=== design 1 ===
Figure 1. Cell classes on the final placement (design 1).
Fill, decap, tap and diode cells in grey.
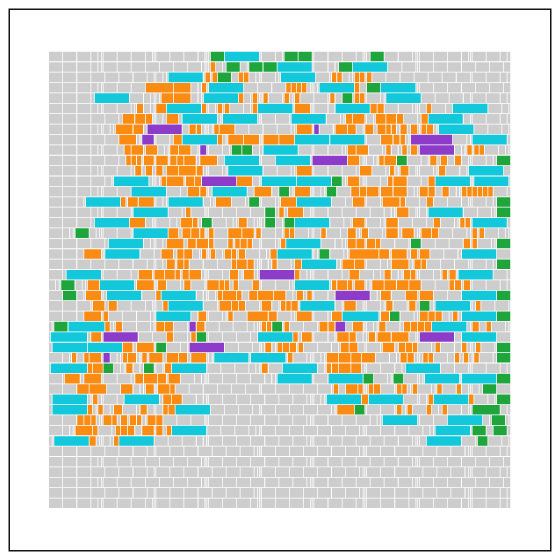

==> config.mk <==
export PLATFORM = sky130hd
export DESIGN_NAME = uart_boot_loader_flat
export DESIGN_NICKNAME = d
export VERILOG_FILES = /design/src/rtl/uart_boot_loader_if.sv /design/src/rtl/uart_boot_loader.sv /design/src/flat_wrapper.sv
export SDC_FILE = /design/constraint.sdc
export NUM_CORES = 1
export LEC_CHECK = 0
export ABC_AREA = 0
export CAP_MARGIN = 0
export CORE_MARGIN = 10
export CORE_UTILIZATION = 35
export DETAILED_ROUTE_END_ITERATION = 10
export MAX_ROUTING_LAYER = met4
export SYNTH_ARGS = -nofsm -noshare
export SYNTH_HDL_FRONTEND = slang
export SYNTH_SLANG_ARGS = --single-unit
==> constraint.sdc <==
create_clock -name clock -period 2.9 [get_ports clock]
set_clock_uncertainty 0.1 [all_clocks]
set_input_delay 0.435 -clock clock [delete_from_list [all_inputs] [get_ports clock]]
set_output_delay 0.435 -clock clock [all_outputs]
set_load 0.02 [all_outputs]
==> src/rtl/uart_boot_loader_if.sv <==
// Memory write port driven by the UART boot loader while it owns Memory.
interface uart_boot_loader_if;
    logic [15:0] mem_addr;
    logic [7:0]  mem_data;
    logic        mem_write;

    modport master (output mem_addr, output mem_data, output mem_write);
    modport slave  (input  mem_addr, input  mem_data, input  mem_write);
endinterface

==> src/rtl/uart_boot_loader.sv <==
// Receives a framed program image over 8N1 UART and writes it into Memory from address 0.
// Frame: 0xA5, LEN_LO, LEN_HI, LEN payload bytes, 8-bit additive checksum of the payload.
module uart_boot_loader #(
    parameter int unsigned CLK_FREQ = 27_000_000,
    parameter int unsigned BAUD     = 115_200,
    parameter int unsigned MEM_SIZE = 256
) (
    input  logic                  clock,
    input  logic                  reset,
    input  logic                  rx,
    uart_boot_loader_if.master    mem,
    output logic                  busy,
    output logic                  done,
    output logic                  error
);
    localparam int unsigned CLKS_PER_BIT = CLK_FREQ / BAUD;
    localparam int unsigned HALF_BIT     = CLKS_PER_BIT / 2;
    localparam int unsigned CNT_W        = $clog2(CLKS_PER_BIT);
    localparam int unsigned ADDR_W       = 16;
    localparam int unsigned DATA_W       = 8;
    localparam logic [DATA_W-1:0] SYNC_BYTE = 8'hA5;

    typedef enum logic [1:0] {R_IDLE, R_START, R_DATA, R_STOP} rx_state_t;
    typedef enum logic [2:0] {S_SYNC, S_LEN_LO, S_LEN_HI, S_DATA, S_CSUM, S_DONE, S_ERR} state_t;

    // rx synchroniser; rx_prev gives the falling-edge reference
    logic rx_meta, rx_sync, rx_prev;

    always_ff @(posedge clock or negedge reset) begin
        if (!reset) begin
            rx_meta <= 1'b1;
            rx_sync <= 1'b1;
            rx_prev <= 1'b1;
        end else begin
            rx_meta <= rx;
            rx_sync <= rx_meta;
            rx_prev <= rx_sync;
        end
    end

    rx_state_t          rx_state_q, rx_state_d;
    logic [CNT_W-1:0]   cnt_q, cnt_d;
    logic [2:0]         bit_q, bit_d;
    logic [DATA_W-1:0]  shift_q, shift_d;
    logic               byte_valid_c;
    logic               frame_err_c;

    always_ff @(posedge clock or negedge reset) begin
        if (!reset) begin
            rx_state_q <= R_IDLE;
            cnt_q      <= '0;
            bit_q      <= '0;
            shift_q    <= '0;
        end else begin
            rx_state_q <= rx_state_d;
            cnt_q      <= cnt_d;
            bit_q      <= bit_d;
            shift_q    <= shift_d;
        end
    end

    // Bit timing: start re-checked at half a bit, data/stop sampled one bit apart from there
    always_comb begin
        rx_state_d   = rx_state_q;
        cnt_d        = cnt_q;
        bit_d        = bit_q;
        shift_d      = shift_q;
        byte_valid_c = 1'b0;
        frame_err_c  = 1'b0;
        case (rx_state_q)
            R_IDLE: begin
                if (rx_prev && !rx_sync) begin
                    rx_state_d = R_START;
                    cnt_d      = '0;
                end
            end
            R_START: begin
                if (cnt_q == CNT_W'(HALF_BIT - 1)) begin
                    cnt_d      = '0;
                    bit_d      = '0;
                    rx_state_d = rx_sync ? R_IDLE : R_DATA;
                end else begin
                    cnt_d = cnt_q + CNT_W'(1);
                end
            end
            R_DATA: begin
                if (cnt_q == CNT_W'(CLKS_PER_BIT - 1)) begin
                    cnt_d   = '0;
                    shift_d = {rx_sync, shift_q[DATA_W-1:1]};
                    if (bit_q == 3'd7) begin
                        rx_state_d = R_STOP;
                    end else begin
                        bit_d = bit_q + 3'd1;
                    end
                end else begin
                    cnt_d = cnt_q + CNT_W'(1);
                end
            end
            R_STOP: begin
                if (cnt_q == CNT_W'(CLKS_PER_BIT - 1)) begin
                    cnt_d        = '0;
                    rx_state_d   = R_IDLE;
                    byte_valid_c = rx_sync;
                    frame_err_c  = !rx_sync;
                end else begin
                    cnt_d = cnt_q + CNT_W'(1);
                end
            end
            default: rx_state_d = R_IDLE;
        endcase
    end

    state_t             state_q, state_d;
    logic [ADDR_W-1:0]  len_q, len_d;
    logic [ADDR_W-1:0]  addr_q, addr_d;
    logic [DATA_W-1:0]  sum_q, sum_d;
    logic [ADDR_W-1:0]  mem_addr_q, mem_addr_d;
    logic [DATA_W-1:0]  mem_data_q, mem_data_d;
    logic               mem_write_q, mem_write_d;
    logic               busy_q, busy_d;
    logic               done_q, done_d;
    logic               error_q, error_d;
    logic [ADDR_W-1:0]  len_full_c;

    assign len_full_c = {shift_q, len_q[7:0]};

    always_ff @(posedge clock or negedge reset) begin
        if (!reset) begin
            state_q     <= S_SYNC;
            len_q       <= '0;
            addr_q      <= '0;
            sum_q       <= '0;
            mem_addr_q  <= '0;
            mem_data_q  <= '0;
            mem_write_q <= 1'b0;
            busy_q      <= 1'b0;
            done_q      <= 1'b0;
            error_q     <= 1'b0;
        end else begin
            state_q     <= state_d;
            len_q       <= len_d;
            addr_q      <= addr_d;
            sum_q       <= sum_d;
            mem_addr_q  <= mem_addr_d;
            mem_data_q  <= mem_data_d;
            mem_write_q <= mem_write_d;
            busy_q      <= busy_d;
            done_q      <= done_d;
            error_q     <= error_d;
        end
    end

    // Frame parser; status flags are decoded from the next state so they line up with the write strobe
    always_comb begin
        state_d     = state_q;
        len_d       = len_q;
        addr_d      = addr_q;
        sum_d       = sum_q;
        mem_addr_d  = mem_addr_q;
        mem_data_d  = mem_data_q;
        mem_write_d = 1'b0;
        if (frame_err_c && state_q != S_DONE) begin
            state_d = S_ERR;
        end else if (byte_valid_c) begin
            case (state_q)
                S_SYNC, S_ERR: begin
                    if (shift_q == SYNC_BYTE) begin
                        state_d = S_LEN_LO;
                        addr_d  = '0;
                        sum_d   = '0;
                    end
                end
                S_LEN_LO: begin
                    len_d   = {len_q[15:8], shift_q};
                    state_d = S_LEN_HI;
                end
                S_LEN_HI: begin
                    len_d = len_full_c;
                    if (len_full_c > ADDR_W'(MEM_SIZE)) begin
                        state_d = S_ERR;
                    end else if (len_full_c == '0) begin
                        state_d = S_CSUM;
                    end else begin
                        state_d = S_DATA;
                    end
                end
                S_DATA: begin
                    mem_write_d = 1'b1;
                    mem_addr_d  = addr_q;
                    mem_data_d  = shift_q;
                    addr_d      = addr_q + ADDR_W'(1);
                    sum_d       = sum_q + shift_q;
                    if (addr_q + ADDR_W'(1) == len_q) begin
                        state_d = S_CSUM;
                    end
                end
                S_CSUM: state_d = (shift_q == sum_q) ? S_DONE : S_ERR;
                default: state_d = state_q;
            endcase
        end
        busy_d  = (state_d == S_LEN_LO) || (state_d == S_LEN_HI) ||
                  (state_d == S_DATA)   || (state_d == S_CSUM);
        done_d  = (state_d == S_DONE);
        error_d = (state_d == S_ERR);
    end

    assign mem.mem_addr  = mem_addr_q;
    assign mem.mem_data  = mem_data_q;
    assign mem.mem_write = mem_write_q;
    assign busy          = busy_q;
    assign done          = done_q;
    assign error         = error_q;
endmodule
==> src/flat_wrapper.sv <==
// flat-port wrapper written by rule: the top's interface ports become plain ports
module uart_boot_loader_flat 
#(
    parameter int unsigned CLK_FREQ = 27_000_000,
    parameter int unsigned BAUD     = 115_200,
    parameter int unsigned MEM_SIZE = 256
)
  (clock, reset, rx, busy, done, error, mem_mem_addr, mem_mem_data, mem_mem_write);
  uart_boot_loader_if mem_i ();
  input  logic clock;
  input  logic reset;
  input  logic rx;
  output logic busy;
  output logic done;
  output logic error;
  output wire logic [$bits(mem_i.mem_addr)-1:0] mem_mem_addr;
  output wire logic [$bits(mem_i.mem_data)-1:0] mem_mem_data;
  output wire logic [$bits(mem_i.mem_write)-1:0] mem_mem_write;
  assign mem_mem_addr = mem_i.mem_addr;
  assign mem_mem_data = mem_i.mem_data;
  assign mem_mem_write = mem_i.mem_write;
  uart_boot_loader #(.CLK_FREQ(CLK_FREQ), .BAUD(BAUD), .MEM_SIZE(MEM_SIZE)) u_core (.clock(clock), .reset(reset), .rx(rx), .mem(mem_i), .busy(busy), .done(done), .error(error));
endmodule
=== design 2 ===
--- src/rtl/mb_bus_arbiter.sv ---
// -----------------------------------------------------------------------------
// mb_bus_arbiter
//   Decides who owns the 68000/motherboard bus: the CPU, a motherboard DMA
//   master using the BR/BG/BGACK 3-wire protocol, or the on-card local
//   requester using LREQ/LGNT. The arbiter first takes the bus from the CPU
//   with the BR/BG handshake. It then waits for the bus to be idle for
//   SETTLE_CYCLES consecutive cycles, grants exactly one requester, and
//   returns the bus to the CPU through a single RELEASE cycle.
//
//   Optional feature macro: ARB_TIMEOUT_EN
//     When defined, a motherboard grant that is never acknowledged with
//     BGACK_MB_n is withdrawn after TIMEOUT_CYCLES cycles, and TIMEOUT pulses.
//     When undefined, GRANT_MB waits indefinitely and TIMEOUT is tied to 0.
//
// Request/grant semantics
//   LREQ is a level signal. LGNT rises once the local requester owns the bus.
//   Dropping LREQ releases the bus, so the requester must complete its own
//   cycle before dropping LREQ. A motherboard master owns the bus from the
//   moment it asserts BGACK_MB_n while BG_MB_n is low, until it negates
//   BGACK_MB_n.
//
// Ports
//   C7M         in   bus clock, all state changes on its rising edge
//   RESET       in   asynchronous active-high reset
//   AS_CPU_n    in   CPU address strobe
//   DTACK_n     in   combined data transfer acknowledge
//   HALT_n      in   0 blocks new arbitration (an ongoing tenure is unaffected)
//   BR_MB_n     in   motherboard bus request
//   BGACK_MB_n  in   motherboard bus grant acknowledge
//   BG_CPU_n    in   bus grant from the CPU
//   LREQ        in   local request (level)
//   BR_CPU_n    out  bus request to the CPU
//   BG_MB_n     out  bus grant to the motherboard masters
//   BGACK_L_n   out  bus grant acknowledge while the local requester owns the bus
//   LGNT        out  local grant
//   LPREEMPT    out  local owns the bus and a motherboard master is requesting
//   BUS_OE      out  1 = CPU side drives AS_MB_n, 0 = tristate
//   OWNER       out  00 CPU, 01 MB, 10 local, 11 handover
//   TIMEOUT     out  one-cycle pulse when an unacknowledged MB grant is dropped
// -----------------------------------------------------------------------------
module mb_bus_arbiter #(
  parameter int SETTLE_CYCLES  = 2,
  parameter int TIMEOUT_CYCLES = 64
) (
  input  logic       C7M,
  input  logic       RESET,
  input  logic       AS_CPU_n,
  input  logic       DTACK_n,
  input  logic       HALT_n,
  input  logic       BR_MB_n,
  input  logic       BGACK_MB_n,
  input  logic       BG_CPU_n,
  input  logic       LREQ,
  output logic       BR_CPU_n,
  output logic       BG_MB_n,
  output logic       BGACK_L_n,
  output logic       LGNT,
  output logic       LPREEMPT,
  output logic       BUS_OE,
  output logic [1:0] OWNER,
  output logic       TIMEOUT
);

  // The timeout counter is 7 bits wide.
  if (TIMEOUT_CYCLES < 1 || TIMEOUT_CYCLES > 127) begin : g_bad_timeout
    $error("TIMEOUT_CYCLES must be in 1..127");
  end

  localparam int SW = (SETTLE_CYCLES < 2) ? 1 : $clog2(SETTLE_CYCLES + 1);

  localparam logic [1:0] OWN_CPU = 2'b00;
  localparam logic [1:0] OWN_MB  = 2'b01;
  localparam logic [1:0] OWN_LOC = 2'b10;
  localparam logic [1:0] OWN_HO  = 2'b11;

  typedef enum logic [2:0] {
    S_IDLE,
    S_REQ,
    S_WAIT_END,
    S_GRANT_MB,
    S_OWN_MB,
    S_OWN_L,
    S_RELEASE
  } state_t;

  state_t          state, state_nx;
  logic [SW-1:0]   settle_cnt, settle_nx, settle_inc;
  logic            last_local, last_local_nx;   // 0 = MB owned last, 1 = local
  logic            br_nx, bg_nx, bgack_l_nx, lgnt_nx, oe_nx;
  logic [1:0]      owner_nx;
  logic            bus_idle, mb_pend;

`ifdef ARB_TIMEOUT_EN
  logic [6:0]      tcnt, tcnt_nx, tcnt_inc;
  logic            tout_nx;
`endif

  // The bus may be handed over only when no CPU cycle is in flight and no
  // motherboard master still holds BGACK.
  assign bus_idle   = AS_CPU_n & DTACK_n & BGACK_MB_n;
  assign mb_pend    = ~BR_MB_n;
  assign settle_inc = settle_cnt + SW'(1);

`ifdef ARB_TIMEOUT_EN
  assign tcnt_inc = tcnt + 7'd1;
`endif

  always_comb begin
    state_nx      = state;
    settle_nx     = settle_cnt;
    last_local_nx = last_local;
    br_nx         = BR_CPU_n;
    bg_nx         = BG_MB_n;
    bgack_l_nx    = BGACK_L_n;
    lgnt_nx       = LGNT;
    oe_nx         = BUS_OE;
    owner_nx      = OWNER;
`ifdef ARB_TIMEOUT_EN
    tout_nx       = 1'b0;
    tcnt_nx       = (state == S_GRANT_MB) ? tcnt_inc : 7'd0;
`endif

    case (state)
      S_IDLE: begin
        settle_nx = '0;
        if (HALT_n && (mb_pend || LREQ)) begin
          state_nx = S_REQ;
          br_nx    = 1'b0;
        end
      end

      S_REQ: begin
        if (!BG_CPU_n) begin
          state_nx  = S_WAIT_END;
          owner_nx  = OWN_HO;
          settle_nx = '0;
        end
      end

      S_WAIT_END: begin
        if (!bus_idle) begin
          settle_nx = '0;
        end else if (settle_inc == SW'(SETTLE_CYCLES)) begin
          settle_nx = '0;
          oe_nx     = 1'b0;
          // On a tie, the requester that did not own the bus last wins.
          if (mb_pend && (!LREQ || last_local)) begin
            state_nx = S_GRANT_MB;
            bg_nx    = 1'b0;
          end else if (LREQ) begin
            state_nx   = S_OWN_L;
            lgnt_nx    = 1'b1;
            bgack_l_nx = 1'b0;
            owner_nx   = OWN_LOC;
          end else begin
            state_nx = S_RELEASE;
          end
        end else begin
          settle_nx = settle_inc;
        end
      end

      S_GRANT_MB: begin
        if (!BGACK_MB_n) begin
          state_nx = S_OWN_MB;
          bg_nx    = 1'b1;
          owner_nx = OWN_MB;
        end else if (BR_MB_n) begin
          state_nx = S_RELEASE;
          bg_nx    = 1'b1;
        end
`ifdef ARB_TIMEOUT_EN
        else if (tcnt_inc == 7'(TIMEOUT_CYCLES)) begin
          state_nx      = S_RELEASE;
          bg_nx         = 1'b1;
          tout_nx       = 1'b1;
          last_local_nx = 1'b0;
        end
`endif
      end

      S_OWN_MB: begin
        if (BGACK_MB_n) begin
          state_nx      = S_RELEASE;
          owner_nx      = OWN_HO;
          last_local_nx = 1'b0;
        end
      end

      S_OWN_L: begin
        if (!LREQ) begin
          state_nx      = S_RELEASE;
          lgnt_nx       = 1'b0;
          bgack_l_nx    = 1'b1;
          owner_nx      = OWN_HO;
          last_local_nx = 1'b1;
        end
      end

      S_RELEASE: begin
        state_nx = S_IDLE;
        br_nx    = 1'b1;
        bg_nx    = 1'b1;
        oe_nx    = 1'b1;
        owner_nx = OWN_CPU;
      end

      default: begin
        state_nx = S_IDLE;
      end
    endcase
  end

  always_ff @(posedge C7M or posedge RESET) begin
    if (RESET) begin
      state      <= S_IDLE;
      settle_cnt <= '0;
      last_local <= 1'b0;
      BR_CPU_n   <= 1'b1;
      BG_MB_n    <= 1'b1;
      BGACK_L_n  <= 1'b1;
      LGNT       <= 1'b0;
      BUS_OE     <= 1'b1;
      OWNER      <= OWN_CPU;
    end else begin
      state      <= state_nx;
      settle_cnt <= settle_nx;
      last_local <= last_local_nx;
      BR_CPU_n   <= br_nx;
      BG_MB_n    <= bg_nx;
      BGACK_L_n  <= bgack_l_nx;
      LGNT       <= lgnt_nx;
      BUS_OE     <= oe_nx;
      OWNER      <= owner_nx;
    end
  end

`ifdef ARB_TIMEOUT_EN
  always_ff @(posedge C7M or posedge RESET) begin
    if (RESET) begin
      tcnt    <= 7'd0;
      TIMEOUT <= 1'b0;
    end else begin
      tcnt    <= tcnt_nx;
      TIMEOUT <= tout_nx;
    end
  end
`else
  assign TIMEOUT = 1'b0;
`endif

  // Warns the local requester, within the same cycle, that a motherboard
  // master is waiting for the bus.
  assign LPREEMPT = (state == S_OWN_L) && !BR_MB_n;

endmodule

--- config.mk ---
export PLATFORM = sky130hd
export DESIGN_NAME = mb_bus_arbiter
export DESIGN_NICKNAME = d
export VERILOG_FILES = /design/src/rtl/mb_bus_arbiter.sv
export SDC_FILE = /design/constraint.sdc
export NUM_CORES = 1
export LEC_CHECK = 0
export ABC_AREA = 0
export CORE_MARGIN = 2
export CORE_UTILIZATION = 51
export CTS_BUF_LIST = sky130_fd_sc_hd__clkbuf_8
export DETAILED_ROUTE_END_ITERATION = 16
export PLACE_DENSITY_LB_ADDON = 0.2
export SLEW_MARGIN = 20
export SYNTH_ARGS = -nofsm -noshare
export SYNTH_HDL_FRONTEND = slang
export SYNTH_SLANG_ARGS = --single-unit
--- constraint.sdc ---
create_clock -name C7M -period 1.9 [get_ports C7M]
set_input_delay 0.38 -clock C7M [delete_from_list [all_inputs] [get_ports C7M]]
set_output_delay 0.38 -clock C7M [all_outputs]
set_load 0.005 [all_outputs]
Figure 2. Pin placement (design 1).
Pins as bars across the die edge, other pins in grey.
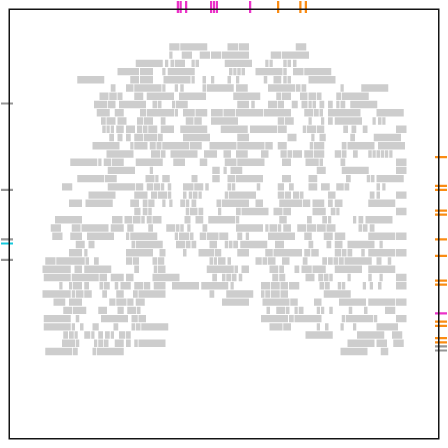
Key: magenta = `mem_mem_data` [pins 8, direction output, edge 7 top, 1 right]; cyan = `error` [pins 1, direction output, edge left]; orange = `mem_mem_addr` [pins 16, direction output, edge 13 right, 3 top]
All pins by edge: 16 right, 10 top, 5 left.
horizontal extent of the die: 141 µm
overall die height: 141 µm
number of buffer cells added on primary ports: 30

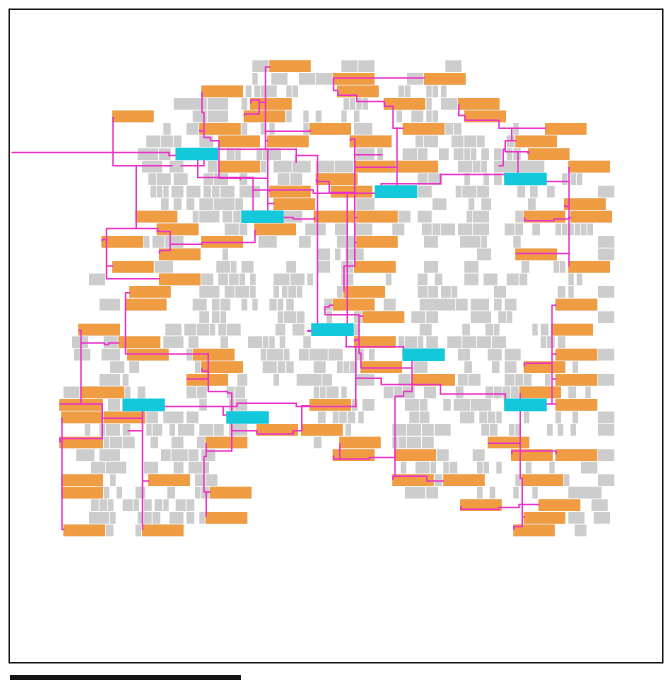
Figure 3: design 1, clock wires, drivers and flops.
Scale bar: 50 µm.
Key: magenta = clock wires [length 1240 µm]; orange = flip-flops [count 95]; cyan = clock-net drivers [count 9]
There are 10 routed clock nets.
Clk network pwr share: 0.414
clk latency late pin: 0.35 ns
clock network power: 1.17 mW

Notes on Figure 1 above:
Key: orange = remaining logic cells [cells 434, share of their area 46%]; purple = clock drivers and dummy loads [cells 16, share of their area 5.0%]; cyan = registers [cells 95, share of their area 41%]; green = remaining buffers and delay cells [cells 55, share of their area 8.5%]
Seq/total area: 0.391
core footprint: 14500 µm²

==> impl_metrics.tcl, design 1 <==
# collected from the flow reports
set metrics [dict create \
    result_of_the_run "complete, but fails checks" \
    violations_in_the_final_reports "hold timing" \
    cts_setup_buffers 0 \
    synth-edff-count 0 \
    cap_violations 0 \
    antenna_violating_nets_post_route 0 \
    path_max_fanout 6 \
    regArea_um2 2380 \
    top_cells_by_area "sky130_fd_sc_hd__dfrtp_1 (45%), sky130_fd_sc_hd__nand2_1 (7.9%), sky130_fd_sc_hd__o21ai_0 (5.3%), sky130_fd_sc_hd__mux2_2 (3.9%), sky130_fd_sc_hd__ha_1 (3.2%)" \
    final-hold-violation-count 1 \
    synthTopCellsByCount "sky130_fd_sc_hd__nand2_1 (109), sky130_fd_sc_hd__dfrtp_1 (92), sky130_fd_sc_hd__o21ai_0 (55)" \
    yosys.area_share.simple 0.222 \
    cp.arrival_ns 2.88 \
    power_combinational_uw 231 \
    grt_pass1_vias 4252 \
    r2r_setup_slack_ns 0.20 \
    whs_ns -0.000588 \
    number_of_sequential_storage_elements 95 \
    power_frac_seq 0.504 \
    timing.critical_path.depth 8 \
    cts_tree "built" \
    pin_count_of_the_biggest_net_entering_global_routing 48 \
    grt_util_met3 0.0387 \
    pre_cts_ws_ns 0.187 \
    postSynthRegisterBits 95 \
]
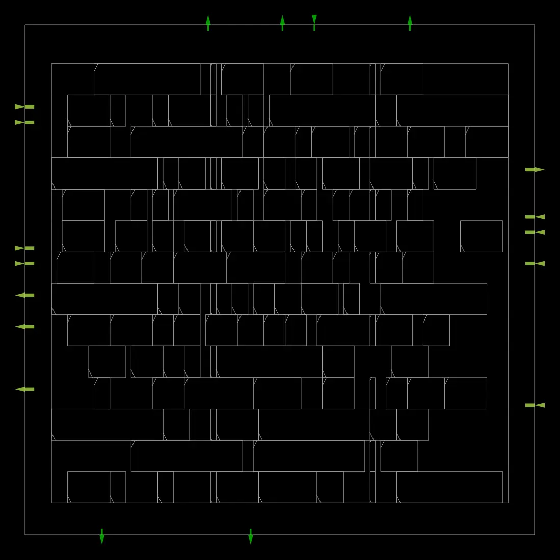
Figure 4: design 2, cell outlines without signal wires.
core footprint: 1510 µm²
number of filler instances in the final layout: 127

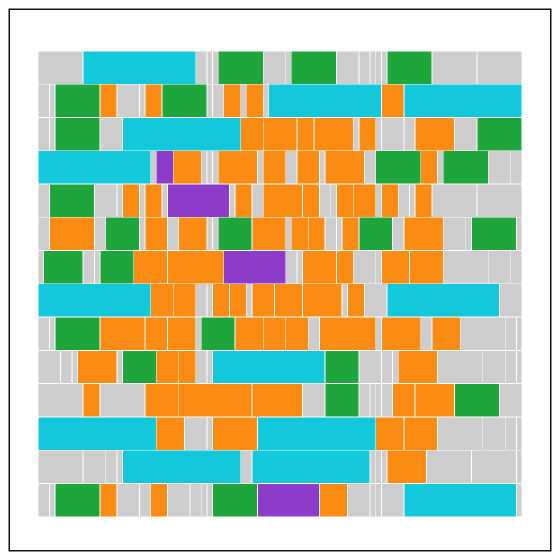
Figure 5: design 2, cell classes on the final placement.
Fill, decap, tap and diode cells in grey.
Key: purple = clock drivers and dummy loads [cells 4, share of their area 4.2%]; orange = remaining logic cells [cells 75, share of their area 44%]; green = remaining buffers and delay cells [cells 24, share of their area 21%]; cyan = registers [cells 13, share of their area 31%]
post-route cell area: 1080 µm²
final core occ: 0.719
number of placement rows: 14
Seq/total area: 0.307

==> impl_metrics.tcl, design 2 <==
# collected from the flow reports
set metrics [dict create \
    antenna_cells 0 \
    die_area_um2 1950 \
    cpMostUsedCell "sky130_fd_sc_hd__o21ai_0" \
    comb_power_share 0.532 \
    post_cts_hold_buffer_count 0 \
    result_of_the_run "finished, final reports clean" \
    post_synth_fa_ha_maj_area_fraction 0 \
    antenna_found_initial 0 \
    yosys.area_share.simple 0.233 \
    worst_ir_drop_vdd_mv 0.797 \
    yosys.area_share.xor_xnor 0 \
    combAreaFraction 0.410 \
    power_combinational_uw 869 \
    syn_avg_cell_area_um2 8.84 \
    top_regs "state: 3 flops, OWNER: 2 flops, settle_cnt: 2 flops" \
    clockPowerShare 0.151 \
    power.total_mw 1.63 \
    top_area_cell_type_share_of_the_netlist_area 0.274 \
    cap_violations 0 \
]

=== design 3 ===
Figure 6. Clock wires, drivers and flops (design 3).
Scale bar: 50 µm.
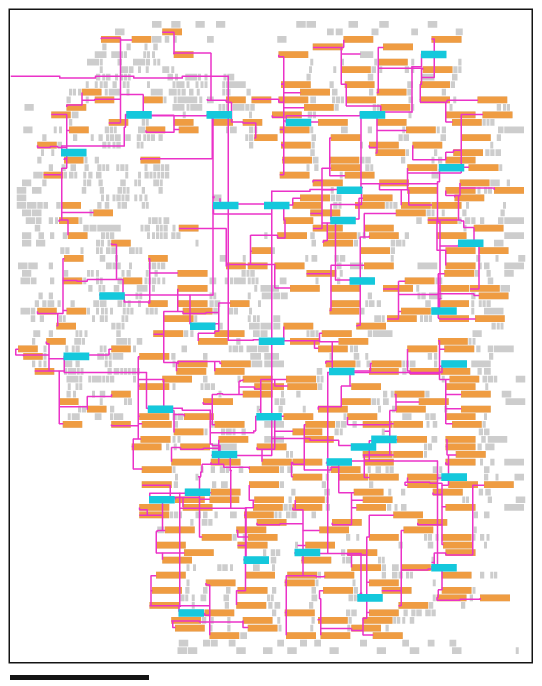

`config.mk`:
```
export PLATFORM = sky130hd
export DESIGN_NAME = read_data_collector
export DESIGN_NICKNAME = d
export VERILOG_FILES = /design/src/rtl/read_data_collector.sv
export SDC_FILE = /design/constraint.sdc
export NUM_CORES = 1
export LEC_CHECK = 0
export ABC_AREA = 1
export CAP_MARGIN = 20
export CORE_AREA = 2 2 186 233
export DETAILED_ROUTE_END_ITERATION = 7
export DIE_AREA = 0 0 188 235
export GPL_TIMING_DRIVEN = 1
export PLACE_DENSITY = 0.42
export SLEW_MARGIN = 5
export SYNTH_ARGS = -nofsm -noshare
export SYNTH_HDL_FRONTEND = slang
export SYNTH_SLANG_ARGS = --single-unit
```
`constraint.sdc`:
```
create_clock -name sys_clk -period 4.3 [get_ports sys_clk]
set_clock_uncertainty 0.05 [all_clocks]
set_input_delay 1.29 -clock sys_clk [delete_from_list [all_inputs] [get_ports sys_clk]]
set_output_delay 1.29 -clock sys_clk [all_outputs]
set_load 0.05 [all_outputs]
```
`src/rtl/read_data_collector.sv`:
```
// Paces the array read FSM one word at a time, buffers returns in an FWFT FIFO and streams them out.
// Optional read-return timeout is enabled by defining READ_TIMEOUT_EN.
module read_data_collector #(
  parameter int unsigned DATA_W      = 9,
  parameter int unsigned ADDR_W      = 21,
  parameter int unsigned FIFO_DEPTH  = 8,
  parameter int unsigned CNT_W       = 16,
  parameter int unsigned TIMEOUT_CYC = 255
) (
  input  logic              sys_clk,
  input  logic              rst,
  input  logic              start,
  input  logic [CNT_W-1:0]  burst_len,
  output logic              rden,
  input  logic              rd_request,
  input  logic [DATA_W-1:0] rd_data,
  input  logic [ADDR_W-1:0] rd_addr,
  output logic              m_valid,
  input  logic              m_ready,
  output logic [DATA_W-1:0] m_data,
  output logic [ADDR_W-1:0] m_addr,
  output logic              m_last,
  output logic              busy,
  output logic              done,
  output logic              err_spurious,
  output logic              timeout
);

  localparam int unsigned PTR_W = (FIFO_DEPTH > 1) ? $clog2(FIFO_DEPTH) : 1;
  localparam int unsigned OCC_W = PTR_W + 1;

  generate
    if (FIFO_DEPTH < 2 || (FIFO_DEPTH & (FIFO_DEPTH - 1)) != 0 || TIMEOUT_CYC < 1) begin : g_bad_param
      $error("read_data_collector: FIFO_DEPTH must be a power of 2 >= 2 and TIMEOUT_CYC >= 1");
    end
  endgenerate

  typedef enum logic [1:0] {IDLE, ISSUE, WAIT_DATA, DRAIN} state_t;

  typedef struct packed {
    logic              last;
    logic [ADDR_W-1:0] addr;
    logic [DATA_W-1:0] data;
  } entry_t;

  state_t            state_q, state_d;
  entry_t            mem [FIFO_DEPTH];
  entry_t            head;
  logic [PTR_W-1:0]  wr_ptr_q, rd_ptr_q;
  logic [OCC_W-1:0]  occ_q, occ_d;
  logic [CNT_W-1:0]  len_q, issued_q;
  logic              rden_q, done_q, err_q, busy_q;
  logic              rden_d, done_d, err_d;
  logic              fifo_empty, fifo_room, req_ok, is_last, push, pop, timeout_hit;

  assign fifo_empty = (occ_q == '0);
  assign fifo_room  = (occ_q < OCC_W'(FIFO_DEPTH));
  assign req_ok     = (state_q == WAIT_DATA) && rd_request;
  assign is_last    = (CNT_W'(issued_q + CNT_W'(1)) == len_q);
  assign push       = req_ok && fifo_room;
  assign pop        = !fifo_empty && m_ready;
  assign occ_d      = OCC_W'(occ_q + OCC_W'(push) - OCC_W'(pop));

`ifdef READ_TIMEOUT_EN
  logic [CNT_W-1:0] wait_cnt_q;
  logic             timeout_q;

  assign timeout_hit = (state_q == WAIT_DATA) && !rd_request &&
                       (wait_cnt_q == CNT_W'(TIMEOUT_CYC - 1));

  // Wait counter is held at zero outside WAIT_DATA so it restarts on every entry.
  always_ff @(posedge sys_clk) begin
    if (rst) begin
      wait_cnt_q <= '0;
      timeout_q  <= 1'b0;
    end else begin
      wait_cnt_q <= (state_q == WAIT_DATA) ? CNT_W'(wait_cnt_q + CNT_W'(1)) : '0;
      if (timeout_hit) timeout_q <= 1'b1;
    end
  end

  assign timeout = timeout_q;
`else
  assign timeout_hit = 1'b0;
  assign timeout     = 1'b0;
`endif

  // State register
  always_ff @(posedge sys_clk) begin
    if (rst) state_q <= IDLE;
    else     state_q <= state_d;
  end

  // Next-state logic
  always_comb begin
    state_d = state_q;
    case (state_q)
      IDLE:      if (start && burst_len != '0) state_d = ISSUE;
      ISSUE:     if (fifo_room) state_d = WAIT_DATA;
      WAIT_DATA: begin
        if (req_ok)           state_d = is_last ? DRAIN : ISSUE;
        else if (timeout_hit) state_d = DRAIN;
      end
      DRAIN:     if (occ_d == '0) state_d = IDLE;
      default:   state_d = IDLE;
    endcase
  end

  // Output decode, registered below
  always_comb begin
    rden_d = 1'b0;
    done_d = 1'b0;
    err_d  = err_q;
    case (state_q)
      IDLE:    done_d = start && (burst_len == '0);
      ISSUE:   rden_d = fifo_room;
      DRAIN:   done_d = (occ_d == '0);
      default: ;
    endcase
    if (rd_request && state_q != WAIT_DATA) err_d = 1'b1;
    if (req_ok && !fifo_room)               err_d = 1'b1;
  end

  always_ff @(posedge sys_clk) begin
    if (rst) begin
      rden_q <= 1'b0;
      done_q <= 1'b0;
      err_q  <= 1'b0;
      busy_q <= 1'b0;
    end else begin
      rden_q <= rden_d;
      done_q <= done_d;
      err_q  <= err_d;
      busy_q <= (state_d != IDLE);
    end
  end

  // Burst length latch and issued-word counter
  always_ff @(posedge sys_clk) begin
    if (rst) begin
      len_q    <= '0;
      issued_q <= '0;
    end else if (state_q == IDLE && start && burst_len != '0) begin
      len_q    <= burst_len;
      issued_q <= '0;
    end else if (req_ok) begin
      issued_q <= CNT_W'(issued_q + CNT_W'(1));
    end
  end

  // Capture FIFO pointers and occupancy
  always_ff @(posedge sys_clk) begin
    if (rst) begin
      wr_ptr_q <= '0;
      rd_ptr_q <= '0;
      occ_q    <= '0;
    end else begin
      if (push) wr_ptr_q <= PTR_W'(wr_ptr_q + PTR_W'(1));
      if (pop)  rd_ptr_q <= PTR_W'(rd_ptr_q + PTR_W'(1));
      occ_q <= occ_d;
    end
  end

  always_ff @(posedge sys_clk) begin
    if (push) mem[wr_ptr_q] <= '{last: is_last, addr: rd_addr, data: rd_data};
  end

  // Head entry is gated so the stream reads as zero when nothing is buffered.
  assign head         = mem[rd_ptr_q];
  assign m_valid      = !fifo_empty;
  assign m_data       = m_valid ? head.data : '0;
  assign m_addr       = m_valid ? head.addr : '0;
  assign m_last       = m_valid && head.last;
  assign rden         = rden_q;
  assign done         = done_q;
  assign err_spurious = err_q;
  assign busy         = busy_q;

endmodule

```
=== design 4 ===
$ cat src/rtl/axis_tp_sat_counter.sv
// ---------------------------------------------------------------------------
// axis_tp_sat_counter
// Statistics counter that sticks at all-ones instead of wrapping.
//   clk_i   : clock (rising edge)
//   rst_ni  : asynchronous active-low reset, zeroes the count
//   clr_i   : synchronous clear, wins over inc_i
//   inc_i   : add one this cycle (ignored once saturated)
//   count_o : current count
// ---------------------------------------------------------------------------
module axis_tp_sat_counter #(
  parameter int WIDTH = 32
) (
  input  logic             clk_i,
  input  logic             rst_ni,
  input  logic             clr_i,
  input  logic             inc_i,
  output logic [WIDTH-1:0] count_o
);

  logic [WIDTH-1:0] count_q, count_d;

  always_comb begin
    count_d = count_q;
    if (clr_i) begin
      count_d = '0;
    end else if (inc_i && (count_q != '1)) begin
      count_d = count_q + WIDTH'(1);
    end
  end

  always_ff @(posedge clk_i or negedge rst_ni) begin
    if (!rst_ni) begin
      count_q <= '0;
    end else begin
      count_q <= count_d;
    end
  end

  assign count_o = count_q;

endmodule

$ cat config.mk
export PLATFORM = sky130hd
export DESIGN_NAME = axis_tp_sat_counter
export DESIGN_NICKNAME = d
export VERILOG_FILES = /design/src/rtl/axis_tp_sat_counter.sv
export SDC_FILE = /design/constraint.sdc
export NUM_CORES = 1
export LEC_CHECK = 0
export ABC_AREA = 1
export ABC_CLOCK_PERIOD_IN_PS = 1500
export CAP_MARGIN = 0
export CELL_PAD_IN_SITES_DETAIL_PLACEMENT = 0
export CELL_PAD_IN_SITES_GLOBAL_PLACEMENT = 1
export CORE_MARGIN = 2
export CORE_UTILIZATION = 30
export CTS_CLUSTER_SIZE = 20
export DETAILED_ROUTE_END_ITERATION = 7
export MAX_ROUTING_LAYER = met4
export PLACE_DENSITY_LB_ADDON = 0.05
export SKIP_LAST_GASP = 1
export SLEW_MARGIN = 20
export SYNTH_ARGS = -nofsm -noshare
export SYNTH_HDL_FRONTEND = slang
export SYNTH_SLANG_ARGS = --single-unit
$ cat constraint.sdc
create_clock -name clk_i -period 1.5 [get_ports clk_i]
set_input_delay 0.3 -clock clk_i [delete_from_list [all_inputs] [get_ports clk_i]]
set_output_delay 0.3 -clock clk_i [all_outputs]
set_load 0.02 [all_outputs]
=== design 5 ===
--- src/rtl/hazard_ctrl.sv ---
// Pipeline hazard controller: load-use and early-branch stall detection,
// taken-branch flush, memory freeze, and saturating stall/flush counters.
module hazard_ctrl (
  input  logic        clk,
  input  logic        rst,
  input  logic [31:0] instrIFID,
  input  logic [31:0] instrIDEX,
  input  logic [31:0] instrEXMEM,
  input  logic        branch_taken,
  input  logic        ext_stall,
  input  logic        cnt_clr,
  output logic        pc_en,
  output logic        ifid_en,
  output logic        exmem_en,
  output logic        memwb_en,
  output logic        ifid_flush,
  output logic        idex_bubble,
  output logic        hold_state,
  output logic [15:0] stall_cycles,
  output logic [15:0] flush_count
);

  typedef enum logic {RUN, HOLD} state_t;

  state_t      r_state;
  state_t      w_next;
  logic [15:0] r_stall_cnt;
  logic [15:0] r_flush_cnt;

  function automatic logic f_alu_r(input logic [31:0] i);
    return (i[31:26] == 6'd0) &&
      (i[5:0] inside {6'd4, 6'd32, 6'd34, 6'd36,
                      6'd37, 6'd38, 6'd42});
  endfunction

  function automatic logic f_alu_i(input logic [31:0] i);
    return i[31:26] inside {6'd8, 6'd10, 6'd12,
                            6'd13, 6'd14, 6'd15};
  endfunction

  function automatic logic f_lw(input logic [31:0] i);
    return i[31:26] == 6'd35;
  endfunction

  function automatic logic f_jr(input logic [31:0] i);
    return (i[31:26] == 6'd0) && (i[5:0] == 6'd8);
  endfunction

  function automatic logic [4:0] f_dst(input logic [31:0] i);
    if (f_alu_r(i))
      return i[15:11];
    if (f_alu_i(i) || f_lw(i))
      return i[20:16];
    return 5'd0;
  endfunction

  logic [4:0] w_id_rs;
  logic [4:0] w_id_rt;
  logic       w_rd_rs;
  logic       w_rd_rt;
  logic       w_early;
  logic [4:0] w_ex_dst;
  logic       w_ex_lw;
  logic       w_ex_alu;
  logic       w_rs_ex;
  logic       w_rt_ex;
  logic       w_rs_mem;
  logic       w_need1;
  logic       w_need2;
  logic       w_stall;
  logic       w_flush;

  assign w_id_rs = instrIFID[25:21];
  assign w_id_rt = instrIFID[20:16];
  assign w_early = (instrIFID[31:26] == 6'd7) || f_jr(instrIFID);
  assign w_rd_rt = f_alu_r(instrIFID) || (instrIFID[31:26] == 6'd43);
  assign w_rd_rs = w_rd_rt || w_early ||
                   f_alu_i(instrIFID) || f_lw(instrIFID);

  assign w_ex_dst = f_dst(instrIDEX);
  assign w_ex_lw  = f_lw(instrIDEX);
  assign w_ex_alu = f_alu_r(instrIDEX) || f_alu_i(instrIDEX);

  // Register 0 never matches: a zero source cannot carry a dependency.
  assign w_rs_ex  = w_rd_rs && (w_id_rs != 5'd0) && (w_id_rs == w_ex_dst);
  assign w_rt_ex  = w_rd_rt && (w_id_rt != 5'd0) && (w_id_rt == w_ex_dst);
  assign w_rs_mem = w_early && f_lw(instrEXMEM) && (w_id_rs != 5'd0) &&
                    (w_id_rs == instrEXMEM[20:16]);

  assign w_need2 = w_early && w_ex_lw && w_rs_ex;
  assign w_need1 = (w_ex_lw && (w_rs_ex || w_rt_ex)) ||
                   (w_early && w_ex_alu && w_rs_ex) || w_rs_mem;

  always_comb begin
    w_next      = r_state;
    w_stall     = 1'b0;
    w_flush     = 1'b0;
    pc_en       = 1'b0;
    ifid_en     = 1'b0;
    exmem_en    = 1'b0;
    memwb_en    = 1'b0;
    ifid_flush  = 1'b0;
    idex_bubble = 1'b0;
    if (rst || ext_stall) begin
      w_next = r_state;
    end else begin
      if (r_state == HOLD) begin
        w_stall = 1'b1;
        w_next  = RUN;
      end else if (w_need2) begin
        w_stall = 1'b1;
        w_next  = HOLD;
      end else if (w_need1) begin
        w_stall = 1'b1;
      end else begin
        w_flush = branch_taken;
      end
      exmem_en    = 1'b1;
      memwb_en    = 1'b1;
      pc_en       = !w_stall;
      ifid_en     = !w_stall;
      idex_bubble = w_stall;
      ifid_flush  = w_flush;
    end
  end

  always_ff @(posedge clk or posedge rst) begin
    if (rst)
      r_state <= RUN;
    else
      r_state <= w_next;
  end

  always_ff @(posedge clk or posedge rst) begin
    if (rst) begin
      r_stall_cnt <= 16'd0;
      r_flush_cnt <= 16'd0;
    end else if (cnt_clr) begin
      r_stall_cnt <= 16'd0;
      r_flush_cnt <= 16'd0;
    end else begin
      if (w_stall && (r_stall_cnt != 16'hFFFF))
        r_stall_cnt <= r_stall_cnt + 16'd1;
      if (w_flush && (r_flush_cnt != 16'hFFFF))
        r_flush_cnt <= r_flush_cnt + 16'd1;
    end
  end

  assign hold_state   = (r_state == HOLD);
  assign stall_cycles = r_stall_cnt;
  assign flush_count  = r_flush_cnt;

endmodule

--- config.mk ---
export PLATFORM = sky130hd
export DESIGN_NAME = hazard_ctrl
export DESIGN_NICKNAME = d
export VERILOG_FILES = /design/src/rtl/hazard_ctrl.sv
export SDC_FILE = /design/constraint.sdc
export NUM_CORES = 1
export LEC_CHECK = 0
export ABC_AREA = 0
export CORE_ASPECT_RATIO = 1.75
export CORE_MARGIN = 2
export CORE_UTILIZATION = 44
export DETAILED_ROUTE_END_ITERATION = 10
export PLACE_DENSITY = 0.95
export SYNTH_ARGS = -nofsm -noshare
export SYNTH_HDL_FRONTEND = slang
export SYNTH_SLANG_ARGS = --single-unit
--- constraint.sdc ---
create_clock -name clk -period 10.7 [get_ports clk]
set_clock_uncertainty 0.2 [all_clocks]
set_input_delay 2.14 -clock clk [delete_from_list [all_inputs] [get_ports clk]]
set_output_delay 2.14 -clock clk [all_outputs]
set_load 0.1 [all_outputs]
=== design 6 ===
**src/rtl/paicore_send_ctrl.sv**
```systemverilog
// paicore_send_ctrl: sequences one send job (length latch, word counters, idle timeout, abort)
module paicore_send_ctrl #(
  parameter int TO_W = 32
) (
  input  logic            s_axis_aclk,
  input  logic            s_axis_aresetn,
  input  logic            cfg_start,
  input  logic [31:0]     cfg_len,
  input  logic [TO_W-1:0] cfg_timeout,
  input  logic            cfg_abort,
  output logic [31:0]     send_len,
  output logic            dp_enable,
  output logic            dp_flush,
  input  logic            write_hsked,
  input  logic            snn_in_hsked,
  input  logic            o_tx_done,
  output logic            busy,
  output logic            done,
  output logic            err_timeout,
  output logic            err_abort,
  output logic            err_zero_len,
  output logic [31:0]     in_cnt,
  output logic [31:0]     out_cnt
);
  typedef enum logic [2:0] {IDLE, LOAD, RUN, DRAIN, DONE, ERR} state_t;
  state_t state_q, state_d;
  logic [31:0] send_len_q, send_len_d, in_cnt_q, in_cnt_d, out_cnt_q, out_cnt_d;
  logic [TO_W-1:0] idle_q, idle_d;
  logic tx_seen_q, tx_seen_d, busy_q, busy_d, dp_enable_q, dp_enable_d;
  logic dp_flush_q, dp_flush_d, done_q, done_d;
  logic err_timeout_q, err_timeout_d, err_abort_q, err_abort_d, err_zero_len_q, err_zero_len_d;
  logic active, timeout, abort;
  always_comb begin
    active = state_q == RUN || state_q == DRAIN;
    state_d = state_q;
    send_len_d = send_len_q;
    err_timeout_d = err_timeout_q;
    err_abort_d = err_abort_q;
    err_zero_len_d = err_zero_len_q;
    in_cnt_d = (state_q == RUN && write_hsked && in_cnt_q != '1) ? in_cnt_q + 32'd1 : in_cnt_q;
    out_cnt_d = (active && snn_in_hsked && out_cnt_q != '1) ? out_cnt_q + 32'd1 : out_cnt_q;
    idle_d = !active ? idle_q : (write_hsked || snn_in_hsked) ? '0 :
             (idle_q != '1) ? idle_q + TO_W'(1) : idle_q;
    tx_seen_d = (state_q == LOAD) ? 1'b0 : tx_seen_q || (active && o_tx_done);
    timeout = active && cfg_timeout != '0 && idle_d >= cfg_timeout;
    abort = cfg_abort && (state_q == LOAD || active);
    case (state_q)
      IDLE: if (cfg_start) begin
        if (cfg_len != 32'd0) begin
          state_d = LOAD;
          send_len_d = cfg_len;
          err_timeout_d = 1'b0;
          err_abort_d = 1'b0;
          err_zero_len_d = 1'b0;
        end else err_zero_len_d = 1'b1;
      end
      LOAD: begin
        state_d = RUN;
        in_cnt_d = '0;
        out_cnt_d = '0;
        idle_d = '0;
      end
      RUN: if (write_hsked && in_cnt_d == send_len_q) state_d = DRAIN;
      // completion counts this cycle's handshake and tx_done pulse
      DRAIN: if (out_cnt_d == send_len_q && (tx_seen_q || o_tx_done)) state_d = DONE;
      default: state_d = IDLE;
    endcase
    if (abort) begin
      state_d = ERR;
      err_abort_d = 1'b1;
    end else if (timeout) begin
      state_d = ERR;
      err_timeout_d = 1'b1;
    end
    busy_d = state_d inside {LOAD, RUN, DRAIN};
    dp_enable_d = state_d == RUN;
    done_d = state_d == DONE;
    dp_flush_d = state_d == ERR;
  end
  always_ff @(posedge s_axis_aclk or negedge s_axis_aresetn) begin
    if (!s_axis_aresetn) begin
      state_q <= IDLE;
      send_len_q <= '0;
      in_cnt_q <= '0;
      out_cnt_q <= '0;
      idle_q <= '0;
      tx_seen_q <= 1'b0;
      busy_q <= 1'b0;
      dp_enable_q <= 1'b0;
      dp_flush_q <= 1'b0;
      done_q <= 1'b0;
      err_timeout_q <= 1'b0;
      err_abort_q <= 1'b0;
      err_zero_len_q <= 1'b0;
    end else begin
      state_q <= state_d;
      send_len_q <= send_len_d;
      in_cnt_q <= in_cnt_d;
      out_cnt_q <= out_cnt_d;
      idle_q <= idle_d;
      tx_seen_q <= tx_seen_d;
      busy_q <= busy_d;
      dp_enable_q <= dp_enable_d;
      dp_flush_q <= dp_flush_d;
      done_q <= done_d;
      err_timeout_q <= err_timeout_d;
      err_abort_q <= err_abort_d;
      err_zero_len_q <= err_zero_len_d;
    end
  end
  assign send_len = send_len_q;
  assign in_cnt = in_cnt_q;
  assign out_cnt = out_cnt_q;
  assign busy = busy_q;
  assign dp_enable = dp_enable_q;
  assign dp_flush = dp_flush_q;
  assign done = done_q;
  assign err_timeout = err_timeout_q;
  assign err_abort = err_abort_q;
  assign err_zero_len = err_zero_len_q;
endmodule

```
**config.mk**
```make
export PLATFORM = sky130hd
export DESIGN_NAME = paicore_send_ctrl
export DESIGN_NICKNAME = d
export VERILOG_FILES = /design/src/rtl/paicore_send_ctrl.sv
export SDC_FILE = /design/constraint.sdc
export NUM_CORES = 1
export LEC_CHECK = 0
export CORE_MARGIN = 2
export CORE_UTILIZATION = 49
export DETAILED_ROUTE_END_ITERATION = 16
export PLACE_DENSITY_LB_ADDON = 0.12
export SYNTH_ARGS = -nofsm -noshare
export SYNTH_HDL_FRONTEND = slang
export SYNTH_SLANG_ARGS = --single-unit
```
**constraint.sdc**
```tcl
create_clock -name s_axis_aclk -period 4.4 [get_ports s_axis_aclk]
set_clock_uncertainty 0.2 [all_clocks]
set_input_delay 0.66 -clock s_axis_aclk [delete_from_list [all_inputs] [get_ports s_axis_aclk]]
set_output_delay 0.66 -clock s_axis_aclk [all_outputs]
set_load 0.02 [all_outputs]
```
=== design 7 ===
--- src/rtl/lc3b_fetch_stage.sv ---
// lc3b_fetch_stage: LC-3b fetch stage with IF/ID register, stall skid and redirect drop handling.
module lc3b_fetch_stage (
  input  logic        clk,
  input  logic        reset,
  input  logic        forward_load,
  input  logic        redirect,
  input  logic [15:0] redirect_target,
  output logic        imem_read,
  output logic [15:0] imem_address,
  input  logic [15:0] imem_rdata,
  input  logic        imem_resp,
  output logic        if_id_valid,
  output logic [15:0] if_id_ir,
  output logic [15:0] if_id_pc,
  output logic [2:0]  if_id_dest,
  output logic [2:0]  if_id_sr1,
  output logic [2:0]  if_id_sr2,
  output logic        fetch_busy
);
  typedef enum logic [1:0] {FETCH, SKID, DROP} state_t;
  state_t state, state_n;
  logic [15:0] pc, pc_n, ir_n, ifpc_n, skid, skid_n, pending, pending_n;
  logic valid_n;
  logic [3:0] op;
  always_ff @(posedge clk) begin
    if (reset) begin
      state <= FETCH;
      pc <= '0;
      if_id_valid <= 1'b0;
      if_id_ir <= '0;
      if_id_pc <= '0;
      skid <= '0;
      pending <= '0;
    end else begin
      state <= state_n;
      pc <= pc_n;
      if_id_valid <= valid_n;
      if_id_ir <= ir_n;
      if_id_pc <= ifpc_n;
      skid <= skid_n;
      pending <= pending_n;
    end
  end
  // Redirect squashes IF/ID up front; the state arms below only pick the PC/state follow-up.
  always_comb begin
    state_n = state;
    pc_n = pc;
    valid_n = if_id_valid;
    ir_n = if_id_ir;
    ifpc_n = if_id_pc;
    skid_n = skid;
    pending_n = pending;
    if (redirect) begin
      valid_n = 1'b0;
      ir_n = '0;
    end
    case (state)
      FETCH:
        if (imem_resp) begin
          if (redirect) pc_n = redirect_target;
          else if (forward_load) begin
            valid_n = 1'b1;
            ir_n = imem_rdata;
            ifpc_n = pc + 16'd2;
            pc_n = pc + 16'd2;
          end else begin
            skid_n = imem_rdata;
            pc_n = pc + 16'd2;
            state_n = SKID;
          end
        end else if (redirect) begin
          pending_n = redirect_target;
          state_n = DROP;
        end else if (forward_load) begin
          valid_n = 1'b0;
          ir_n = '0;
        end
      SKID:
        if (redirect) begin
          pc_n = redirect_target;
          state_n = FETCH;
        end else if (forward_load) begin
          valid_n = 1'b1;
          ir_n = skid;
          ifpc_n = pc;
          state_n = FETCH;
        end
      DROP: begin
        if (redirect) pending_n = redirect_target;
        if (imem_resp) begin
          pc_n = redirect ? redirect_target : pending;
          state_n = FETCH;
        end
      end
      default: state_n = FETCH;
    endcase
  end
  always_comb begin
    imem_read = !reset && state != SKID;
    imem_address = pc;
    fetch_busy = state != SKID && !imem_resp;
    op = if_id_ir[15:12];
    if_id_dest = if_id_ir[11:9];
    if_id_sr1 = if_id_ir[8:6];
    if_id_sr2 = (op == 4'b0111 || op == 4'b0011 || op == 4'b1011) ? if_id_ir[11:9] : if_id_ir[2:0];
  end
endmodule

--- config.mk ---
export PLATFORM = sky130hd
export DESIGN_NAME = lc3b_fetch_stage
export DESIGN_NICKNAME = d
export VERILOG_FILES = /design/src/rtl/lc3b_fetch_stage.sv
export SDC_FILE = /design/constraint.sdc
export NUM_CORES = 1
export LEC_CHECK = 0
export ABC_CLOCK_PERIOD_IN_PS = 2580
export CORE_ASPECT_RATIO = 0.5
export CORE_UTILIZATION = 40
export CTS_CLUSTER_DIAMETER = 200
export DETAILED_ROUTE_END_ITERATION = 7
export PLACE_DENSITY = 0.7
export SYNTH_ARGS = -nofsm -noshare
export SYNTH_HDL_FRONTEND = slang
export SYNTH_SLANG_ARGS = --single-unit
--- constraint.sdc ---
create_clock -name clk -period 2.58 [get_ports clk]
set_input_delay 0.258 -clock clk [delete_from_list [all_inputs] [get_ports clk]]
set_output_delay 0.258 -clock clk [all_outputs]
set_load 0.05 [all_outputs]
Figure 7. Cell outlines without signal wires (design 4).
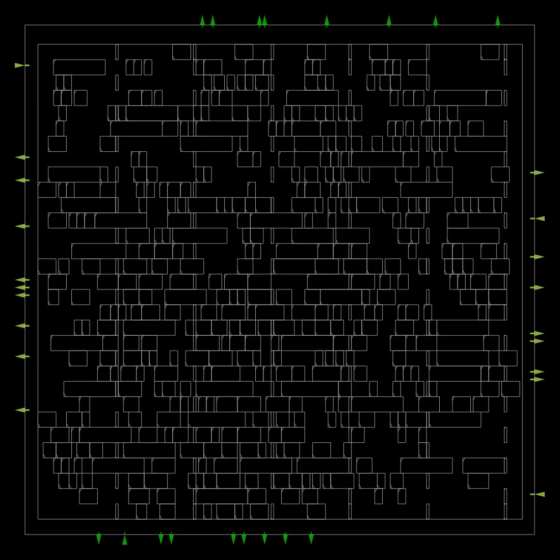
number of non-filler instances in the completed layout: 567
number of sequential storage elements: 32

==> impl_metrics.tcl, design 4 <==
# collected from the flow reports
set metrics [dict create \
    result_of_the_run "complete, but fails checks" \
    violations_in_the_final_reports "setup timing" \
    mostFrequentLayoutCell "sky130_fd_sc_hd__nand2_1" \
    boundaryPins 36 \
    synth_compound_gate_area_share 0.0435 \
    fin_ws_ns -0.0643 \
    fraction_of_met1_tracks_used_by_global_routing 0.290 \
    worst_path_required_time_ns 1.68 \
    report.final.setup_viol 22 \
    clk_latency_late_pin_ns 0.29 \
    synthesis.nets 350 \
    crit_path_cell_trace "ha_4, nand2_4, nor2_4, nand2_4, nor2_8, nand2_4, nand2_8, nand2_8, buf_16, nand2_2, o21ai_1" \
    timing.critical_path.depth 11 \
    place.gp.congestion 0.836 \
    ys_cells 345 \
    top_cells_by_area "sky130_fd_sc_hd__dfrtp_1 (36%), sky130_fd_sc_hd__nand2_1 (23%), sky130_fd_sc_hd__nor2_1 (8.7%), sky130_fd_sc_hd__nand3_1 (7.6%), sky130_fd_sc_hd__inv_1 (4.9%)" \
    layout.core_utilization 0.523 \
    fillCellCount 753 \
    dr.first_iter.drc_count 72 \
]
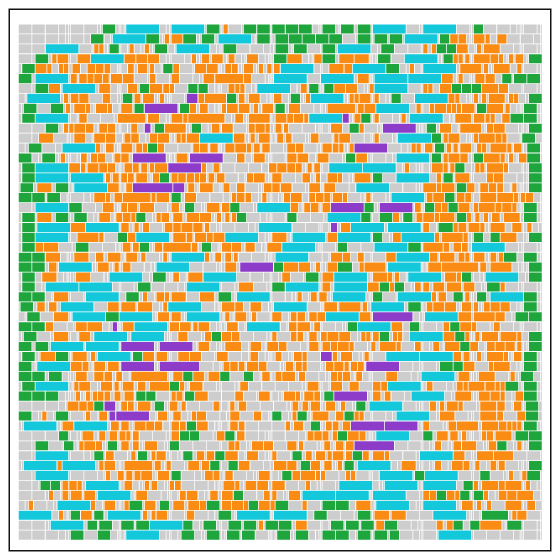
Figure 8: design 6, cell classes on the final placement.
Fill, decap, tap and diode cells in grey.
Key: cyan = registers [cells 139, share of their area 26%]; orange = remaining logic cells [cells 973, share of their area 49%]; purple = clock drivers and dummy loads [cells 30, share of their area 4.5%]; green = remaining buffers and delay cells [cells 308, share of their area 21%]
core footprint: 20300 µm²
Seq/total area: 0.252
number of placement rows: 52
final core occ: 0.679

==> impl_metrics.tcl, design 6 <==
# collected from the flow reports
set metrics [dict create \
    result_of_the_run "finished, final reports clean" \
    cts-htree-levels 4 \
    period_used_share 0.977 \
    fillCellCount 1747 \
    clk_latency_late_pin_ns 0.42 \
    pin_count_of_the_biggest_net_entering_global_routing 97 \
    synth.most_common_cell "sky130_fd_sc_hd__nor2_1" \
    detailed_place.area_um2 13000 \
    worst_r2r_startpoint "idle_q[6]" \
    fin_nets 1545 \
    crit_path_cell_trace "and4_4, nand4_1, nor2_4, a41oi_4, and3_4, nand2_2, or3_4, xor2_2, nor2_1, ha_1, a21o_1, a21o_1, a21o_1, a21o_1, a21oi_2, o21ai_2, o221a_2, o21ai_4, buf_6, o211ai_1, a311oi_1" \
    synthCells 1171 \
    cell_internal_pwr_mw 3.52 \
    dieWidth_um 148 \
    drt-met1-wl_mm 15.8 \
    synthesis.nets 1277 \
    drc_violations 0 \
    fp_util 0.500 \
    postSynthRegisterBits 139 \
    nWellTaps 270 \
    met3_length_mm 3.58 \
    path_class "reg -> reg" \
    final_report_max_slew_violation_count 0 \
    dominant_power_group "combinational logic" \
    cts_setup_buffers 0 \
    power_leakage_nw 5.77 \
    switching_share 0.404 \
    antenna_violating_nets_post_route 0 \
    fin_ws_ns 0.0996 \
    cts_root_buf "sky130_fd_sc_hd__clkbuf_16" \
]
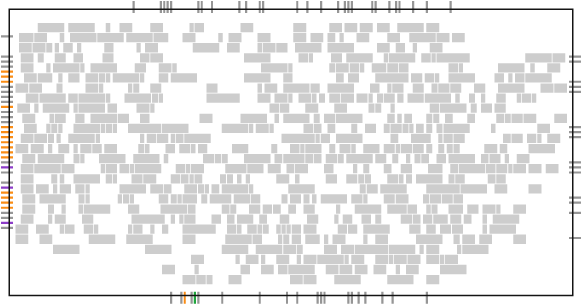
Figure 9: design 7, pin placement.
Pins as bars across the die edge, other pins in grey.
Key: green = `fetch_busy` [pins 1, direction output, edge bottom]; purple = `if_id_sr1` [pins 3, direction output, edge left]; orange = `imem_rdata` [pins 16, direction input, edge 15 left, 1 bottom]
All pins by edge: 35 left, 27 top, 20 bottom, 15 right.
number of buffer cells added on primary ports: 96
overall die height: 76.8 µm
horizontal extent of the die: 152 µm

==> impl_metrics.tcl, design 7 <==
# collected from the flow reports
set metrics [dict create \
    result_of_the_run "finished, final reports clean" \
    path_class "reg -> out" \
    top_cells_by_area "sky130_fd_sc_hd__dfxtp_1 (37%), sky130_fd_sc_hd__mux2i_1 (6.3%), sky130_fd_sc_hd__nor2_1 (5.4%), sky130_fd_sc_hd__nand2_1 (4.4%), sky130_fd_sc_hd__a21oi_1 (3.6%)" \
    antenna_cells 0 \
    path_max_fanout 3 \
    cell_internal_pwr_mw 2.55 \
    cap_violations 0 \
    number_of_sequential_storage_elements 83 \
    met3_length_um 892 \
    cts_root_buf "sky130_fd_sc_hd__clkbuf_16" \
    postSynthRegisterBits 83 \
    grtUsageTotal 0.220 \
    fp_util 0.425 \
    clock_sink_count 83 \
    comb.multi_input.count 385 \
    routed_wirelength_mm 12.3 \
    first_pass_iters 5 \
    maxUsedRoutingLayer "met4" \
    count_of_tool_warnings 29 \
    grt-busiest-layer "met2" \
    drt-met1-wl_mm 5.62 \
]
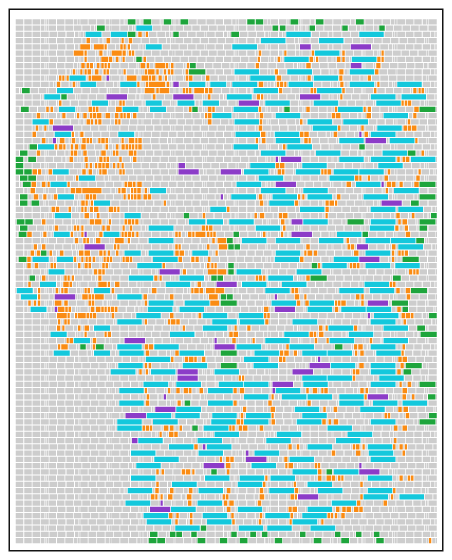
Figure 10: design 3, cell classes on the final placement.
Fill, decap, tap and diode cells in grey.
Key: green = remaining buffers and delay cells [cells 116, share of their area 8.4%]; cyan = registers [cells 299, share of their area 58%]; orange = remaining logic cells [cells 800, share of their area 26%]; purple = clock drivers and dummy loads [cells 60, share of their area 7.0%]
Seq/total area: 0.555
post-route cell area: 15300 µm²
final core occ: 0.364

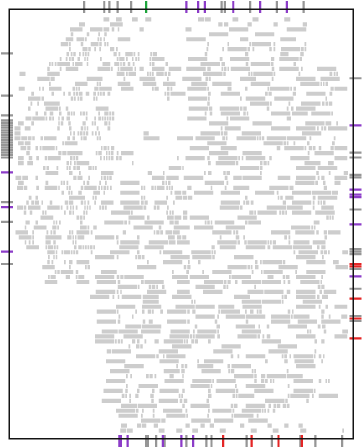
Figure 11: design 3, pin placement.
Pins as bars across the die edge, other pins in grey.
Key: purple = `rd_addr` [pins 21, direction input, edge 6 right, 6 top, 6 bottom, 3 left]; red = `rd_data` [pins 9, direction input, edge 5 right, 4 bottom]; green = `m_ready` [pins 1, direction input, edge top]
number of buffer cells added on primary ports: 86
horizontal extent of the die: 188 µm
overall die height: 235 µm

## Picture notes: Figure 6
Key: cyan = clock-net drivers [count 34]; magenta = clock wires [length 4120 µm]; orange = flip-flops [count 299]
Position of the flops: widely spread. There are 35 routed clock nets.
clk latency late pin: 0.51 ns
clock network power: 2.69 mW
Clk network pwr share: 0.298

==> impl_metrics.tcl, design 3 <==
# collected from the flow reports
set metrics [dict create \
    worstSetupEndpoint "m_addr[10]" \
    boundaryPins 88 \
    cp.arrival_ns 2.67 \
    min_from "err_spurious" \
    crit_buf_inv 3 \
    result_of_the_run "finished, final reports clean" \
    ys_sh_mux 0 \
    regArea_um2 8470 \
    clock_sink_count 299 \
    cts_root_buf "sky130_fd_sc_hd__clkbuf_16" \
    switching_share 0.359 \
    cap_violations 0 \
    worst_setup_path_start_kind "flop" \
    fin_ws_ns 0.294 \
    clock_area_frac 0.0671 \
]
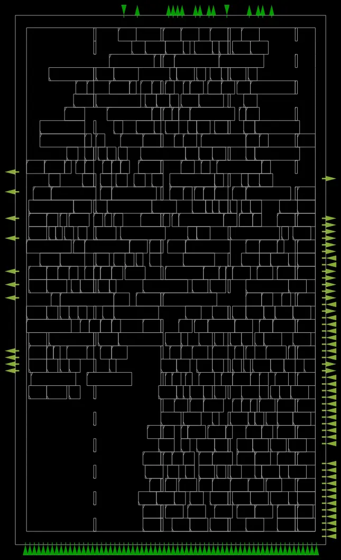
Figure 12: design 5, cell outlines without signal wires.
final core occ: 0.636
Well Taps: 80
number of filler instances in the final layout: 501
number of placement rows: 38

==> impl_metrics.tcl, design 5 <==
# collected from the flow reports
set metrics [dict create \
    result_of_the_run "finished, final reports clean" \
    report.final.setup_viol 0 \
    grtUsageTotal 0.229 \
    synth-seq-area-share 0.300 \
    grt_first_pass_wirelength_mm 12.9 \
    critPathTopFamily "buffers and inverters" \
    place.gp.congestion 0.841 \
    period_used_share 0.791 \
    postSynthRegisterBits 33 \
    grt-busiest-layer "met2" \
    whs_ns 0.370 \
    switching_share 0.254 \
    power_frac_seq 0.376 \
    synthesis.nets 428 \
    crit_end_category "primary output" \
    power_leakage_nw 1.45 \
    area_share_nonclk_buffers 0.255 \
    timing.hold.worst.class "reg -> reg" \
    dpl.cell_count 489 \
    crit-reg2reg-capture "flush_count[0]" \
]

==> notes/layouts.md <==
Pictures saved along the way, in no particular order.

Clock wires, drivers and flops.
image #1
Scale bar: 20 µm.
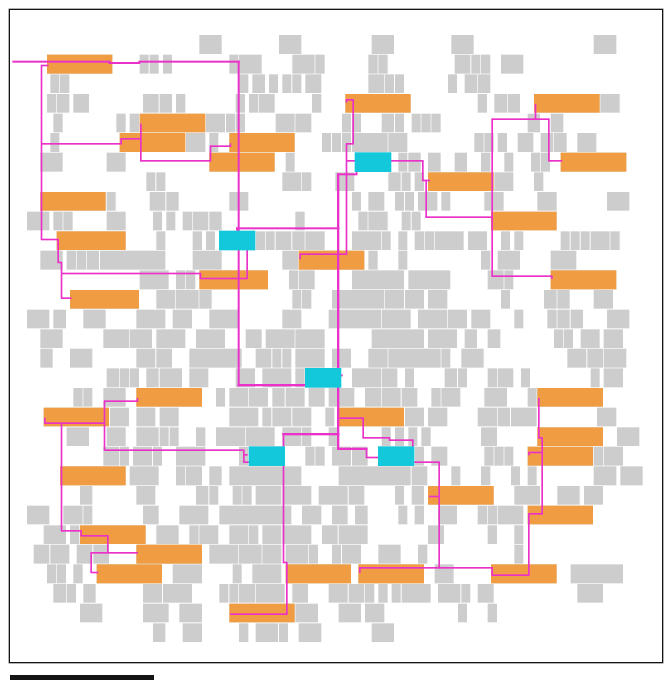
image #2
Scale bar: 50 µm.
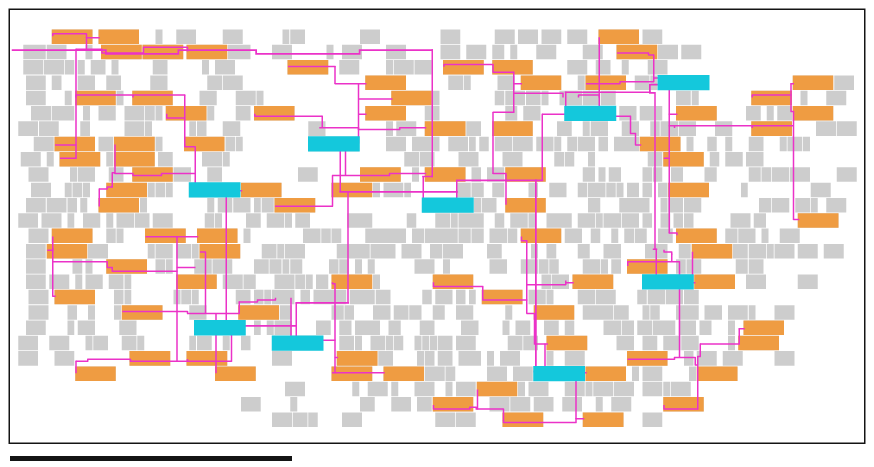
image #3
Scale bar: 50 µm.
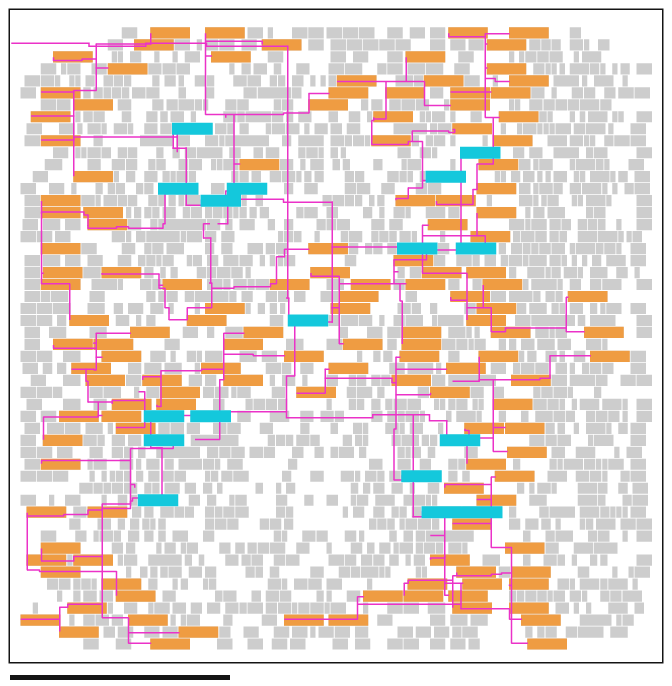
image #4
Scale bar: 20 µm.
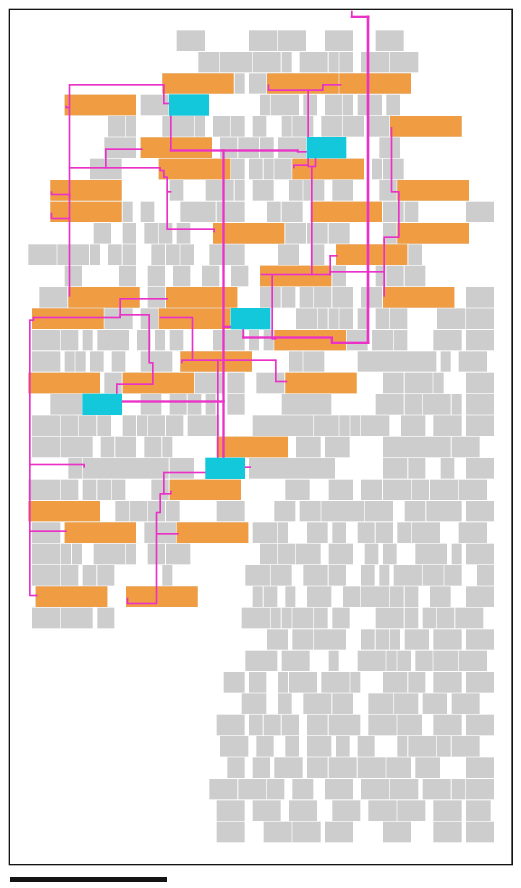
design 7 -> image #2
design 5 -> image #4
design 4 -> image #1
design 6 -> image #3


=== design 8 ===
## src/rtl/mastermind_pkg.sv

```systemverilog
// Shared definitions for the Mastermind scoring stage: default code geometry,
// count width, the packed code type and the scorer FSM state encoding.
package mastermind_pkg;

    localparam int NUM_PEGS = 4;
    localparam int COLOR_W  = 2;
    localparam int CNT_W    = $clog2(NUM_PEGS + 1);

    typedef logic [NUM_PEGS*COLOR_W-1:0] code_t;

    typedef enum logic [1:0] {
        IDLE  = 2'd0,
        EXACT = 2'd1,
        COLOR = 2'd2,
        DONE  = 2'd3
    } scorer_state_t;

endpackage

```

## src/rtl/mastermind_scorer_color_counter.sv

```systemverilog
// color_counter: purely combinational count of how many pegs of a packed
// code hold a given colour. Used once for the guess and once for the solution.
module color_counter #(
    parameter int NUM_PEGS = mastermind_pkg::NUM_PEGS,
    parameter int COLOR_W  = mastermind_pkg::COLOR_W,
    localparam int CW      = $clog2(NUM_PEGS + 1)
) (
    input  logic [NUM_PEGS*COLOR_W-1:0] code_i,
    input  logic [COLOR_W-1:0]          color_i,
    output logic [CW-1:0]               count_o
);

    logic [NUM_PEGS-1:0] hit;

    for (genvar gi = 0; gi < NUM_PEGS; gi++) begin : g_hit
        assign hit[gi] = (code_i[gi*COLOR_W +: COLOR_W] == color_i);
    end

    // Population count of the per-peg colour hits.
    always_comb begin
        count_o = '0;
        for (int i = 0; i < NUM_PEGS; i++) begin
            count_o = count_o + CW'(hit[i]);
        end
    end

endmodule

```

## src/rtl/mastermind_scorer.sv

```systemverilog
// mastermind_scorer: latches a guess/solution pair on submit and scores it
// over several cycles (one exact-match cycle, then one cycle per colour
// accumulating min(guess count, solution count)). Tracks tries and victory.
// Optional try limit compiled in with macro MASTERMIND_TRY_LIMIT_EN; without
// it game_over is constant 0.
module mastermind_scorer #(
    parameter int NUM_PEGS  = mastermind_pkg::NUM_PEGS,
    parameter int COLOR_W   = mastermind_pkg::COLOR_W,
    parameter int MAX_TRIES = 10,
    localparam int CW       = $clog2(NUM_PEGS + 1),
    localparam int CODE_W   = NUM_PEGS * COLOR_W
) (
    input  logic              clk,
    input  logic              rst,
    input  logic              submit,
    input  logic              new_game,
    input  logic [CODE_W-1:0] guess,
    input  logic [CODE_W-1:0] sol,
    output logic              busy,
    output logic              score_valid,
    output logic [CW-1:0]     exact_cnt,
    output logic [CW-1:0]     partial_cnt,
    output logic [5:0]        tries,
    output logic              victory,
    output logic              game_over
);

    import mastermind_pkg::*;

    localparam logic [COLOR_W-1:0] LAST_COLOR = '1;

    scorer_state_t     state_q, state_d;
    logic [CODE_W-1:0] guess_q, sol_q;
    logic [COLOR_W-1:0] color_q;
    logic [CW-1:0]     exact_q;
    logic [CW-1:0]     acc_q;
    logic [CW-1:0]     exact_cnt_q, partial_cnt_q;
    logic [5:0]        tries_q;
    logic              victory_q;
    logic              game_over_q;

    logic [CW-1:0]     guess_color_cnt, sol_color_cnt;
    logic [CW-1:0]     min_cnt;
    logic [CW-1:0]     acc_sum;
    logic [CW-1:0]     exact_now;
    logic [NUM_PEGS-1:0] peg_match;
    logic [5:0]        tries_inc;
    logic              win;
    logic              accept;

    color_counter #(.NUM_PEGS(NUM_PEGS), .COLOR_W(COLOR_W)) u_guess_cnt (
        .code_i  (guess_q),
        .color_i (color_q),
        .count_o (guess_color_cnt)
    );

    color_counter #(.NUM_PEGS(NUM_PEGS), .COLOR_W(COLOR_W)) u_sol_cnt (
        .code_i  (sol_q),
        .color_i (color_q),
        .count_o (sol_color_cnt)
    );

    for (genvar gi = 0; gi < NUM_PEGS; gi++) begin : g_match
        assign peg_match[gi] = (guess_q[gi*COLOR_W +: COLOR_W] == sol_q[gi*COLOR_W +: COLOR_W]);
    end

    // Exact-match count of the latched pair.
    always_comb begin
        exact_now = '0;
        for (int i = 0; i < NUM_PEGS; i++) begin
            exact_now = exact_now + CW'(peg_match[i]);
        end
    end

    assign min_cnt   = (guess_color_cnt < sol_color_cnt) ? guess_color_cnt : sol_color_cnt;
    assign acc_sum   = acc_q + min_cnt;
    assign tries_inc = (tries_q == 6'd63) ? 6'd63 : tries_q + 6'd1;
    assign win       = (exact_cnt_q == CW'(NUM_PEGS));
    assign accept    = submit && !victory_q && !game_over_q;

    // Next-state logic; new_game aborts any score and wins over submit.
    always_comb begin
        state_d = state_q;
        if (new_game) begin
            state_d = IDLE;
        end else begin
            case (state_q)
                IDLE:    if (accept) state_d = EXACT;
                EXACT:   state_d = COLOR;
                COLOR:   if (color_q == LAST_COLOR) state_d = DONE;
                DONE:    state_d = IDLE;
                default: state_d = IDLE;
            endcase
        end
    end

    // State register and scoring datapath.
    always_ff @(posedge clk or posedge rst) begin
        if (rst) begin
            state_q       <= IDLE;
            guess_q       <= '0;
            sol_q         <= '0;
            color_q       <= '0;
            exact_q       <= '0;
            acc_q         <= '0;
            exact_cnt_q   <= '0;
            partial_cnt_q <= '0;
            tries_q       <= '0;
            victory_q     <= 1'b0;
            game_over_q   <= 1'b0;
        end else begin
            state_q <= state_d;
            if (new_game) begin
                color_q       <= '0;
                acc_q         <= '0;
                exact_cnt_q   <= '0;
                partial_cnt_q <= '0;
                tries_q       <= '0;
                victory_q     <= 1'b0;
                game_over_q   <= 1'b0;
            end else begin
                case (state_q)
                    IDLE: begin
                        if (accept) begin
                            guess_q <= guess;
                            sol_q   <= sol;
                        end
                    end
                    EXACT: begin
                        exact_q <= exact_now;
                        acc_q   <= '0;
                        color_q <= '0;
                    end
                    COLOR: begin
                        acc_q   <= acc_sum;
                        color_q <= color_q + 1'b1;
                        if (color_q == LAST_COLOR) begin
                            // Sum of mins always covers the exact matches, so no underflow.
                            exact_cnt_q   <= exact_q;
                            partial_cnt_q <= acc_sum - exact_q;
                        end
                    end
                    DONE: begin
                        tries_q <= tries_inc;
                        if (win) victory_q <= 1'b1;
`ifdef MASTERMIND_TRY_LIMIT_EN
                        if ((tries_inc == 6'(MAX_TRIES)) && !win) game_over_q <= 1'b1;
`endif
                    end
                    default: ;
                endcase
            end
        end
    end

    assign busy        = (state_q != IDLE);
    assign score_valid = (state_q == DONE);
    assign exact_cnt   = exact_cnt_q;
    assign partial_cnt = partial_cnt_q;
    assign tries       = tries_q;
    assign victory     = victory_q;
`ifdef MASTERMIND_TRY_LIMIT_EN
    assign game_over   = game_over_q;
`else
    assign game_over   = 1'b0;
`endif

endmodule

```

## config.mk

```make
export PLATFORM = sky130hd
export DESIGN_NAME = mastermind_scorer
export DESIGN_NICKNAME = d
export VERILOG_FILES = /design/src/rtl/mastermind_pkg.sv /design/src/rtl/mastermind_scorer_color_counter.sv /design/src/rtl/mastermind_scorer.sv
export SDC_FILE = /design/constraint.sdc
export NUM_CORES = 1
export LEC_CHECK = 0
export ABC_AREA = 0
export CORE_UTILIZATION = 54
export CTS_CLUSTER_DIAMETER = 40
export DETAILED_ROUTE_END_ITERATION = 12
export PLACE_DENSITY = 0.8
export SETUP_SLACK_MARGIN = 0.02
export SKIP_CTS_REPAIR_TIMING = 1
export SLEW_MARGIN = 5
export SYNTH_ARGS = -nofsm -noshare
export SYNTH_HDL_FRONTEND = slang
export SYNTH_SLANG_ARGS = --single-unit
```

## constraint.sdc

```tcl
create_clock -name clk -period 6.5 [get_ports clk]
set_input_delay 1.95 -clock clk [delete_from_list [all_inputs] [get_ports clk]]
set_output_delay 1.95 -clock clk [all_outputs]
set_load 0.01 [all_outputs]
```

=== design 9 ===
**config.mk**
```make
export PLATFORM = sky130hd
export DESIGN_NAME = multicycle_control_flat
export DESIGN_NICKNAME = d
export VERILOG_FILES = /design/src/rtl/mc_ctrl_pkg.sv /design/src/rtl/multicycle_control_if.sv /design/src/rtl/multicycle_control_alu_decoder.sv /design/src/rtl/multicycle_control.sv /design/src/flat_wrapper.sv
export SDC_FILE = /design/constraint.sdc
export NUM_CORES = 1
export LEC_CHECK = 0
export CORE_MARGIN = 4
export CORE_UTILIZATION = 45
export CTS_CLUSTER_DIAMETER = 30
export DETAILED_ROUTE_END_ITERATION = 6
export GPL_ROUTABILITY_DRIVEN = 0
export PLACE_DENSITY = 0.8
export SYNTH_ARGS = -nofsm -noshare
export SYNTH_HDL_FRONTEND = slang
export SYNTH_SLANG_ARGS = --single-unit
```
**constraint.sdc**
```tcl
create_clock -name clk -period 3.38 [get_ports clk]
set_input_delay 0.676 -clock clk [delete_from_list [all_inputs] [get_ports clk]]
set_output_delay 0.676 -clock clk [all_outputs]
set_load 0.02 [all_outputs]
```
**src/rtl/mc_ctrl_pkg.sv**
```systemverilog
// mc_ctrl_pkg: states, opcode/funct constants and datapath select codes for multicycle_control.
// The JUMP state and its encodings exist only when MC_CTRL_JUMP_EN is defined.
package mc_ctrl_pkg;
    typedef enum logic [3:0] {
        s_idle,
        s_fetch,
        s_decode,
        s_mem_addr,
        s_mem_read,
        s_mem_wb,
        s_mem_write,
        s_r_exec,
        s_r_wb,
        s_branch,
        s_addi_exec,
        s_addi_wb,
`ifdef MC_CTRL_JUMP_EN
        s_jump,
`endif
        s_halt
    } state_t;

    localparam logic [5:0] OP_R    = 6'h00;
    localparam logic [5:0] OP_LW   = 6'h23;
    localparam logic [5:0] OP_SW   = 6'h2B;
    localparam logic [5:0] OP_BEQ  = 6'h04;
    localparam logic [5:0] OP_ADDI = 6'h08;

    localparam logic [5:0] FN_ADD = 6'h20;
    localparam logic [5:0] FN_SUB = 6'h22;
    localparam logic [5:0] FN_AND = 6'h24;
    localparam logic [5:0] FN_OR  = 6'h25;
    localparam logic [5:0] FN_SLT = 6'h2A;

    localparam logic [2:0] ALU_ADD = 3'b010;
    localparam logic [2:0] ALU_SUB = 3'b110;
    localparam logic [2:0] ALU_AND = 3'b000;
    localparam logic [2:0] ALU_OR  = 3'b001;
    localparam logic [2:0] ALU_SLT = 3'b111;

    localparam logic [1:0] SRCB_B      = 2'b00;
    localparam logic [1:0] SRCB_4      = 2'b01;
    localparam logic [1:0] SRCB_IMM    = 2'b10;
    localparam logic [1:0] SRCB_IMM_SH = 2'b11;

    localparam logic [1:0] PCS_ALU    = 2'b00;
    localparam logic [1:0] PCS_ALUOUT = 2'b01;
`ifdef MC_CTRL_JUMP_EN
    localparam logic [5:0] OP_J     = 6'h02;
    localparam logic [1:0] PCS_JUMP = 2'b10;
`endif
endpackage

```
**src/rtl/multicycle_control_if.sv**
```systemverilog
// multicycle_control_if: instruction fields, memory handshake and datapath controls.
interface multicycle_control_if #(parameter int CNT_W = 32);
    logic [5:0]       opcode;
    logic [5:0]       funct;
    logic             mem_ready;
    logic             pc_write;
    logic             branch;
    logic             ir_write;
    logic             instr_mem_enable;
    logic             data_mem_enable;
    logic             data_mem_write;
    logic             alu_src_a;
    logic [1:0]       alu_src_b;
    logic [2:0]       alu_control;
    logic [1:0]       pc_source;
    logic             reg_file_enable;
    logic             reg_dst;
    logic             mem_to_reg;
    logic             halted;
    logic [CNT_W-1:0] instr_count;

    modport master (
        input  opcode, funct, mem_ready,
        output pc_write, branch, ir_write, instr_mem_enable, data_mem_enable, data_mem_write,
               alu_src_a, alu_src_b, alu_control, pc_source, reg_file_enable, reg_dst,
               mem_to_reg, halted, instr_count
    );

    modport slave (
        output opcode, funct, mem_ready,
        input  pc_write, branch, ir_write, instr_mem_enable, data_mem_enable, data_mem_write,
               alu_src_a, alu_src_b, alu_control, pc_source, reg_file_enable, reg_dst,
               mem_to_reg, halted, instr_count
    );
endinterface

```
**src/rtl/multicycle_control_alu_decoder.sv**
```systemverilog
// alu_decoder: maps an R-type funct field to an ALU operation and flags unsupported values.
module alu_decoder
    import mc_ctrl_pkg::*;
(
    input  logic [5:0] funct,
    output logic [2:0] alu_control,
    output logic       illegal
);
    always_comb begin
        alu_control = funct == FN_ADD ? ALU_ADD :
                      funct == FN_SUB ? ALU_SUB :
                      funct == FN_OR  ? ALU_OR  :
                      funct == FN_SLT ? ALU_SLT : ALU_AND;
        illegal     = !(funct inside {FN_ADD, FN_SUB, FN_AND, FN_OR, FN_SLT});
    end
endmodule

```
**src/rtl/multicycle_control.sv**
```systemverilog
// multicycle_control: Moore FSM sequencing the multicycle datapath, with retired-instruction counter.
// Optional feature: define MC_CTRL_JUMP_EN to support the j instruction (opcode 0x02).
module multicycle_control
    import mc_ctrl_pkg::*;
#(
    parameter int CNT_W = 32
) (
    input  logic                clk,
    input  logic                reset,
    multicycle_control_if.master bus
);
    state_t           state, state_nx;
    logic [2:0]       r_alu, dec_alu;
    logic             dec_ill, retire;
    logic [CNT_W-1:0] count;

    alu_decoder u_alu_decoder (
        .funct       (bus.funct),
        .alu_control (dec_alu),
        .illegal     (dec_ill)
    );

    // The R-type ALU op is latched at DECODE so R_EXEC outputs depend on state only.
    always_ff @(posedge clk or negedge reset) begin
        if (!reset) begin
            state <= s_idle;
            r_alu <= ALU_AND;
            count <= '0;
        end else begin
            state <= state_nx;
            if (state == s_decode) r_alu <= dec_alu;
            if (retire) count <= count + CNT_W'(1);
        end
    end

    assign bus.halted      = state == s_halt;
    assign bus.instr_count = count;

    always_comb begin
        state_nx             = state;
        retire               = 1'b0;
        bus.pc_write         = 1'b0;
        bus.branch           = 1'b0;
        bus.ir_write         = 1'b0;
        bus.instr_mem_enable = 1'b0;
        bus.data_mem_enable  = 1'b0;
        bus.data_mem_write   = 1'b0;
        bus.alu_src_a        = 1'b0;
        bus.alu_src_b        = SRCB_B;
        bus.alu_control      = ALU_AND;
        bus.pc_source        = PCS_ALU;
        bus.reg_file_enable  = 1'b0;
        bus.reg_dst          = 1'b0;
        bus.mem_to_reg       = 1'b0;
        case (state)
            s_idle: state_nx = s_fetch;
            s_fetch: begin
                bus.instr_mem_enable = 1'b1;
                bus.ir_write         = 1'b1;
                bus.pc_write         = 1'b1;
                bus.alu_src_b        = SRCB_4;
                bus.alu_control      = ALU_ADD;
                state_nx             = s_decode;
            end
            s_decode: begin
                bus.alu_src_b   = SRCB_IMM_SH;
                bus.alu_control = ALU_ADD;
                case (bus.opcode)
                    OP_LW, OP_SW: state_nx = s_mem_addr;
                    OP_R:         state_nx = dec_ill ? s_halt : s_r_exec;
                    OP_BEQ:       state_nx = s_branch;
                    OP_ADDI:      state_nx = s_addi_exec;
`ifdef MC_CTRL_JUMP_EN
                    OP_J:         state_nx = s_jump;
`endif
                    default:      state_nx = s_halt;
                endcase
            end
            s_mem_addr: begin
                bus.alu_src_a   = 1'b1;
                bus.alu_src_b   = SRCB_IMM;
                bus.alu_control = ALU_ADD;
                state_nx        = bus.opcode == OP_SW ? s_mem_write : s_mem_read;
            end
            s_mem_read: begin
                bus.data_mem_enable = 1'b1;
                state_nx            = bus.mem_ready ? s_mem_wb : s_mem_read;
            end
            s_mem_wb: begin
                bus.reg_file_enable = 1'b1;
                bus.mem_to_reg      = 1'b1;
                retire              = 1'b1;
                state_nx            = s_fetch;
            end
            s_mem_write: begin
                bus.data_mem_enable = 1'b1;
                bus.data_mem_write  = 1'b1;
                retire              = bus.mem_ready;
                state_nx            = bus.mem_ready ? s_fetch : s_mem_write;
            end
            s_r_exec: begin
                bus.alu_src_a   = 1'b1;
                bus.alu_control = r_alu;
                state_nx        = s_r_wb;
            end
            s_r_wb: begin
                bus.reg_file_enable = 1'b1;
                bus.reg_dst         = 1'b1;
                retire              = 1'b1;
                state_nx            = s_fetch;
            end
            s_branch: begin
                bus.alu_src_a   = 1'b1;
                bus.alu_control = ALU_SUB;
                bus.branch      = 1'b1;
                bus.pc_source   = PCS_ALUOUT;
                retire          = 1'b1;
                state_nx        = s_fetch;
            end
            s_addi_exec: begin
                bus.alu_src_a   = 1'b1;
                bus.alu_src_b   = SRCB_IMM;
                bus.alu_control = ALU_ADD;
                state_nx        = s_addi_wb;
            end
            s_addi_wb: begin
                bus.reg_file_enable = 1'b1;
                retire              = 1'b1;
                state_nx            = s_fetch;
            end
`ifdef MC_CTRL_JUMP_EN
            s_jump: begin
                bus.pc_write  = 1'b1;
                bus.pc_source = PCS_JUMP;
                retire        = 1'b1;
                state_nx      = s_fetch;
            end
`endif
            s_halt: state_nx = s_halt;
            default: state_nx = s_idle;
        endcase
    end
endmodule
```
**src/flat_wrapper.sv**
```systemverilog
// flat-port wrapper written by rule: the top's interface ports become plain ports
module multicycle_control_flat import mc_ctrl_pkg::*;
#(
    parameter int CNT_W = 32
)
  (clk, reset, bus_opcode, bus_funct, bus_mem_ready, bus_pc_write, bus_branch, bus_ir_write, bus_instr_mem_enable, bus_data_mem_enable, bus_data_mem_write, bus_alu_src_a, bus_alu_src_b, bus_alu_control, bus_pc_source, bus_reg_file_enable, bus_reg_dst, bus_mem_to_reg, bus_halted, bus_instr_count);
  multicycle_control_if #(.CNT_W(CNT_W)) bus_i ();
  input  logic clk;
  input  logic reset;
  input wire logic [$bits(bus_i.opcode)-1:0] bus_opcode;
  input wire logic [$bits(bus_i.funct)-1:0] bus_funct;
  input wire logic [$bits(bus_i.mem_ready)-1:0] bus_mem_ready;
  output wire logic [$bits(bus_i.pc_write)-1:0] bus_pc_write;
  output wire logic [$bits(bus_i.branch)-1:0] bus_branch;
  output wire logic [$bits(bus_i.ir_write)-1:0] bus_ir_write;
  output wire logic [$bits(bus_i.instr_mem_enable)-1:0] bus_instr_mem_enable;
  output wire logic [$bits(bus_i.data_mem_enable)-1:0] bus_data_mem_enable;
  output wire logic [$bits(bus_i.data_mem_write)-1:0] bus_data_mem_write;
  output wire logic [$bits(bus_i.alu_src_a)-1:0] bus_alu_src_a;
  output wire logic [$bits(bus_i.alu_src_b)-1:0] bus_alu_src_b;
  output wire logic [$bits(bus_i.alu_control)-1:0] bus_alu_control;
  output wire logic [$bits(bus_i.pc_source)-1:0] bus_pc_source;
  output wire logic [$bits(bus_i.reg_file_enable)-1:0] bus_reg_file_enable;
  output wire logic [$bits(bus_i.reg_dst)-1:0] bus_reg_dst;
  output wire logic [$bits(bus_i.mem_to_reg)-1:0] bus_mem_to_reg;
  output wire logic [$bits(bus_i.halted)-1:0] bus_halted;
  output wire logic [$bits(bus_i.instr_count)-1:0] bus_instr_count;
  assign bus_i.opcode = bus_opcode;
  assign bus_i.funct = bus_funct;
  assign bus_i.mem_ready = bus_mem_ready;
  assign bus_pc_write = bus_i.pc_write;
  assign bus_branch = bus_i.branch;
  assign bus_ir_write = bus_i.ir_write;
  assign bus_instr_mem_enable = bus_i.instr_mem_enable;
  assign bus_data_mem_enable = bus_i.data_mem_enable;
  assign bus_data_mem_write = bus_i.data_mem_write;
  assign bus_alu_src_a = bus_i.alu_src_a;
  assign bus_alu_src_b = bus_i.alu_src_b;
  assign bus_alu_control = bus_i.alu_control;
  assign bus_pc_source = bus_i.pc_source;
  assign bus_reg_file_enable = bus_i.reg_file_enable;
  assign bus_reg_dst = bus_i.reg_dst;
  assign bus_mem_to_reg = bus_i.mem_to_reg;
  assign bus_halted = bus_i.halted;
  assign bus_instr_count = bus_i.instr_count;
  multicycle_control #(.CNT_W(CNT_W)) u_core (.clk(clk), .reset(reset), .bus(bus_i));
endmodule
```
=== design 10 ===
--- src/rtl/fma_operand_loader.sv ---
`default_nettype none
// ============================================================================
//  Module   : fma_operand_loader
//  Purpose  : Operand entry front end for the bf16 fused multiply-add path.
//             Assembles three bf16 operands (a, b, c) one byte at a time from
//             an 8-bit switch bank and a load push-button. Both buttons are
//             synchronized, debounced and edge-detected. A complete set is
//             handed to the datapath with a one-cycle start strobe; an echo
//             word mirrors entry progress for the display driver.
//
//  Ports    : clk            system clock, rising edge
//             reset          asynchronous active-low reset
//             sw[7:0]        raw switch byte, sampled on a load event
//             btn_load       raw load button (active high)
//             btn_clear      raw clear button (active high)
//             a/b/c[15:0]    registered operands, held until next full set
//             start          one-cycle pulse when a/b/c update
//             operands_valid a complete set was delivered since reset/clear
//             byte_idx[2:0]  entry position 0..5, 6 = DONE
//             echo[15:0]     registered display word
//             nan_flag       sticky: a NaN was canonicalized on delivery
//
//  Options  : BF16_CANON_NAN_EN - when defined, NaN operands are replaced by
//             16'h7FC0 at delivery and nan_flag is raised. When undefined,
//             operands pass bit-exact and nan_flag stays 0.
//
//  Revision : 1.0  initial release
// ============================================================================
module fma_operand_loader #(
  parameter int DEB_CNT = 500000,
  parameter int CNT_W   = 20
) (
  input  logic        clk,
  input  logic        reset,
  input  logic [7:0]  sw,
  input  logic        btn_load,
  input  logic        btn_clear,
  output logic [15:0] a,
  output logic [15:0] b,
  output logic [15:0] c,
  output logic        start,
  output logic        operands_valid,
  output logic [2:0]  byte_idx,
  output logic [15:0] echo,
  output logic        nan_flag
);

  localparam logic [CNT_W-1:0] c_deb_last = CNT_W'(DEB_CNT - 1);

  typedef enum logic [2:0] {
    S_A_HI = 3'd0,
    S_A_LO = 3'd1,
    S_B_HI = 3'd2,
    S_B_LO = 3'd3,
    S_C_HI = 3'd4,
    S_C_LO = 3'd5,
    S_DONE = 3'd6
  } state_t;

  // --------------------------------------------------------------------------
  // Button conditioning: bit 0 = load, bit 1 = clear
  // --------------------------------------------------------------------------
  logic [1:0] w_btn_raw;
  logic [1:0] w_rise;

  assign w_btn_raw = {btn_clear, btn_load};

  for (genvar gi = 0; gi < 2; gi++) begin : g_btn
    logic [1:0]       r_sync;
    logic             r_deb;
    logic             r_deb_d;
    logic [CNT_W-1:0] r_cnt;

    // The counter only runs while the synchronized input disagrees with the
    // accepted state; any agreement (bounce back) restarts the stability run.
    always_ff @(posedge clk or negedge reset) begin
      if (!reset) begin
        r_sync  <= 2'b00;
        r_deb   <= 1'b0;
        r_deb_d <= 1'b0;
        r_cnt   <= '0;
      end else begin
        r_sync  <= {r_sync[0], w_btn_raw[gi]};
        r_deb_d <= r_deb;
        if (r_sync[1] == r_deb) begin
          r_cnt <= '0;
        end else if (r_cnt == c_deb_last) begin
          r_deb <= r_sync[1];
          r_cnt <= '0;
        end else begin
          r_cnt <= r_cnt + 1'b1;
        end
      end
    end

    assign w_rise[gi] = r_deb & ~r_deb_d;
  end

  logic w_load_ev;
  logic w_clear_ev;

  assign w_load_ev  = w_rise[0];
  assign w_clear_ev = w_rise[1];

  // --------------------------------------------------------------------------
  // Staging and delivery
  // --------------------------------------------------------------------------
  state_t      r_state;
  logic [47:0] r_stage;    // {a_hi, a_lo, b_hi, b_lo, c_hi, c_lo}
  logic [15:0] r_a;
  logic [15:0] r_b;
  logic [15:0] r_c;
  logic        r_start;
  logic        r_valid;
  logic [15:0] r_echo;
  logic        r_nan;

  // The final byte is taken straight from sw so the set is delivered on the
  // same edge that captures it.
  logic [47:0] w_set;
  logic [15:0] w_a_raw;
  logic [15:0] w_b_raw;
  logic [15:0] w_c_raw;
  logic [15:0] w_a_out;
  logic [15:0] w_b_out;
  logic [15:0] w_c_out;
  logic        w_nan_any;

  assign w_set   = {r_stage[47:8], sw};
  assign w_a_raw = w_set[47:32];
  assign w_b_raw = w_set[31:16];
  assign w_c_raw = w_set[15:0];

`ifdef BF16_CANON_NAN_EN
  function automatic logic is_nan(input logic [15:0] v);
    return (v[14:7] == 8'hFF) && (v[6:0] != 7'd0);
  endfunction

  assign w_a_out   = is_nan(w_a_raw) ? 16'h7FC0 : w_a_raw;
  assign w_b_out   = is_nan(w_b_raw) ? 16'h7FC0 : w_b_raw;
  assign w_c_out   = is_nan(w_c_raw) ? 16'h7FC0 : w_c_raw;
  assign w_nan_any = is_nan(w_a_raw) | is_nan(w_b_raw) | is_nan(w_c_raw);
`else
  assign w_a_out   = w_a_raw;
  assign w_b_out   = w_b_raw;
  assign w_c_out   = w_c_raw;
  assign w_nan_any = 1'b0;
`endif

  // Echo is computed from the current state and registered below, so the
  // display sees sw/state one cycle late.
  logic [15:0] w_echo;

  always_comb begin
    w_echo = 16'h0000;
    case (r_state)
      S_A_HI, S_B_HI, S_C_HI: w_echo = {sw, 8'h00};
      S_A_LO:                 w_echo = {r_stage[47:40], sw};
      S_B_LO:                 w_echo = {r_stage[31:24], sw};
      S_C_LO:                 w_echo = {r_stage[15:8], sw};
      S_DONE:                 w_echo = r_c;
      default:                w_echo = 16'h0000;
    endcase
  end

  always_ff @(posedge clk or negedge reset) begin
    if (!reset) begin
      r_state <= S_A_HI;
      r_stage <= 48'h0;
      r_a     <= 16'h0000;
      r_b     <= 16'h0000;
      r_c     <= 16'h0000;
      r_start <= 1'b0;
      r_valid <= 1'b0;
      r_echo  <= 16'h0000;
      r_nan   <= 1'b0;
    end else begin
      r_start <= 1'b0;
      r_echo  <= w_echo;
      // Clear has priority; a coincident load is dropped. Operands are held.
      if (w_clear_ev) begin
        r_stage <= 48'h0;
        r_state <= S_A_HI;
        r_valid <= 1'b0;
        r_nan   <= 1'b0;
      end else if (w_load_ev) begin
        case (r_state)
          S_A_HI: begin r_stage[47:40] <= sw; r_state <= S_A_LO; end
          S_A_LO: begin r_stage[39:32] <= sw; r_state <= S_B_HI; end
          S_B_HI: begin r_stage[31:24] <= sw; r_state <= S_B_LO; end
          S_B_LO: begin r_stage[23:16] <= sw; r_state <= S_C_HI; end
          S_C_HI: begin r_stage[15:8]  <= sw; r_state <= S_C_LO; end
          S_C_LO: begin
            r_stage[7:0] <= sw;
            r_a          <= w_a_out;
            r_b          <= w_b_out;
            r_c          <= w_c_out;
            r_start      <= 1'b1;
            r_valid      <= 1'b1;
            r_nan        <= r_nan | w_nan_any;
            r_state      <= S_DONE;
          end
          // A new entry begins directly with A high; old operands stay valid.
          S_DONE: begin r_stage[47:40] <= sw; r_state <= S_A_LO; end
          default: r_state <= S_A_HI;
        endcase
      end
    end
  end

  assign a              = r_a;
  assign b              = r_b;
  assign c              = r_c;
  assign start          = r_start;
  assign operands_valid = r_valid;
  assign byte_idx       = r_state;
  assign echo           = r_echo;
  assign nan_flag       = r_nan;

endmodule
`default_nettype wire

--- config.mk ---
export PLATFORM = sky130hd
export DESIGN_NAME = fma_operand_loader
export DESIGN_NICKNAME = d
export VERILOG_FILES = /design/src/rtl/fma_operand_loader.sv
export SDC_FILE = /design/constraint.sdc
export NUM_CORES = 1
export LEC_CHECK = 0
export CAP_MARGIN = 20
export CORE_ASPECT_RATIO = 1.5
export CORE_UTILIZATION = 29
export CTS_CLUSTER_DIAMETER = 60
export DETAILED_ROUTE_END_ITERATION = 7
export PLACE_DENSITY = 0.54
export SYNTH_ARGS = -nofsm -noshare
export SYNTH_HDL_FRONTEND = slang
export SYNTH_SLANG_ARGS = --single-unit
--- constraint.sdc ---
create_clock -name clk -period 2.7 [get_ports clk]
set_input_delay 0.54 -clock clk [delete_from_list [all_inputs] [get_ports clk]]
set_output_delay 0.54 -clock clk [all_outputs]
set_load 0.03 [all_outputs]
Figure 13. Metal layers overlaid (design 8).
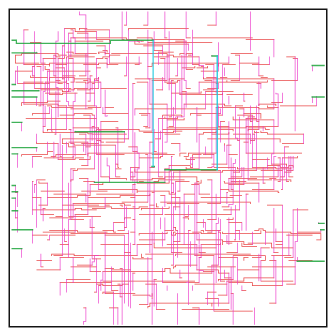
Key: magenta = M2 [wire length 1880 µm]; green = M3 [wire length 118 µm]; cyan = M4 [wire length 51.7 µm]; red = M1 [wire length 2070 µm]
sum of routed wire length over all layers: 4.12 mm
global router's overall resource usage: 0.209
detailed-route wire length per cell: 13.5 µm
Via Count: 1595

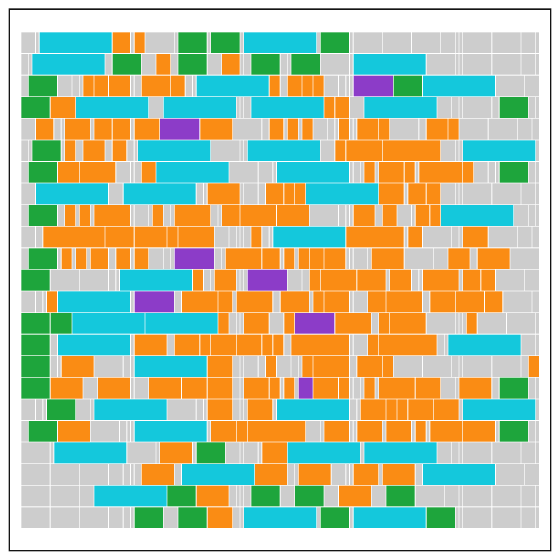
Figure 14: design 8, cell classes on the final placement.
Fill, decap, tap and diode cells in grey.
Key: purple = clock drivers and dummy loads [cells 7, share of their area 3.2%]; cyan = registers [cells 39, share of their area 35%]; orange = remaining logic cells [cells 173, share of their area 49%]; green = remaining buffers and delay cells [cells 35, share of their area 13%]
number of placement rows: 23
Seq/total area: 0.347
final core occ: 0.689

==> impl_metrics.tcl, design 8 <==
# collected from the flow reports
set metrics [dict create \
    result_of_the_run "finished, final reports clean" \
    power_sequential_uw 407 \
    fillCellCount 328 \
    drc_violations 0 \
    first_pass_iters 4 \
    grt_remaining_overflow 0 \
    power.total_mw 1.52 \
    final_report_max_slew_violation_count 0 \
    synth_compound_gate_area_share 0.0834 \
    yosys-dominant-comb-family "adder cells" \
    r2r_setup_slack_ns 1.84 \
    p_switching_uw 624 \
    antenna_cells 0 \
    synth.most_common_cell "sky130_fd_sc_hd__dfrtp_1" \
    grt_first_pass_wirelength_mm 7.15 \
    route.detailed.vias_per_inst 5.25 \
]
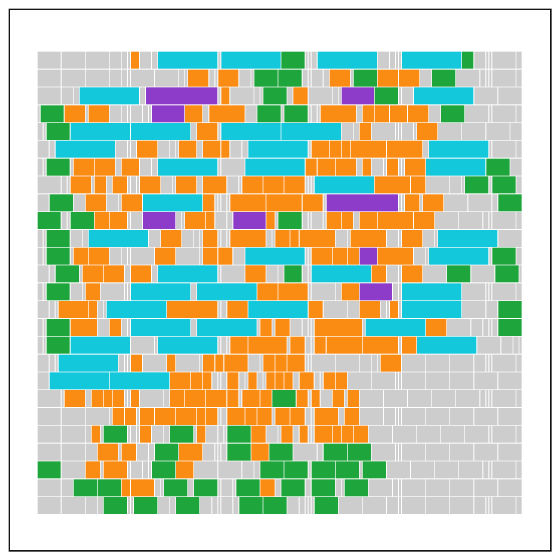
Figure 15: design 9, cell classes on the final placement.
Fill, decap, tap and diode cells in grey.
Key: cyan = registers [cells 39, share of their area 31%]; purple = clock drivers and dummy loads [cells 8, share of their area 4.4%]; orange = remaining logic cells [cells 183, share of their area 44%]; green = remaining buffers and delay cells [cells 64, share of their area 20%]
final core occ: 0.614
Seq/total area: 0.304

==> impl_metrics.tcl, design 9 <==
# collected from the flow reports
set metrics [dict create \
    dominant_power_group "combinational logic" \
    cap_violations 0 \
    critPathTopFamily "flip-flops" \
    yosys-dominant-comb-family "AND-OR/OR-AND gates" \
    drive_gt1_frac 0.102 \
    synthTopCellsByCount "sky130_fd_sc_hd__dfrtp_1 (39), sky130_fd_sc_hd__xor2_1 (18), sky130_fd_sc_hd__nand3_1 (14), sky130_fd_sc_hd__xnor2_1 (14)" \
    final-hold-violation-count 0 \
    die_area_um2 6800 \
    drc_violations 0 \
    timing.hold.worst.class "in -> async" \
    p_per_area_nw_per_um2 597 \
    comb_power_share 0.414 \
    report.final.setup_viol 0 \
    cp.arrival_ns 2.30 \
    number_of_sequential_storage_elements 39 \
    result_of_the_run "finished, final reports clean" \
    yosys.area_share.xor_xnor 0.112 \
    post_synth_fa_ha_maj_area_fraction 0.00501 \
    power_sequential_uw 659 \
    yosys.area_share.simple 0.204 \
    worstSetupEndpoint "bus_alu_src_b[0]" \
    final_report_max_slew_violation_count 0 \
    yosys.area.top_type "sky130_fd_sc_hd__dfrtp_1" \
    clockPowerShare 0.243 \
    count_of_clock_buffers_in_the_final_design 5 \
    worst_ir_drop_vdd_mv 0.430 \
]
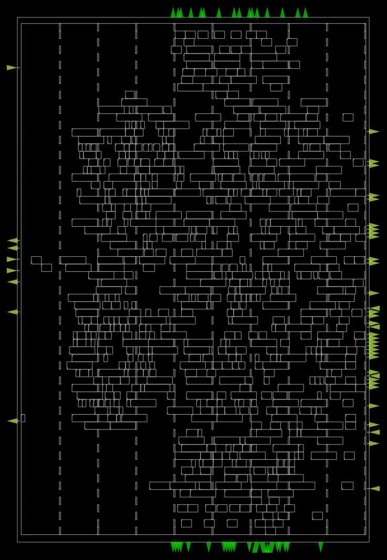
Figure 16: design 10, cell outlines without signal wires.
Seq/total area: 0.461
Well Taps: 315

==> impl_metrics.tcl, design 10 <==
# collected from the flow reports
set metrics [dict create \
    drt-met1-wl_mm 6.50 \
    comb.multi_input.count 393 \
    power_combinational_uw 177 \
    worstSetupEndpoint "byte_idx[0]" \
    ys_async_sr_fraction 1.00 \
    combAreaFraction 0.319 \
    count_of_clock_buffers_in_the_final_design 19 \
    clock_sink_count 157 \
    first_pass_iters 4 \
    post_synth_fa_ha_maj_area_fraction 0.00367 \
    whs_ns 0.0656 \
    result_of_the_run "finished, final reports clean" \
    ys_cells 595 \
    chipHeight_um 190 \
    path_max_fanout 11 \
    dominant_power_group "sequential cells" \
    worst_ir_drop_vdd_mv 0.455 \
    largest_class "registers" \
    path_class "reg -> out" \
    grtUsageTotal 0.143 \
    grt_util_met3 0.0391 \
    synth.cell_area_um2 6830 \
    power_frac_seq 0.500 \
    synthesis.nets 609 \
    grt_remaining_overflow 0 \
    crit_end_category "primary output" \
    antenna_found_initial 0 \
    place.gp.congestion 0.800 \
]

==> gallery <==
Pin placement.
Pins as bars across the die edge, other pins in grey.
Plate I
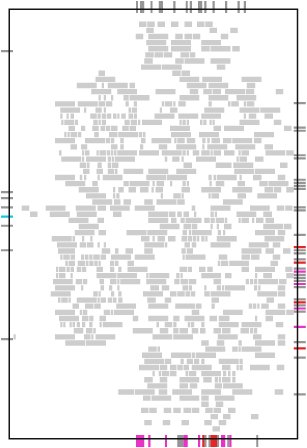
Plate II
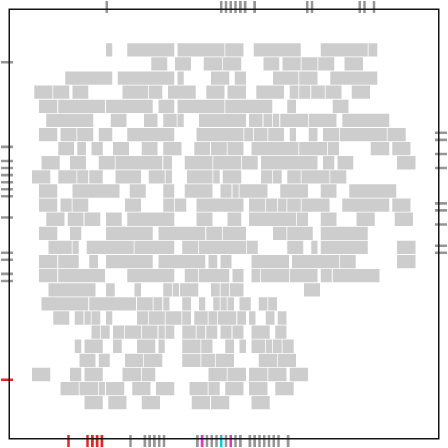
Plate III
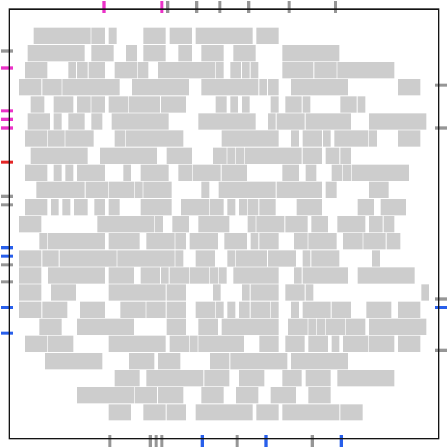
| from | picture |
|---|---|
| design 10 | Plate I |
| design 8 | Plate III |
| design 9 | Plate II |
The one with the most pins is Plate I.
The one with the fewest pins is Plate III.


=== design 11 ===
Figure 17. Cell outlines without signal wires (design 11).
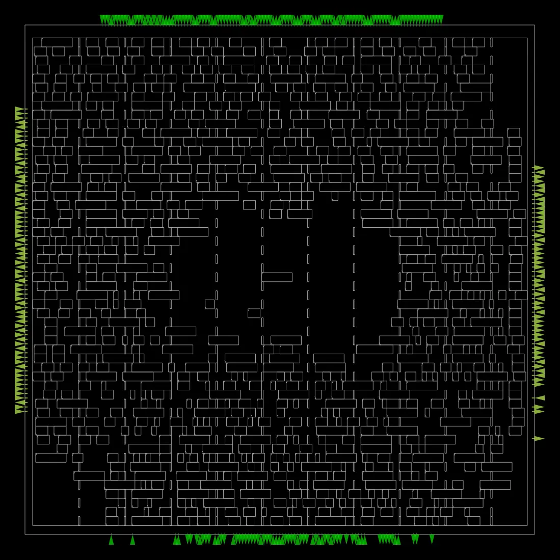

--- src/rtl/regbus_arb.sv ---
`default_nettype none

// ============================================================================
//  Module      : regbus_arb
//  Description : Two-requester arbiter for a shared IP register bus.
//                Each transaction runs IDLE -> ACCESS -> RESP -> IDLE:
//                  - IDLE   : pick a winner and latch its request
//                  - ACCESS : drive the IP bus for exactly one cycle
//                  - RESP   : pulse the winner's done for one cycle
//                All outputs are registered.
//  Options     : REGBUS_ARB_RR_EN -- when defined, ties are resolved
//                round robin; otherwise requester 0 always wins a tie.
//  Revision    : 1.0 - initial release
// ============================================================================

`ifndef AHB_ADDR_WIDTH
`define AHB_ADDR_WIDTH 32
`endif

`ifndef AHB_DATA_WIDTH
`define AHB_DATA_WIDTH 32
`endif

module regbus_arb #(
  parameter int ADDR_W = `AHB_ADDR_WIDTH,
  parameter int DATA_W = `AHB_DATA_WIDTH
) (
  input  logic              HCLK,
  input  logic              HRESETn,
  // requester 0
  input  logic              req0,
  input  logic              wr1_rd0_0,
  input  logic [ADDR_W-1:0] addr0,
  input  logic [DATA_W-1:0] wdata0,
  output logic              done0,
  output logic [DATA_W-1:0] rdata0,
  // requester 1
  input  logic              req1,
  input  logic              wr1_rd0_1,
  input  logic [ADDR_W-1:0] addr1,
  input  logic [DATA_W-1:0] wdata1,
  output logic              done1,
  output logic [DATA_W-1:0] rdata1,
  // status
  output logic              busy,
  // shared IP register bus
  output logic [ADDR_W-1:0] ip_addr,
  output logic [DATA_W-1:0] ip_write_data,
  output logic              ip_wr1_rd0,
  output logic              valid_reg_access,
  input  logic [DATA_W-1:0] ip_read_data
);

  typedef enum logic [1:0] {
    ST_IDLE   = 2'd0,
    ST_ACCESS = 2'd1,
    ST_RESP   = 2'd2
  } state_t;

  state_t r_state;
  logic   r_gnt;          // index of the requester owning the transaction

  logic              w_any_req;
  logic              w_tie;
  logic              w_win;
  logic [ADDR_W-1:0] w_win_addr;
  logic [DATA_W-1:0] w_win_wdata;
  logic              w_win_wr;
  logic [DATA_W-1:0] w_capture;

  assign w_any_req = req0 | req1;
  assign w_tie     = req0 & req1;

`ifdef REGBUS_ARB_RR_EN
  // Requester granted most recently; reset to 1 so requester 0 wins the first tie
  logic r_last_gnt;

  // On a tie the requester not granted last wins; a lone request always wins
  assign w_win = w_tie ? ~r_last_gnt : (req1 & ~req0);

  // Round-robin pointer follows every grant made in IDLE
  always_ff @(posedge HCLK or negedge HRESETn) begin
    if (!HRESETn) begin
      r_last_gnt <= 1'b1;
    end else if ((r_state == ST_IDLE) && w_any_req) begin
      r_last_gnt <= w_win;
    end
  end
`else
  // Fixed priority: requester 1 only wins when requester 0 is not asking
  assign w_win = req1 & ~req0 & ~w_tie;
`endif

  // Request fields of the current winner, latched on the grant edge
  assign w_win_addr  = w_win ? addr1     : addr0;
  assign w_win_wdata = w_win ? wdata1    : wdata0;
  assign w_win_wr    = w_win ? wr1_rd0_1 : wr1_rd0_0;

  // Writes return zero to the requester instead of whatever the IP drives
  assign w_capture = ip_wr1_rd0 ? '0 : ip_read_data;

  // Transaction sequencer with registered bus drive, done pulses and read data
  always_ff @(posedge HCLK or negedge HRESETn) begin
    if (!HRESETn) begin
      r_state          <= ST_IDLE;
      r_gnt            <= 1'b0;
      busy             <= 1'b0;
      done0            <= 1'b0;
      done1            <= 1'b0;
      rdata0           <= '0;
      rdata1           <= '0;
      ip_addr          <= '0;
      ip_write_data    <= '0;
      ip_wr1_rd0       <= 1'b0;
      valid_reg_access <= 1'b0;
    end else begin
      case (r_state)
        ST_IDLE: begin
          done0 <= 1'b0;
          done1 <= 1'b0;
          if (w_any_req) begin
            r_state          <= ST_ACCESS;
            r_gnt            <= w_win;
            busy             <= 1'b1;
            valid_reg_access <= 1'b1;
            ip_addr          <= w_win_addr;
            ip_write_data    <= w_win_wdata;
            ip_wr1_rd0       <= w_win_wr;
          end
        end

        ST_ACCESS: begin
          // The IP bus is released as the read data is captured
          r_state          <= ST_RESP;
          valid_reg_access <= 1'b0;
          ip_addr          <= '0;
          ip_write_data    <= '0;
          ip_wr1_rd0       <= 1'b0;
          if (r_gnt) begin
            rdata1 <= w_capture;
            done1  <= 1'b1;
          end else begin
            rdata0 <= w_capture;
            done0  <= 1'b1;
          end
        end

        ST_RESP: begin
          r_state <= ST_IDLE;
          busy    <= 1'b0;
          done0   <= 1'b0;
          done1   <= 1'b0;
        end

        default: begin
          r_state          <= ST_IDLE;
          busy             <= 1'b0;
          done0            <= 1'b0;
          done1            <= 1'b0;
          valid_reg_access <= 1'b0;
          ip_addr          <= '0;
          ip_write_data    <= '0;
          ip_wr1_rd0       <= 1'b0;
        end
      endcase
    end
  end

endmodule

`default_nettype wire

--- config.mk ---
export PLATFORM = sky130hd
export DESIGN_NAME = regbus_arb
export DESIGN_NICKNAME = d
export VERILOG_FILES = /design/src/rtl/regbus_arb.sv
export SDC_FILE = /design/constraint.sdc
export NUM_CORES = 1
export LEC_CHECK = 0
export CAP_MARGIN = 20
export CELL_PAD_IN_SITES_DETAIL_PLACEMENT = 2
export CELL_PAD_IN_SITES_GLOBAL_PLACEMENT = 2
export CORE_MARGIN = 2
export CORE_UTILIZATION = 26
export CTS_CLUSTER_DIAMETER = 80
export CTS_CLUSTER_SIZE = 12
export DETAILED_ROUTE_END_ITERATION = 6
export PLACE_DENSITY = 0.94
export SLEW_MARGIN = 0
export SYNTH_ARGS = -nofsm -noshare
export SYNTH_HDL_FRONTEND = slang
export SYNTH_SLANG_ARGS = --single-unit
--- constraint.sdc ---
create_clock -name HCLK -period 3.6 [get_ports HCLK]
set_input_delay 1.08 -clock HCLK [delete_from_list [all_inputs] [get_ports HCLK]]
set_output_delay 1.08 -clock HCLK [all_outputs]
set_load 0.005 [all_outputs]
=== design 12 ===
<file path="src/rtl/mem_port_arbiter.sv">
// Round-robin arbiter sharing one single-port memory between instruction fetch
// and load/store, one transaction in flight, with a per-transaction ack timeout.
module mem_port_arbiter #(
  parameter int AW      = 32,
  parameter int DW      = 32,
  parameter int TIMEOUT = 16
) (
  input  logic          clk,
  input  logic          rst,
  input  logic          if_req,
  input  logic [AW-1:0] if_addr,
  output logic          if_gnt,
  output logic          if_done,
  output logic [DW-1:0] if_rdata,
  output logic          if_err,
  input  logic          dm_req,
  input  logic          dm_we,
  input  logic [DW/8-1:0] dm_be,
  input  logic [AW-1:0] dm_addr,
  input  logic [DW-1:0] dm_wdata,
  output logic          dm_gnt,
  output logic          dm_done,
  output logic [DW-1:0] dm_rdata,
  output logic          dm_err,
  output logic          mem_req,
  output logic          mem_we,
  output logic [DW/8-1:0] mem_be,
  output logic [AW-1:0] mem_addr,
  output logic [DW-1:0] mem_wdata,
  input  logic          mem_ack,
  input  logic [DW-1:0] mem_rdata
);

  localparam int BW = DW / 8;
  localparam int CW = $clog2(TIMEOUT + 1);
  localparam logic [CW-1:0] TMAX = CW'(TIMEOUT);

  typedef enum logic [1:0] {IDLE, BUSY, RESP} state_t;
  typedef enum logic {FETCH = 1'b0, DATA = 1'b1} src_t;

  state_t          state, state_nxt;
  src_t            owner, owner_nxt;
  src_t            last_grant, last_nxt;
  src_t            pick;
  logic [CW-1:0]   cnt, cnt_nxt;
  logic [DW-1:0]   rd;

  logic            mem_req_nxt, mem_we_nxt;
  logic [BW-1:0]   mem_be_nxt;
  logic [AW-1:0]   mem_addr_nxt;
  logic [DW-1:0]   mem_wdata_nxt;
  logic            if_gnt_nxt, if_done_nxt, if_err_nxt;
  logic            dm_gnt_nxt, dm_done_nxt, dm_err_nxt;
  logic [DW-1:0]   if_rdata_nxt, dm_rdata_nxt;

  always_ff @(posedge clk or negedge rst) begin
    if (!rst) begin
      state      <= IDLE;
      owner      <= FETCH;
      last_grant <= FETCH;
      cnt        <= '0;
      mem_req    <= 1'b0;
      mem_we     <= 1'b0;
      mem_be     <= '0;
      mem_addr   <= '0;
      mem_wdata  <= '0;
      if_gnt     <= 1'b0;
      if_done    <= 1'b0;
      if_err     <= 1'b0;
      if_rdata   <= '0;
      dm_gnt     <= 1'b0;
      dm_done    <= 1'b0;
      dm_err     <= 1'b0;
      dm_rdata   <= '0;
    end else begin
      state      <= state_nxt;
      owner      <= owner_nxt;
      last_grant <= last_nxt;
      cnt        <= cnt_nxt;
      mem_req    <= mem_req_nxt;
      mem_we     <= mem_we_nxt;
      mem_be     <= mem_be_nxt;
      mem_addr   <= mem_addr_nxt;
      mem_wdata  <= mem_wdata_nxt;
      if_gnt     <= if_gnt_nxt;
      if_done    <= if_done_nxt;
      if_err     <= if_err_nxt;
      if_rdata   <= if_rdata_nxt;
      dm_gnt     <= dm_gnt_nxt;
      dm_done    <= dm_done_nxt;
      dm_err     <= dm_err_nxt;
      dm_rdata   <= dm_rdata_nxt;
    end
  end

  always_comb begin
    state_nxt     = state;
    owner_nxt     = owner;
    last_nxt      = last_grant;
    cnt_nxt       = cnt;
    pick          = FETCH;
    rd            = '0;
    mem_req_nxt   = mem_req;
    mem_we_nxt    = mem_we;
    mem_be_nxt    = mem_be;
    mem_addr_nxt  = mem_addr;
    mem_wdata_nxt = mem_wdata;
    if_gnt_nxt    = 1'b0;
    if_done_nxt   = 1'b0;
    if_err_nxt    = 1'b0;
    if_rdata_nxt  = if_rdata;
    dm_gnt_nxt    = 1'b0;
    dm_done_nxt   = 1'b0;
    dm_err_nxt    = 1'b0;
    dm_rdata_nxt  = dm_rdata;

    case (state)
      IDLE: begin
        if (if_req || dm_req) begin
          // On conflict the side that did not win last time goes first.
          pick        = (dm_req && (!if_req || last_grant == FETCH)) ? DATA : FETCH;
          owner_nxt   = pick;
          last_nxt    = pick;
          cnt_nxt     = CW'(1);
          mem_req_nxt = 1'b1;
          state_nxt   = BUSY;
          if (pick == DATA) begin
            mem_we_nxt    = dm_we;
            mem_be_nxt    = dm_be;
            mem_addr_nxt  = dm_addr;
            mem_wdata_nxt = dm_we ? dm_wdata : '0;
            dm_gnt_nxt    = 1'b1;
          end else begin
            mem_we_nxt    = 1'b0;
            mem_be_nxt    = '1;
            mem_addr_nxt  = if_addr;
            mem_wdata_nxt = '0;
            if_gnt_nxt    = 1'b1;
          end
        end
      end
      BUSY: begin
        // An ack in the final allowed cycle still counts as a normal completion.
        if (mem_ack || cnt == TMAX) begin
          state_nxt   = RESP;
          mem_req_nxt = 1'b0;
          cnt_nxt     = '0;
          rd          = (mem_ack && !mem_we) ? mem_rdata : '0;
          if (owner == DATA) begin
            dm_done_nxt  = 1'b1;
            dm_err_nxt   = !mem_ack;
            dm_rdata_nxt = rd;
          end else begin
            if_done_nxt  = 1'b1;
            if_err_nxt   = !mem_ack;
            if_rdata_nxt = rd;
          end
        end else begin
          cnt_nxt = cnt + CW'(1);
        end
      end
      RESP:    state_nxt = IDLE;
      default: state_nxt = IDLE;
    endcase
  end

endmodule
</file>
<file path="config.mk">
export PLATFORM = sky130hd
export DESIGN_NAME = mem_port_arbiter
export DESIGN_NICKNAME = d
export VERILOG_FILES = /design/src/rtl/mem_port_arbiter.sv
export SDC_FILE = /design/constraint.sdc
export NUM_CORES = 1
export LEC_CHECK = 0
export CAP_MARGIN = 30
export CORE_MARGIN = 2
export CORE_UTILIZATION = 42
export CTS_BUF_LIST = sky130_fd_sc_hd__clkbuf_4
export CTS_CLUSTER_DIAMETER = 60
export DETAILED_ROUTE_END_ITERATION = 8
export PLACE_DENSITY = 0.82
export SLEW_MARGIN = 20
export SYNTH_ARGS = -nofsm -noshare
export SYNTH_HDL_FRONTEND = slang
export SYNTH_SLANG_ARGS = --single-unit
</file>
<file path="constraint.sdc">
create_clock -name clk -period 2.2 [get_ports clk]
set_clock_uncertainty 0.1 [all_clocks]
set_input_delay 0.44 -clock clk [delete_from_list [all_inputs] [get_ports clk]]
set_output_delay 0.44 -clock clk [all_outputs]
set_load 0.01 [all_outputs]
</file>

## Gallery

Clock wires, drivers and flops.
shot_01.png
Scale bar: 20 µm.
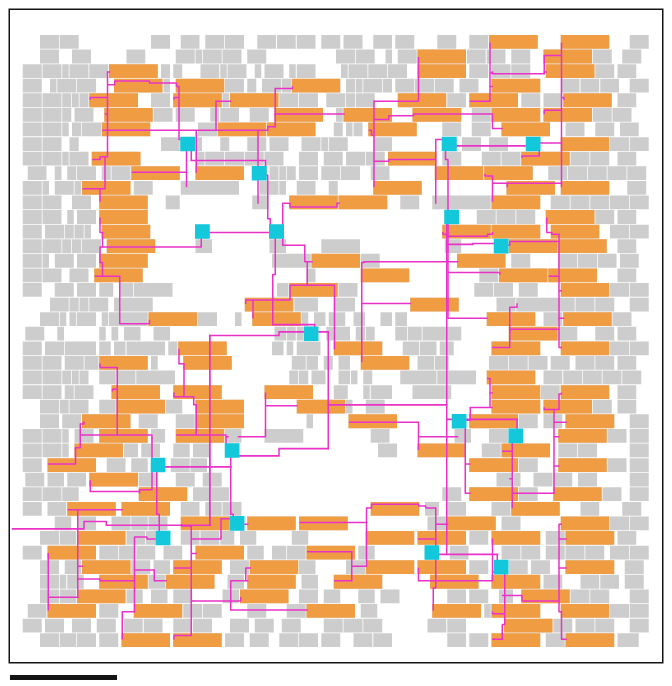
shot_02.png
Scale bar: 50 µm.
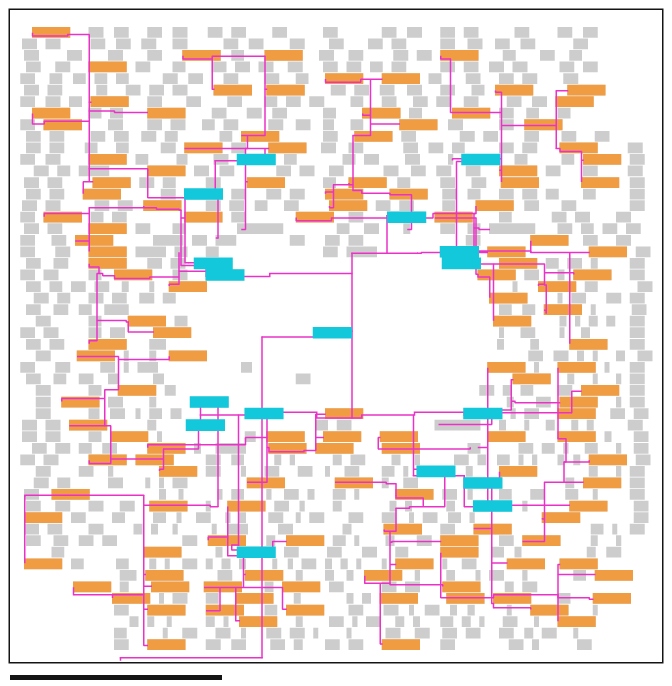
| picture | from |
|---|---|
| shot_01.png | design 12 |
| shot_02.png | design 11 |
Of these, largest die: shot_02.png

Key to shot_02.png:
Key: orange = flip-flops [count 136]; cyan = clock-net drivers [count 17]; magenta = clock wires [length 2090 µm]
Position of the flops: widely spread.

Figure 18. Pin placement (design 11).
Pins as bars across the die edge, other pins in grey.
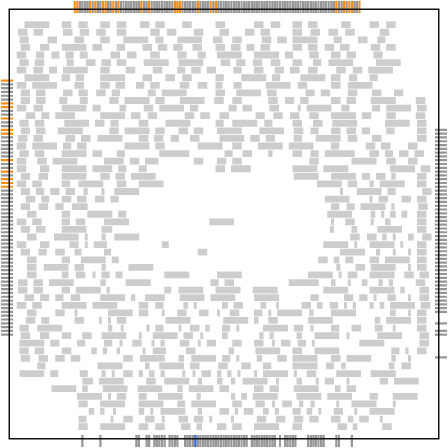
Key: blue = `done1` [pins 1, direction output, edge bottom]; orange = `addr0` [pins 32, direction input, edge 21 top, 11 left]
All pins by edge: 112 top, 68 left, 66 bottom, 53 right.
number of buffer cells added on primary ports: 298
overall die height: 153 µm
horizontal extent of the die: 153 µm

## Picture notes: Figure 17
number of non-filler instances in the completed layout: 1069
final core occ: 0.444

==> impl_metrics.tcl, design 11 <==
# collected from the flow reports
set metrics [dict create \
    result_of_the_run "finished, final reports clean" \
    number_of_sequential_storage_elements 136 \
    clock.fmax_mhz 383 \
    grtUsageTotal 0.195 \
    synthTopCellsByCount "sky130_fd_sc_hd__dfrtp_1 (136), sky130_fd_sc_hd__mux2i_1 (65), sky130_fd_sc_hd__o2bb2ai_1 (65)" \
    post-route-cell-area_um2 9710 \
    setup.worst_path.start "req0" \
    dpl.cell_count 1037 \
    clk_latency_late_pin_ns 0.41 \
    detailed_place.area_um2 9100 \
    grt_remaining_overflow 0 \
    cts_root_buf "sky130_fd_sc_hd__clkbuf_16" \
    drt-met1-wl_mm 8.96 \
    setup-tns-final_ns 0 \
    comb_power_share 0.427 \
    synth-edff-count 0 \
    comb.multi_input.count 306 \
    worst_reg2reg_path_depth 4 \
]
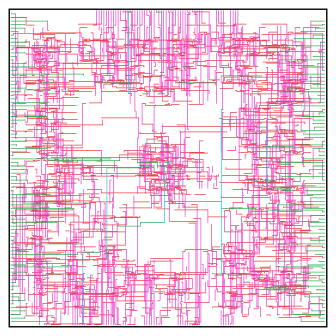
Figure 19: design 12, metal layers overlaid.
Key: red = M1 [wire length 6690 µm]; green = M3 [wire length 1660 µm]; magenta = M2 [wire length 8440 µm]; cyan = M4 [wire length 226 µm]
Via Count: 5124
sum of routed wire length over all layers: 17.0 mm
global router's overall resource usage: 0.229
detailed-route wire length per cell: 18.8 µm

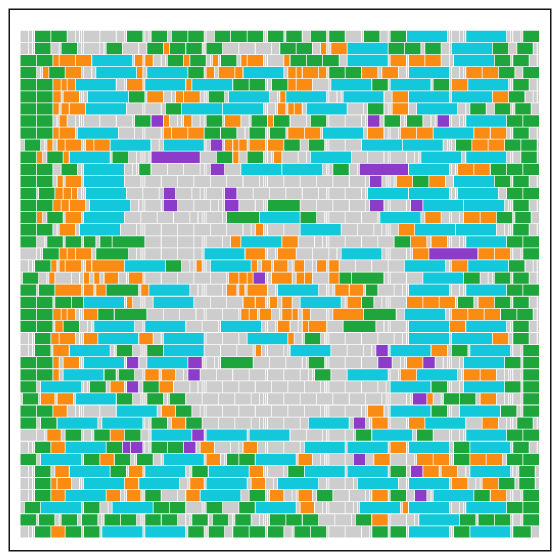
Figure 20: design 12, cell classes on the final placement.
Fill, decap, tap and diode cells in grey.
Key: purple = clock drivers and dummy loads [cells 32, share of their area 3.5%]; orange = remaining logic cells [cells 250, share of their area 21%]; cyan = registers [cells 148, share of their area 41%]; green = remaining buffers and delay cells [cells 297, share of their area 34%]
post-route cell area: 9220 µm²
number of placement rows: 42

==> impl_metrics.tcl, design 12 <==
# collected from the flow reports
set metrics [dict create \
    result_of_the_run "finished, final reports clean" \
    die_area_um2 14800 \
    ys_sh_mux 0 \
    dpl.cell_count 870 \
    max_transition_margin 0.597 \
    comb.multi_input.count 208 \
    worst_slew_pin_slew_ns 0.602 \
    clock_sink_count 148 \
    first_pass_iters 5 \
    synthCells 442 \
    slowest_stage "sky130_fd_sc_hd__clkdlybuf4s50_1" \
    setup.worst_path.start "mem_we" \
    fin_nets 854 \
    pre_cts_ws_ns 0.0992 \
    r2r_setup_slack_ns 0.27 \
    comb_power_share 0.473 \
    layout_overhead_on_the_synthesized_area_pct 58.9 \
]


==> layout pictures side by side <==
Clock wires, drivers and flops.
(a)
Scale bar: 20 µm.
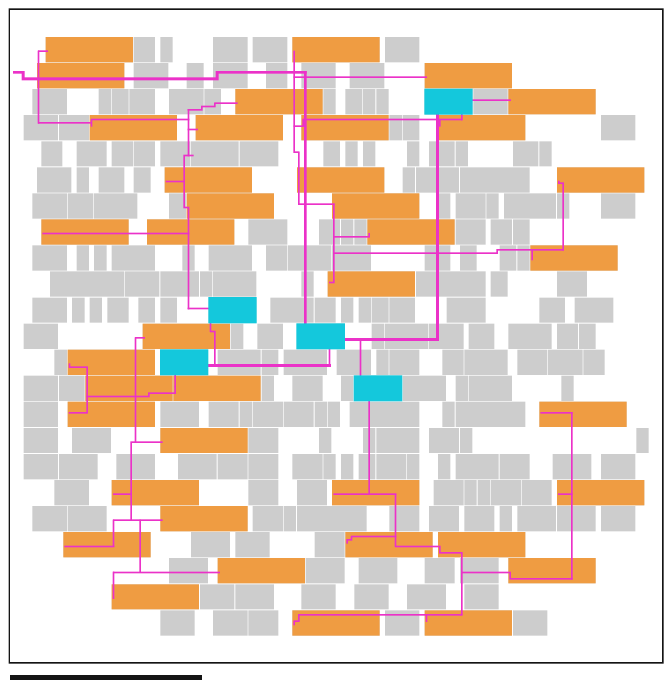
(b)
Scale bar: 10 µm.
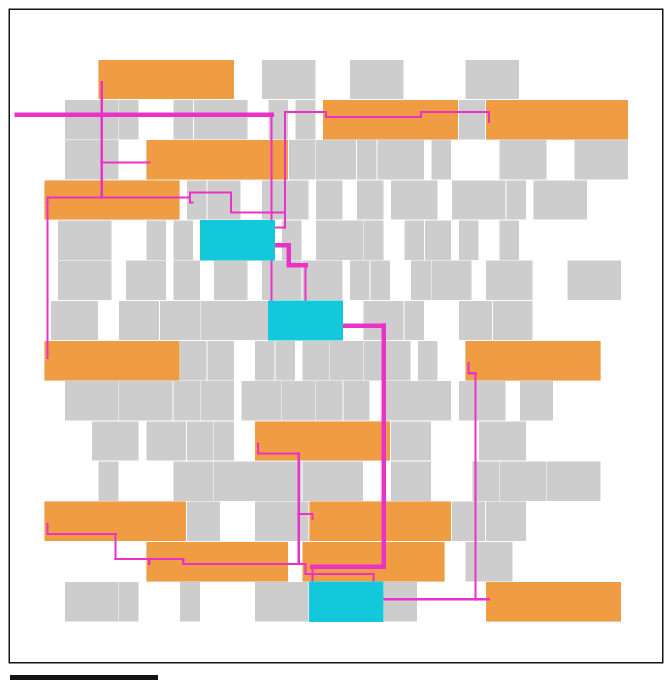
(c)
Scale bar: 50 µm.
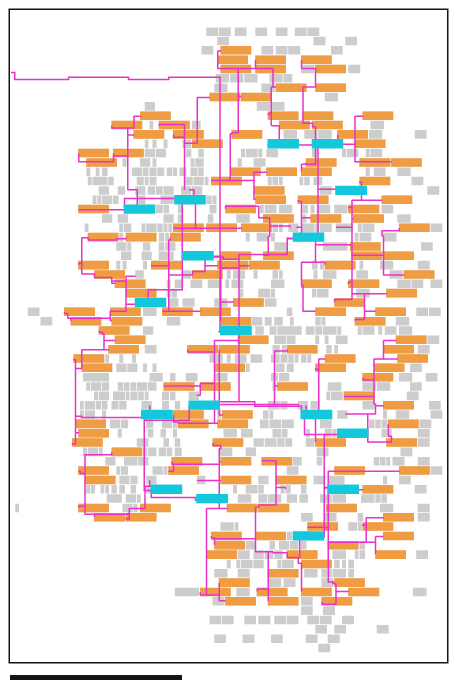
(d)
Scale bar: 20 µm.
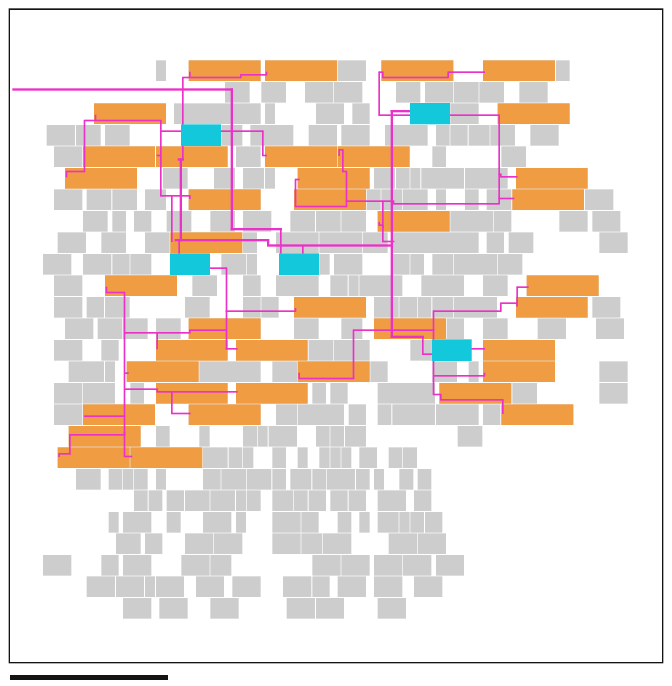
The one with the fewest sequential cells is (b).
The one with the largest die is (c).
(d) -> design 9
(c) -> design 10
(a) -> design 8
(b) -> design 2

Key to (b):
Key: orange = flip-flops [count 13]; magenta = clock wires [length 203 µm]; cyan = clock-net drivers [count 3]
There are 4 routed clock nets. Position of the flops: widely spread.


==> notes/layouts.md <==
Pictures saved along the way, in no particular order.

Metal layers overlaid.
panel A
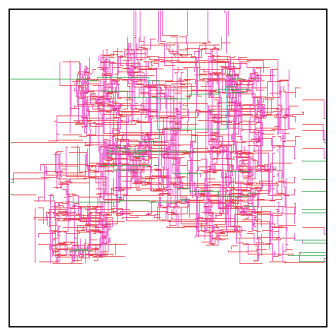
panel B
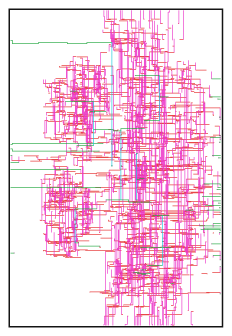
panel C
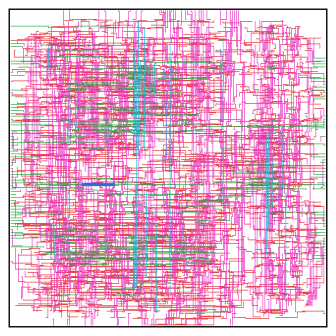
panel D
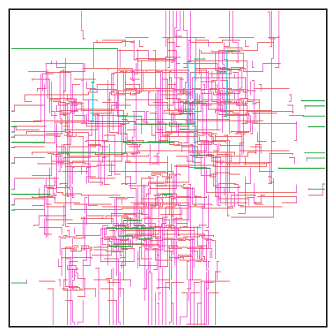
panel E
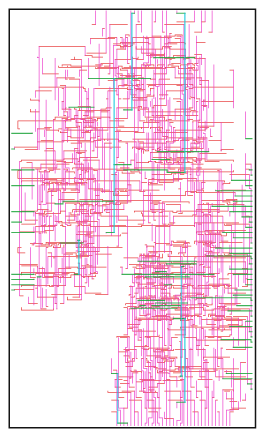
panel F
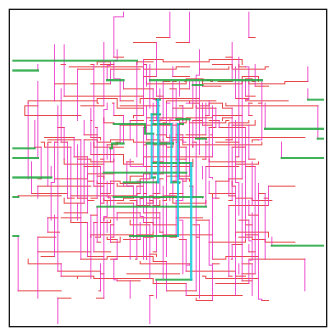
Of these, most wire: panel C
Of these, least wire: panel F
design 2: panel F
design 10: panel B
design 9: panel D
design 6: panel C
design 5: panel E
design 1: panel A

Key to panel B:
Key: green = M3 [wire length 629 µm]; cyan = M4 [wire length 248 µm]; magenta = M2 [wire length 8730 µm]; red = M1 [wire length 6500 µm]

Power and IR drop assume default switching activity.
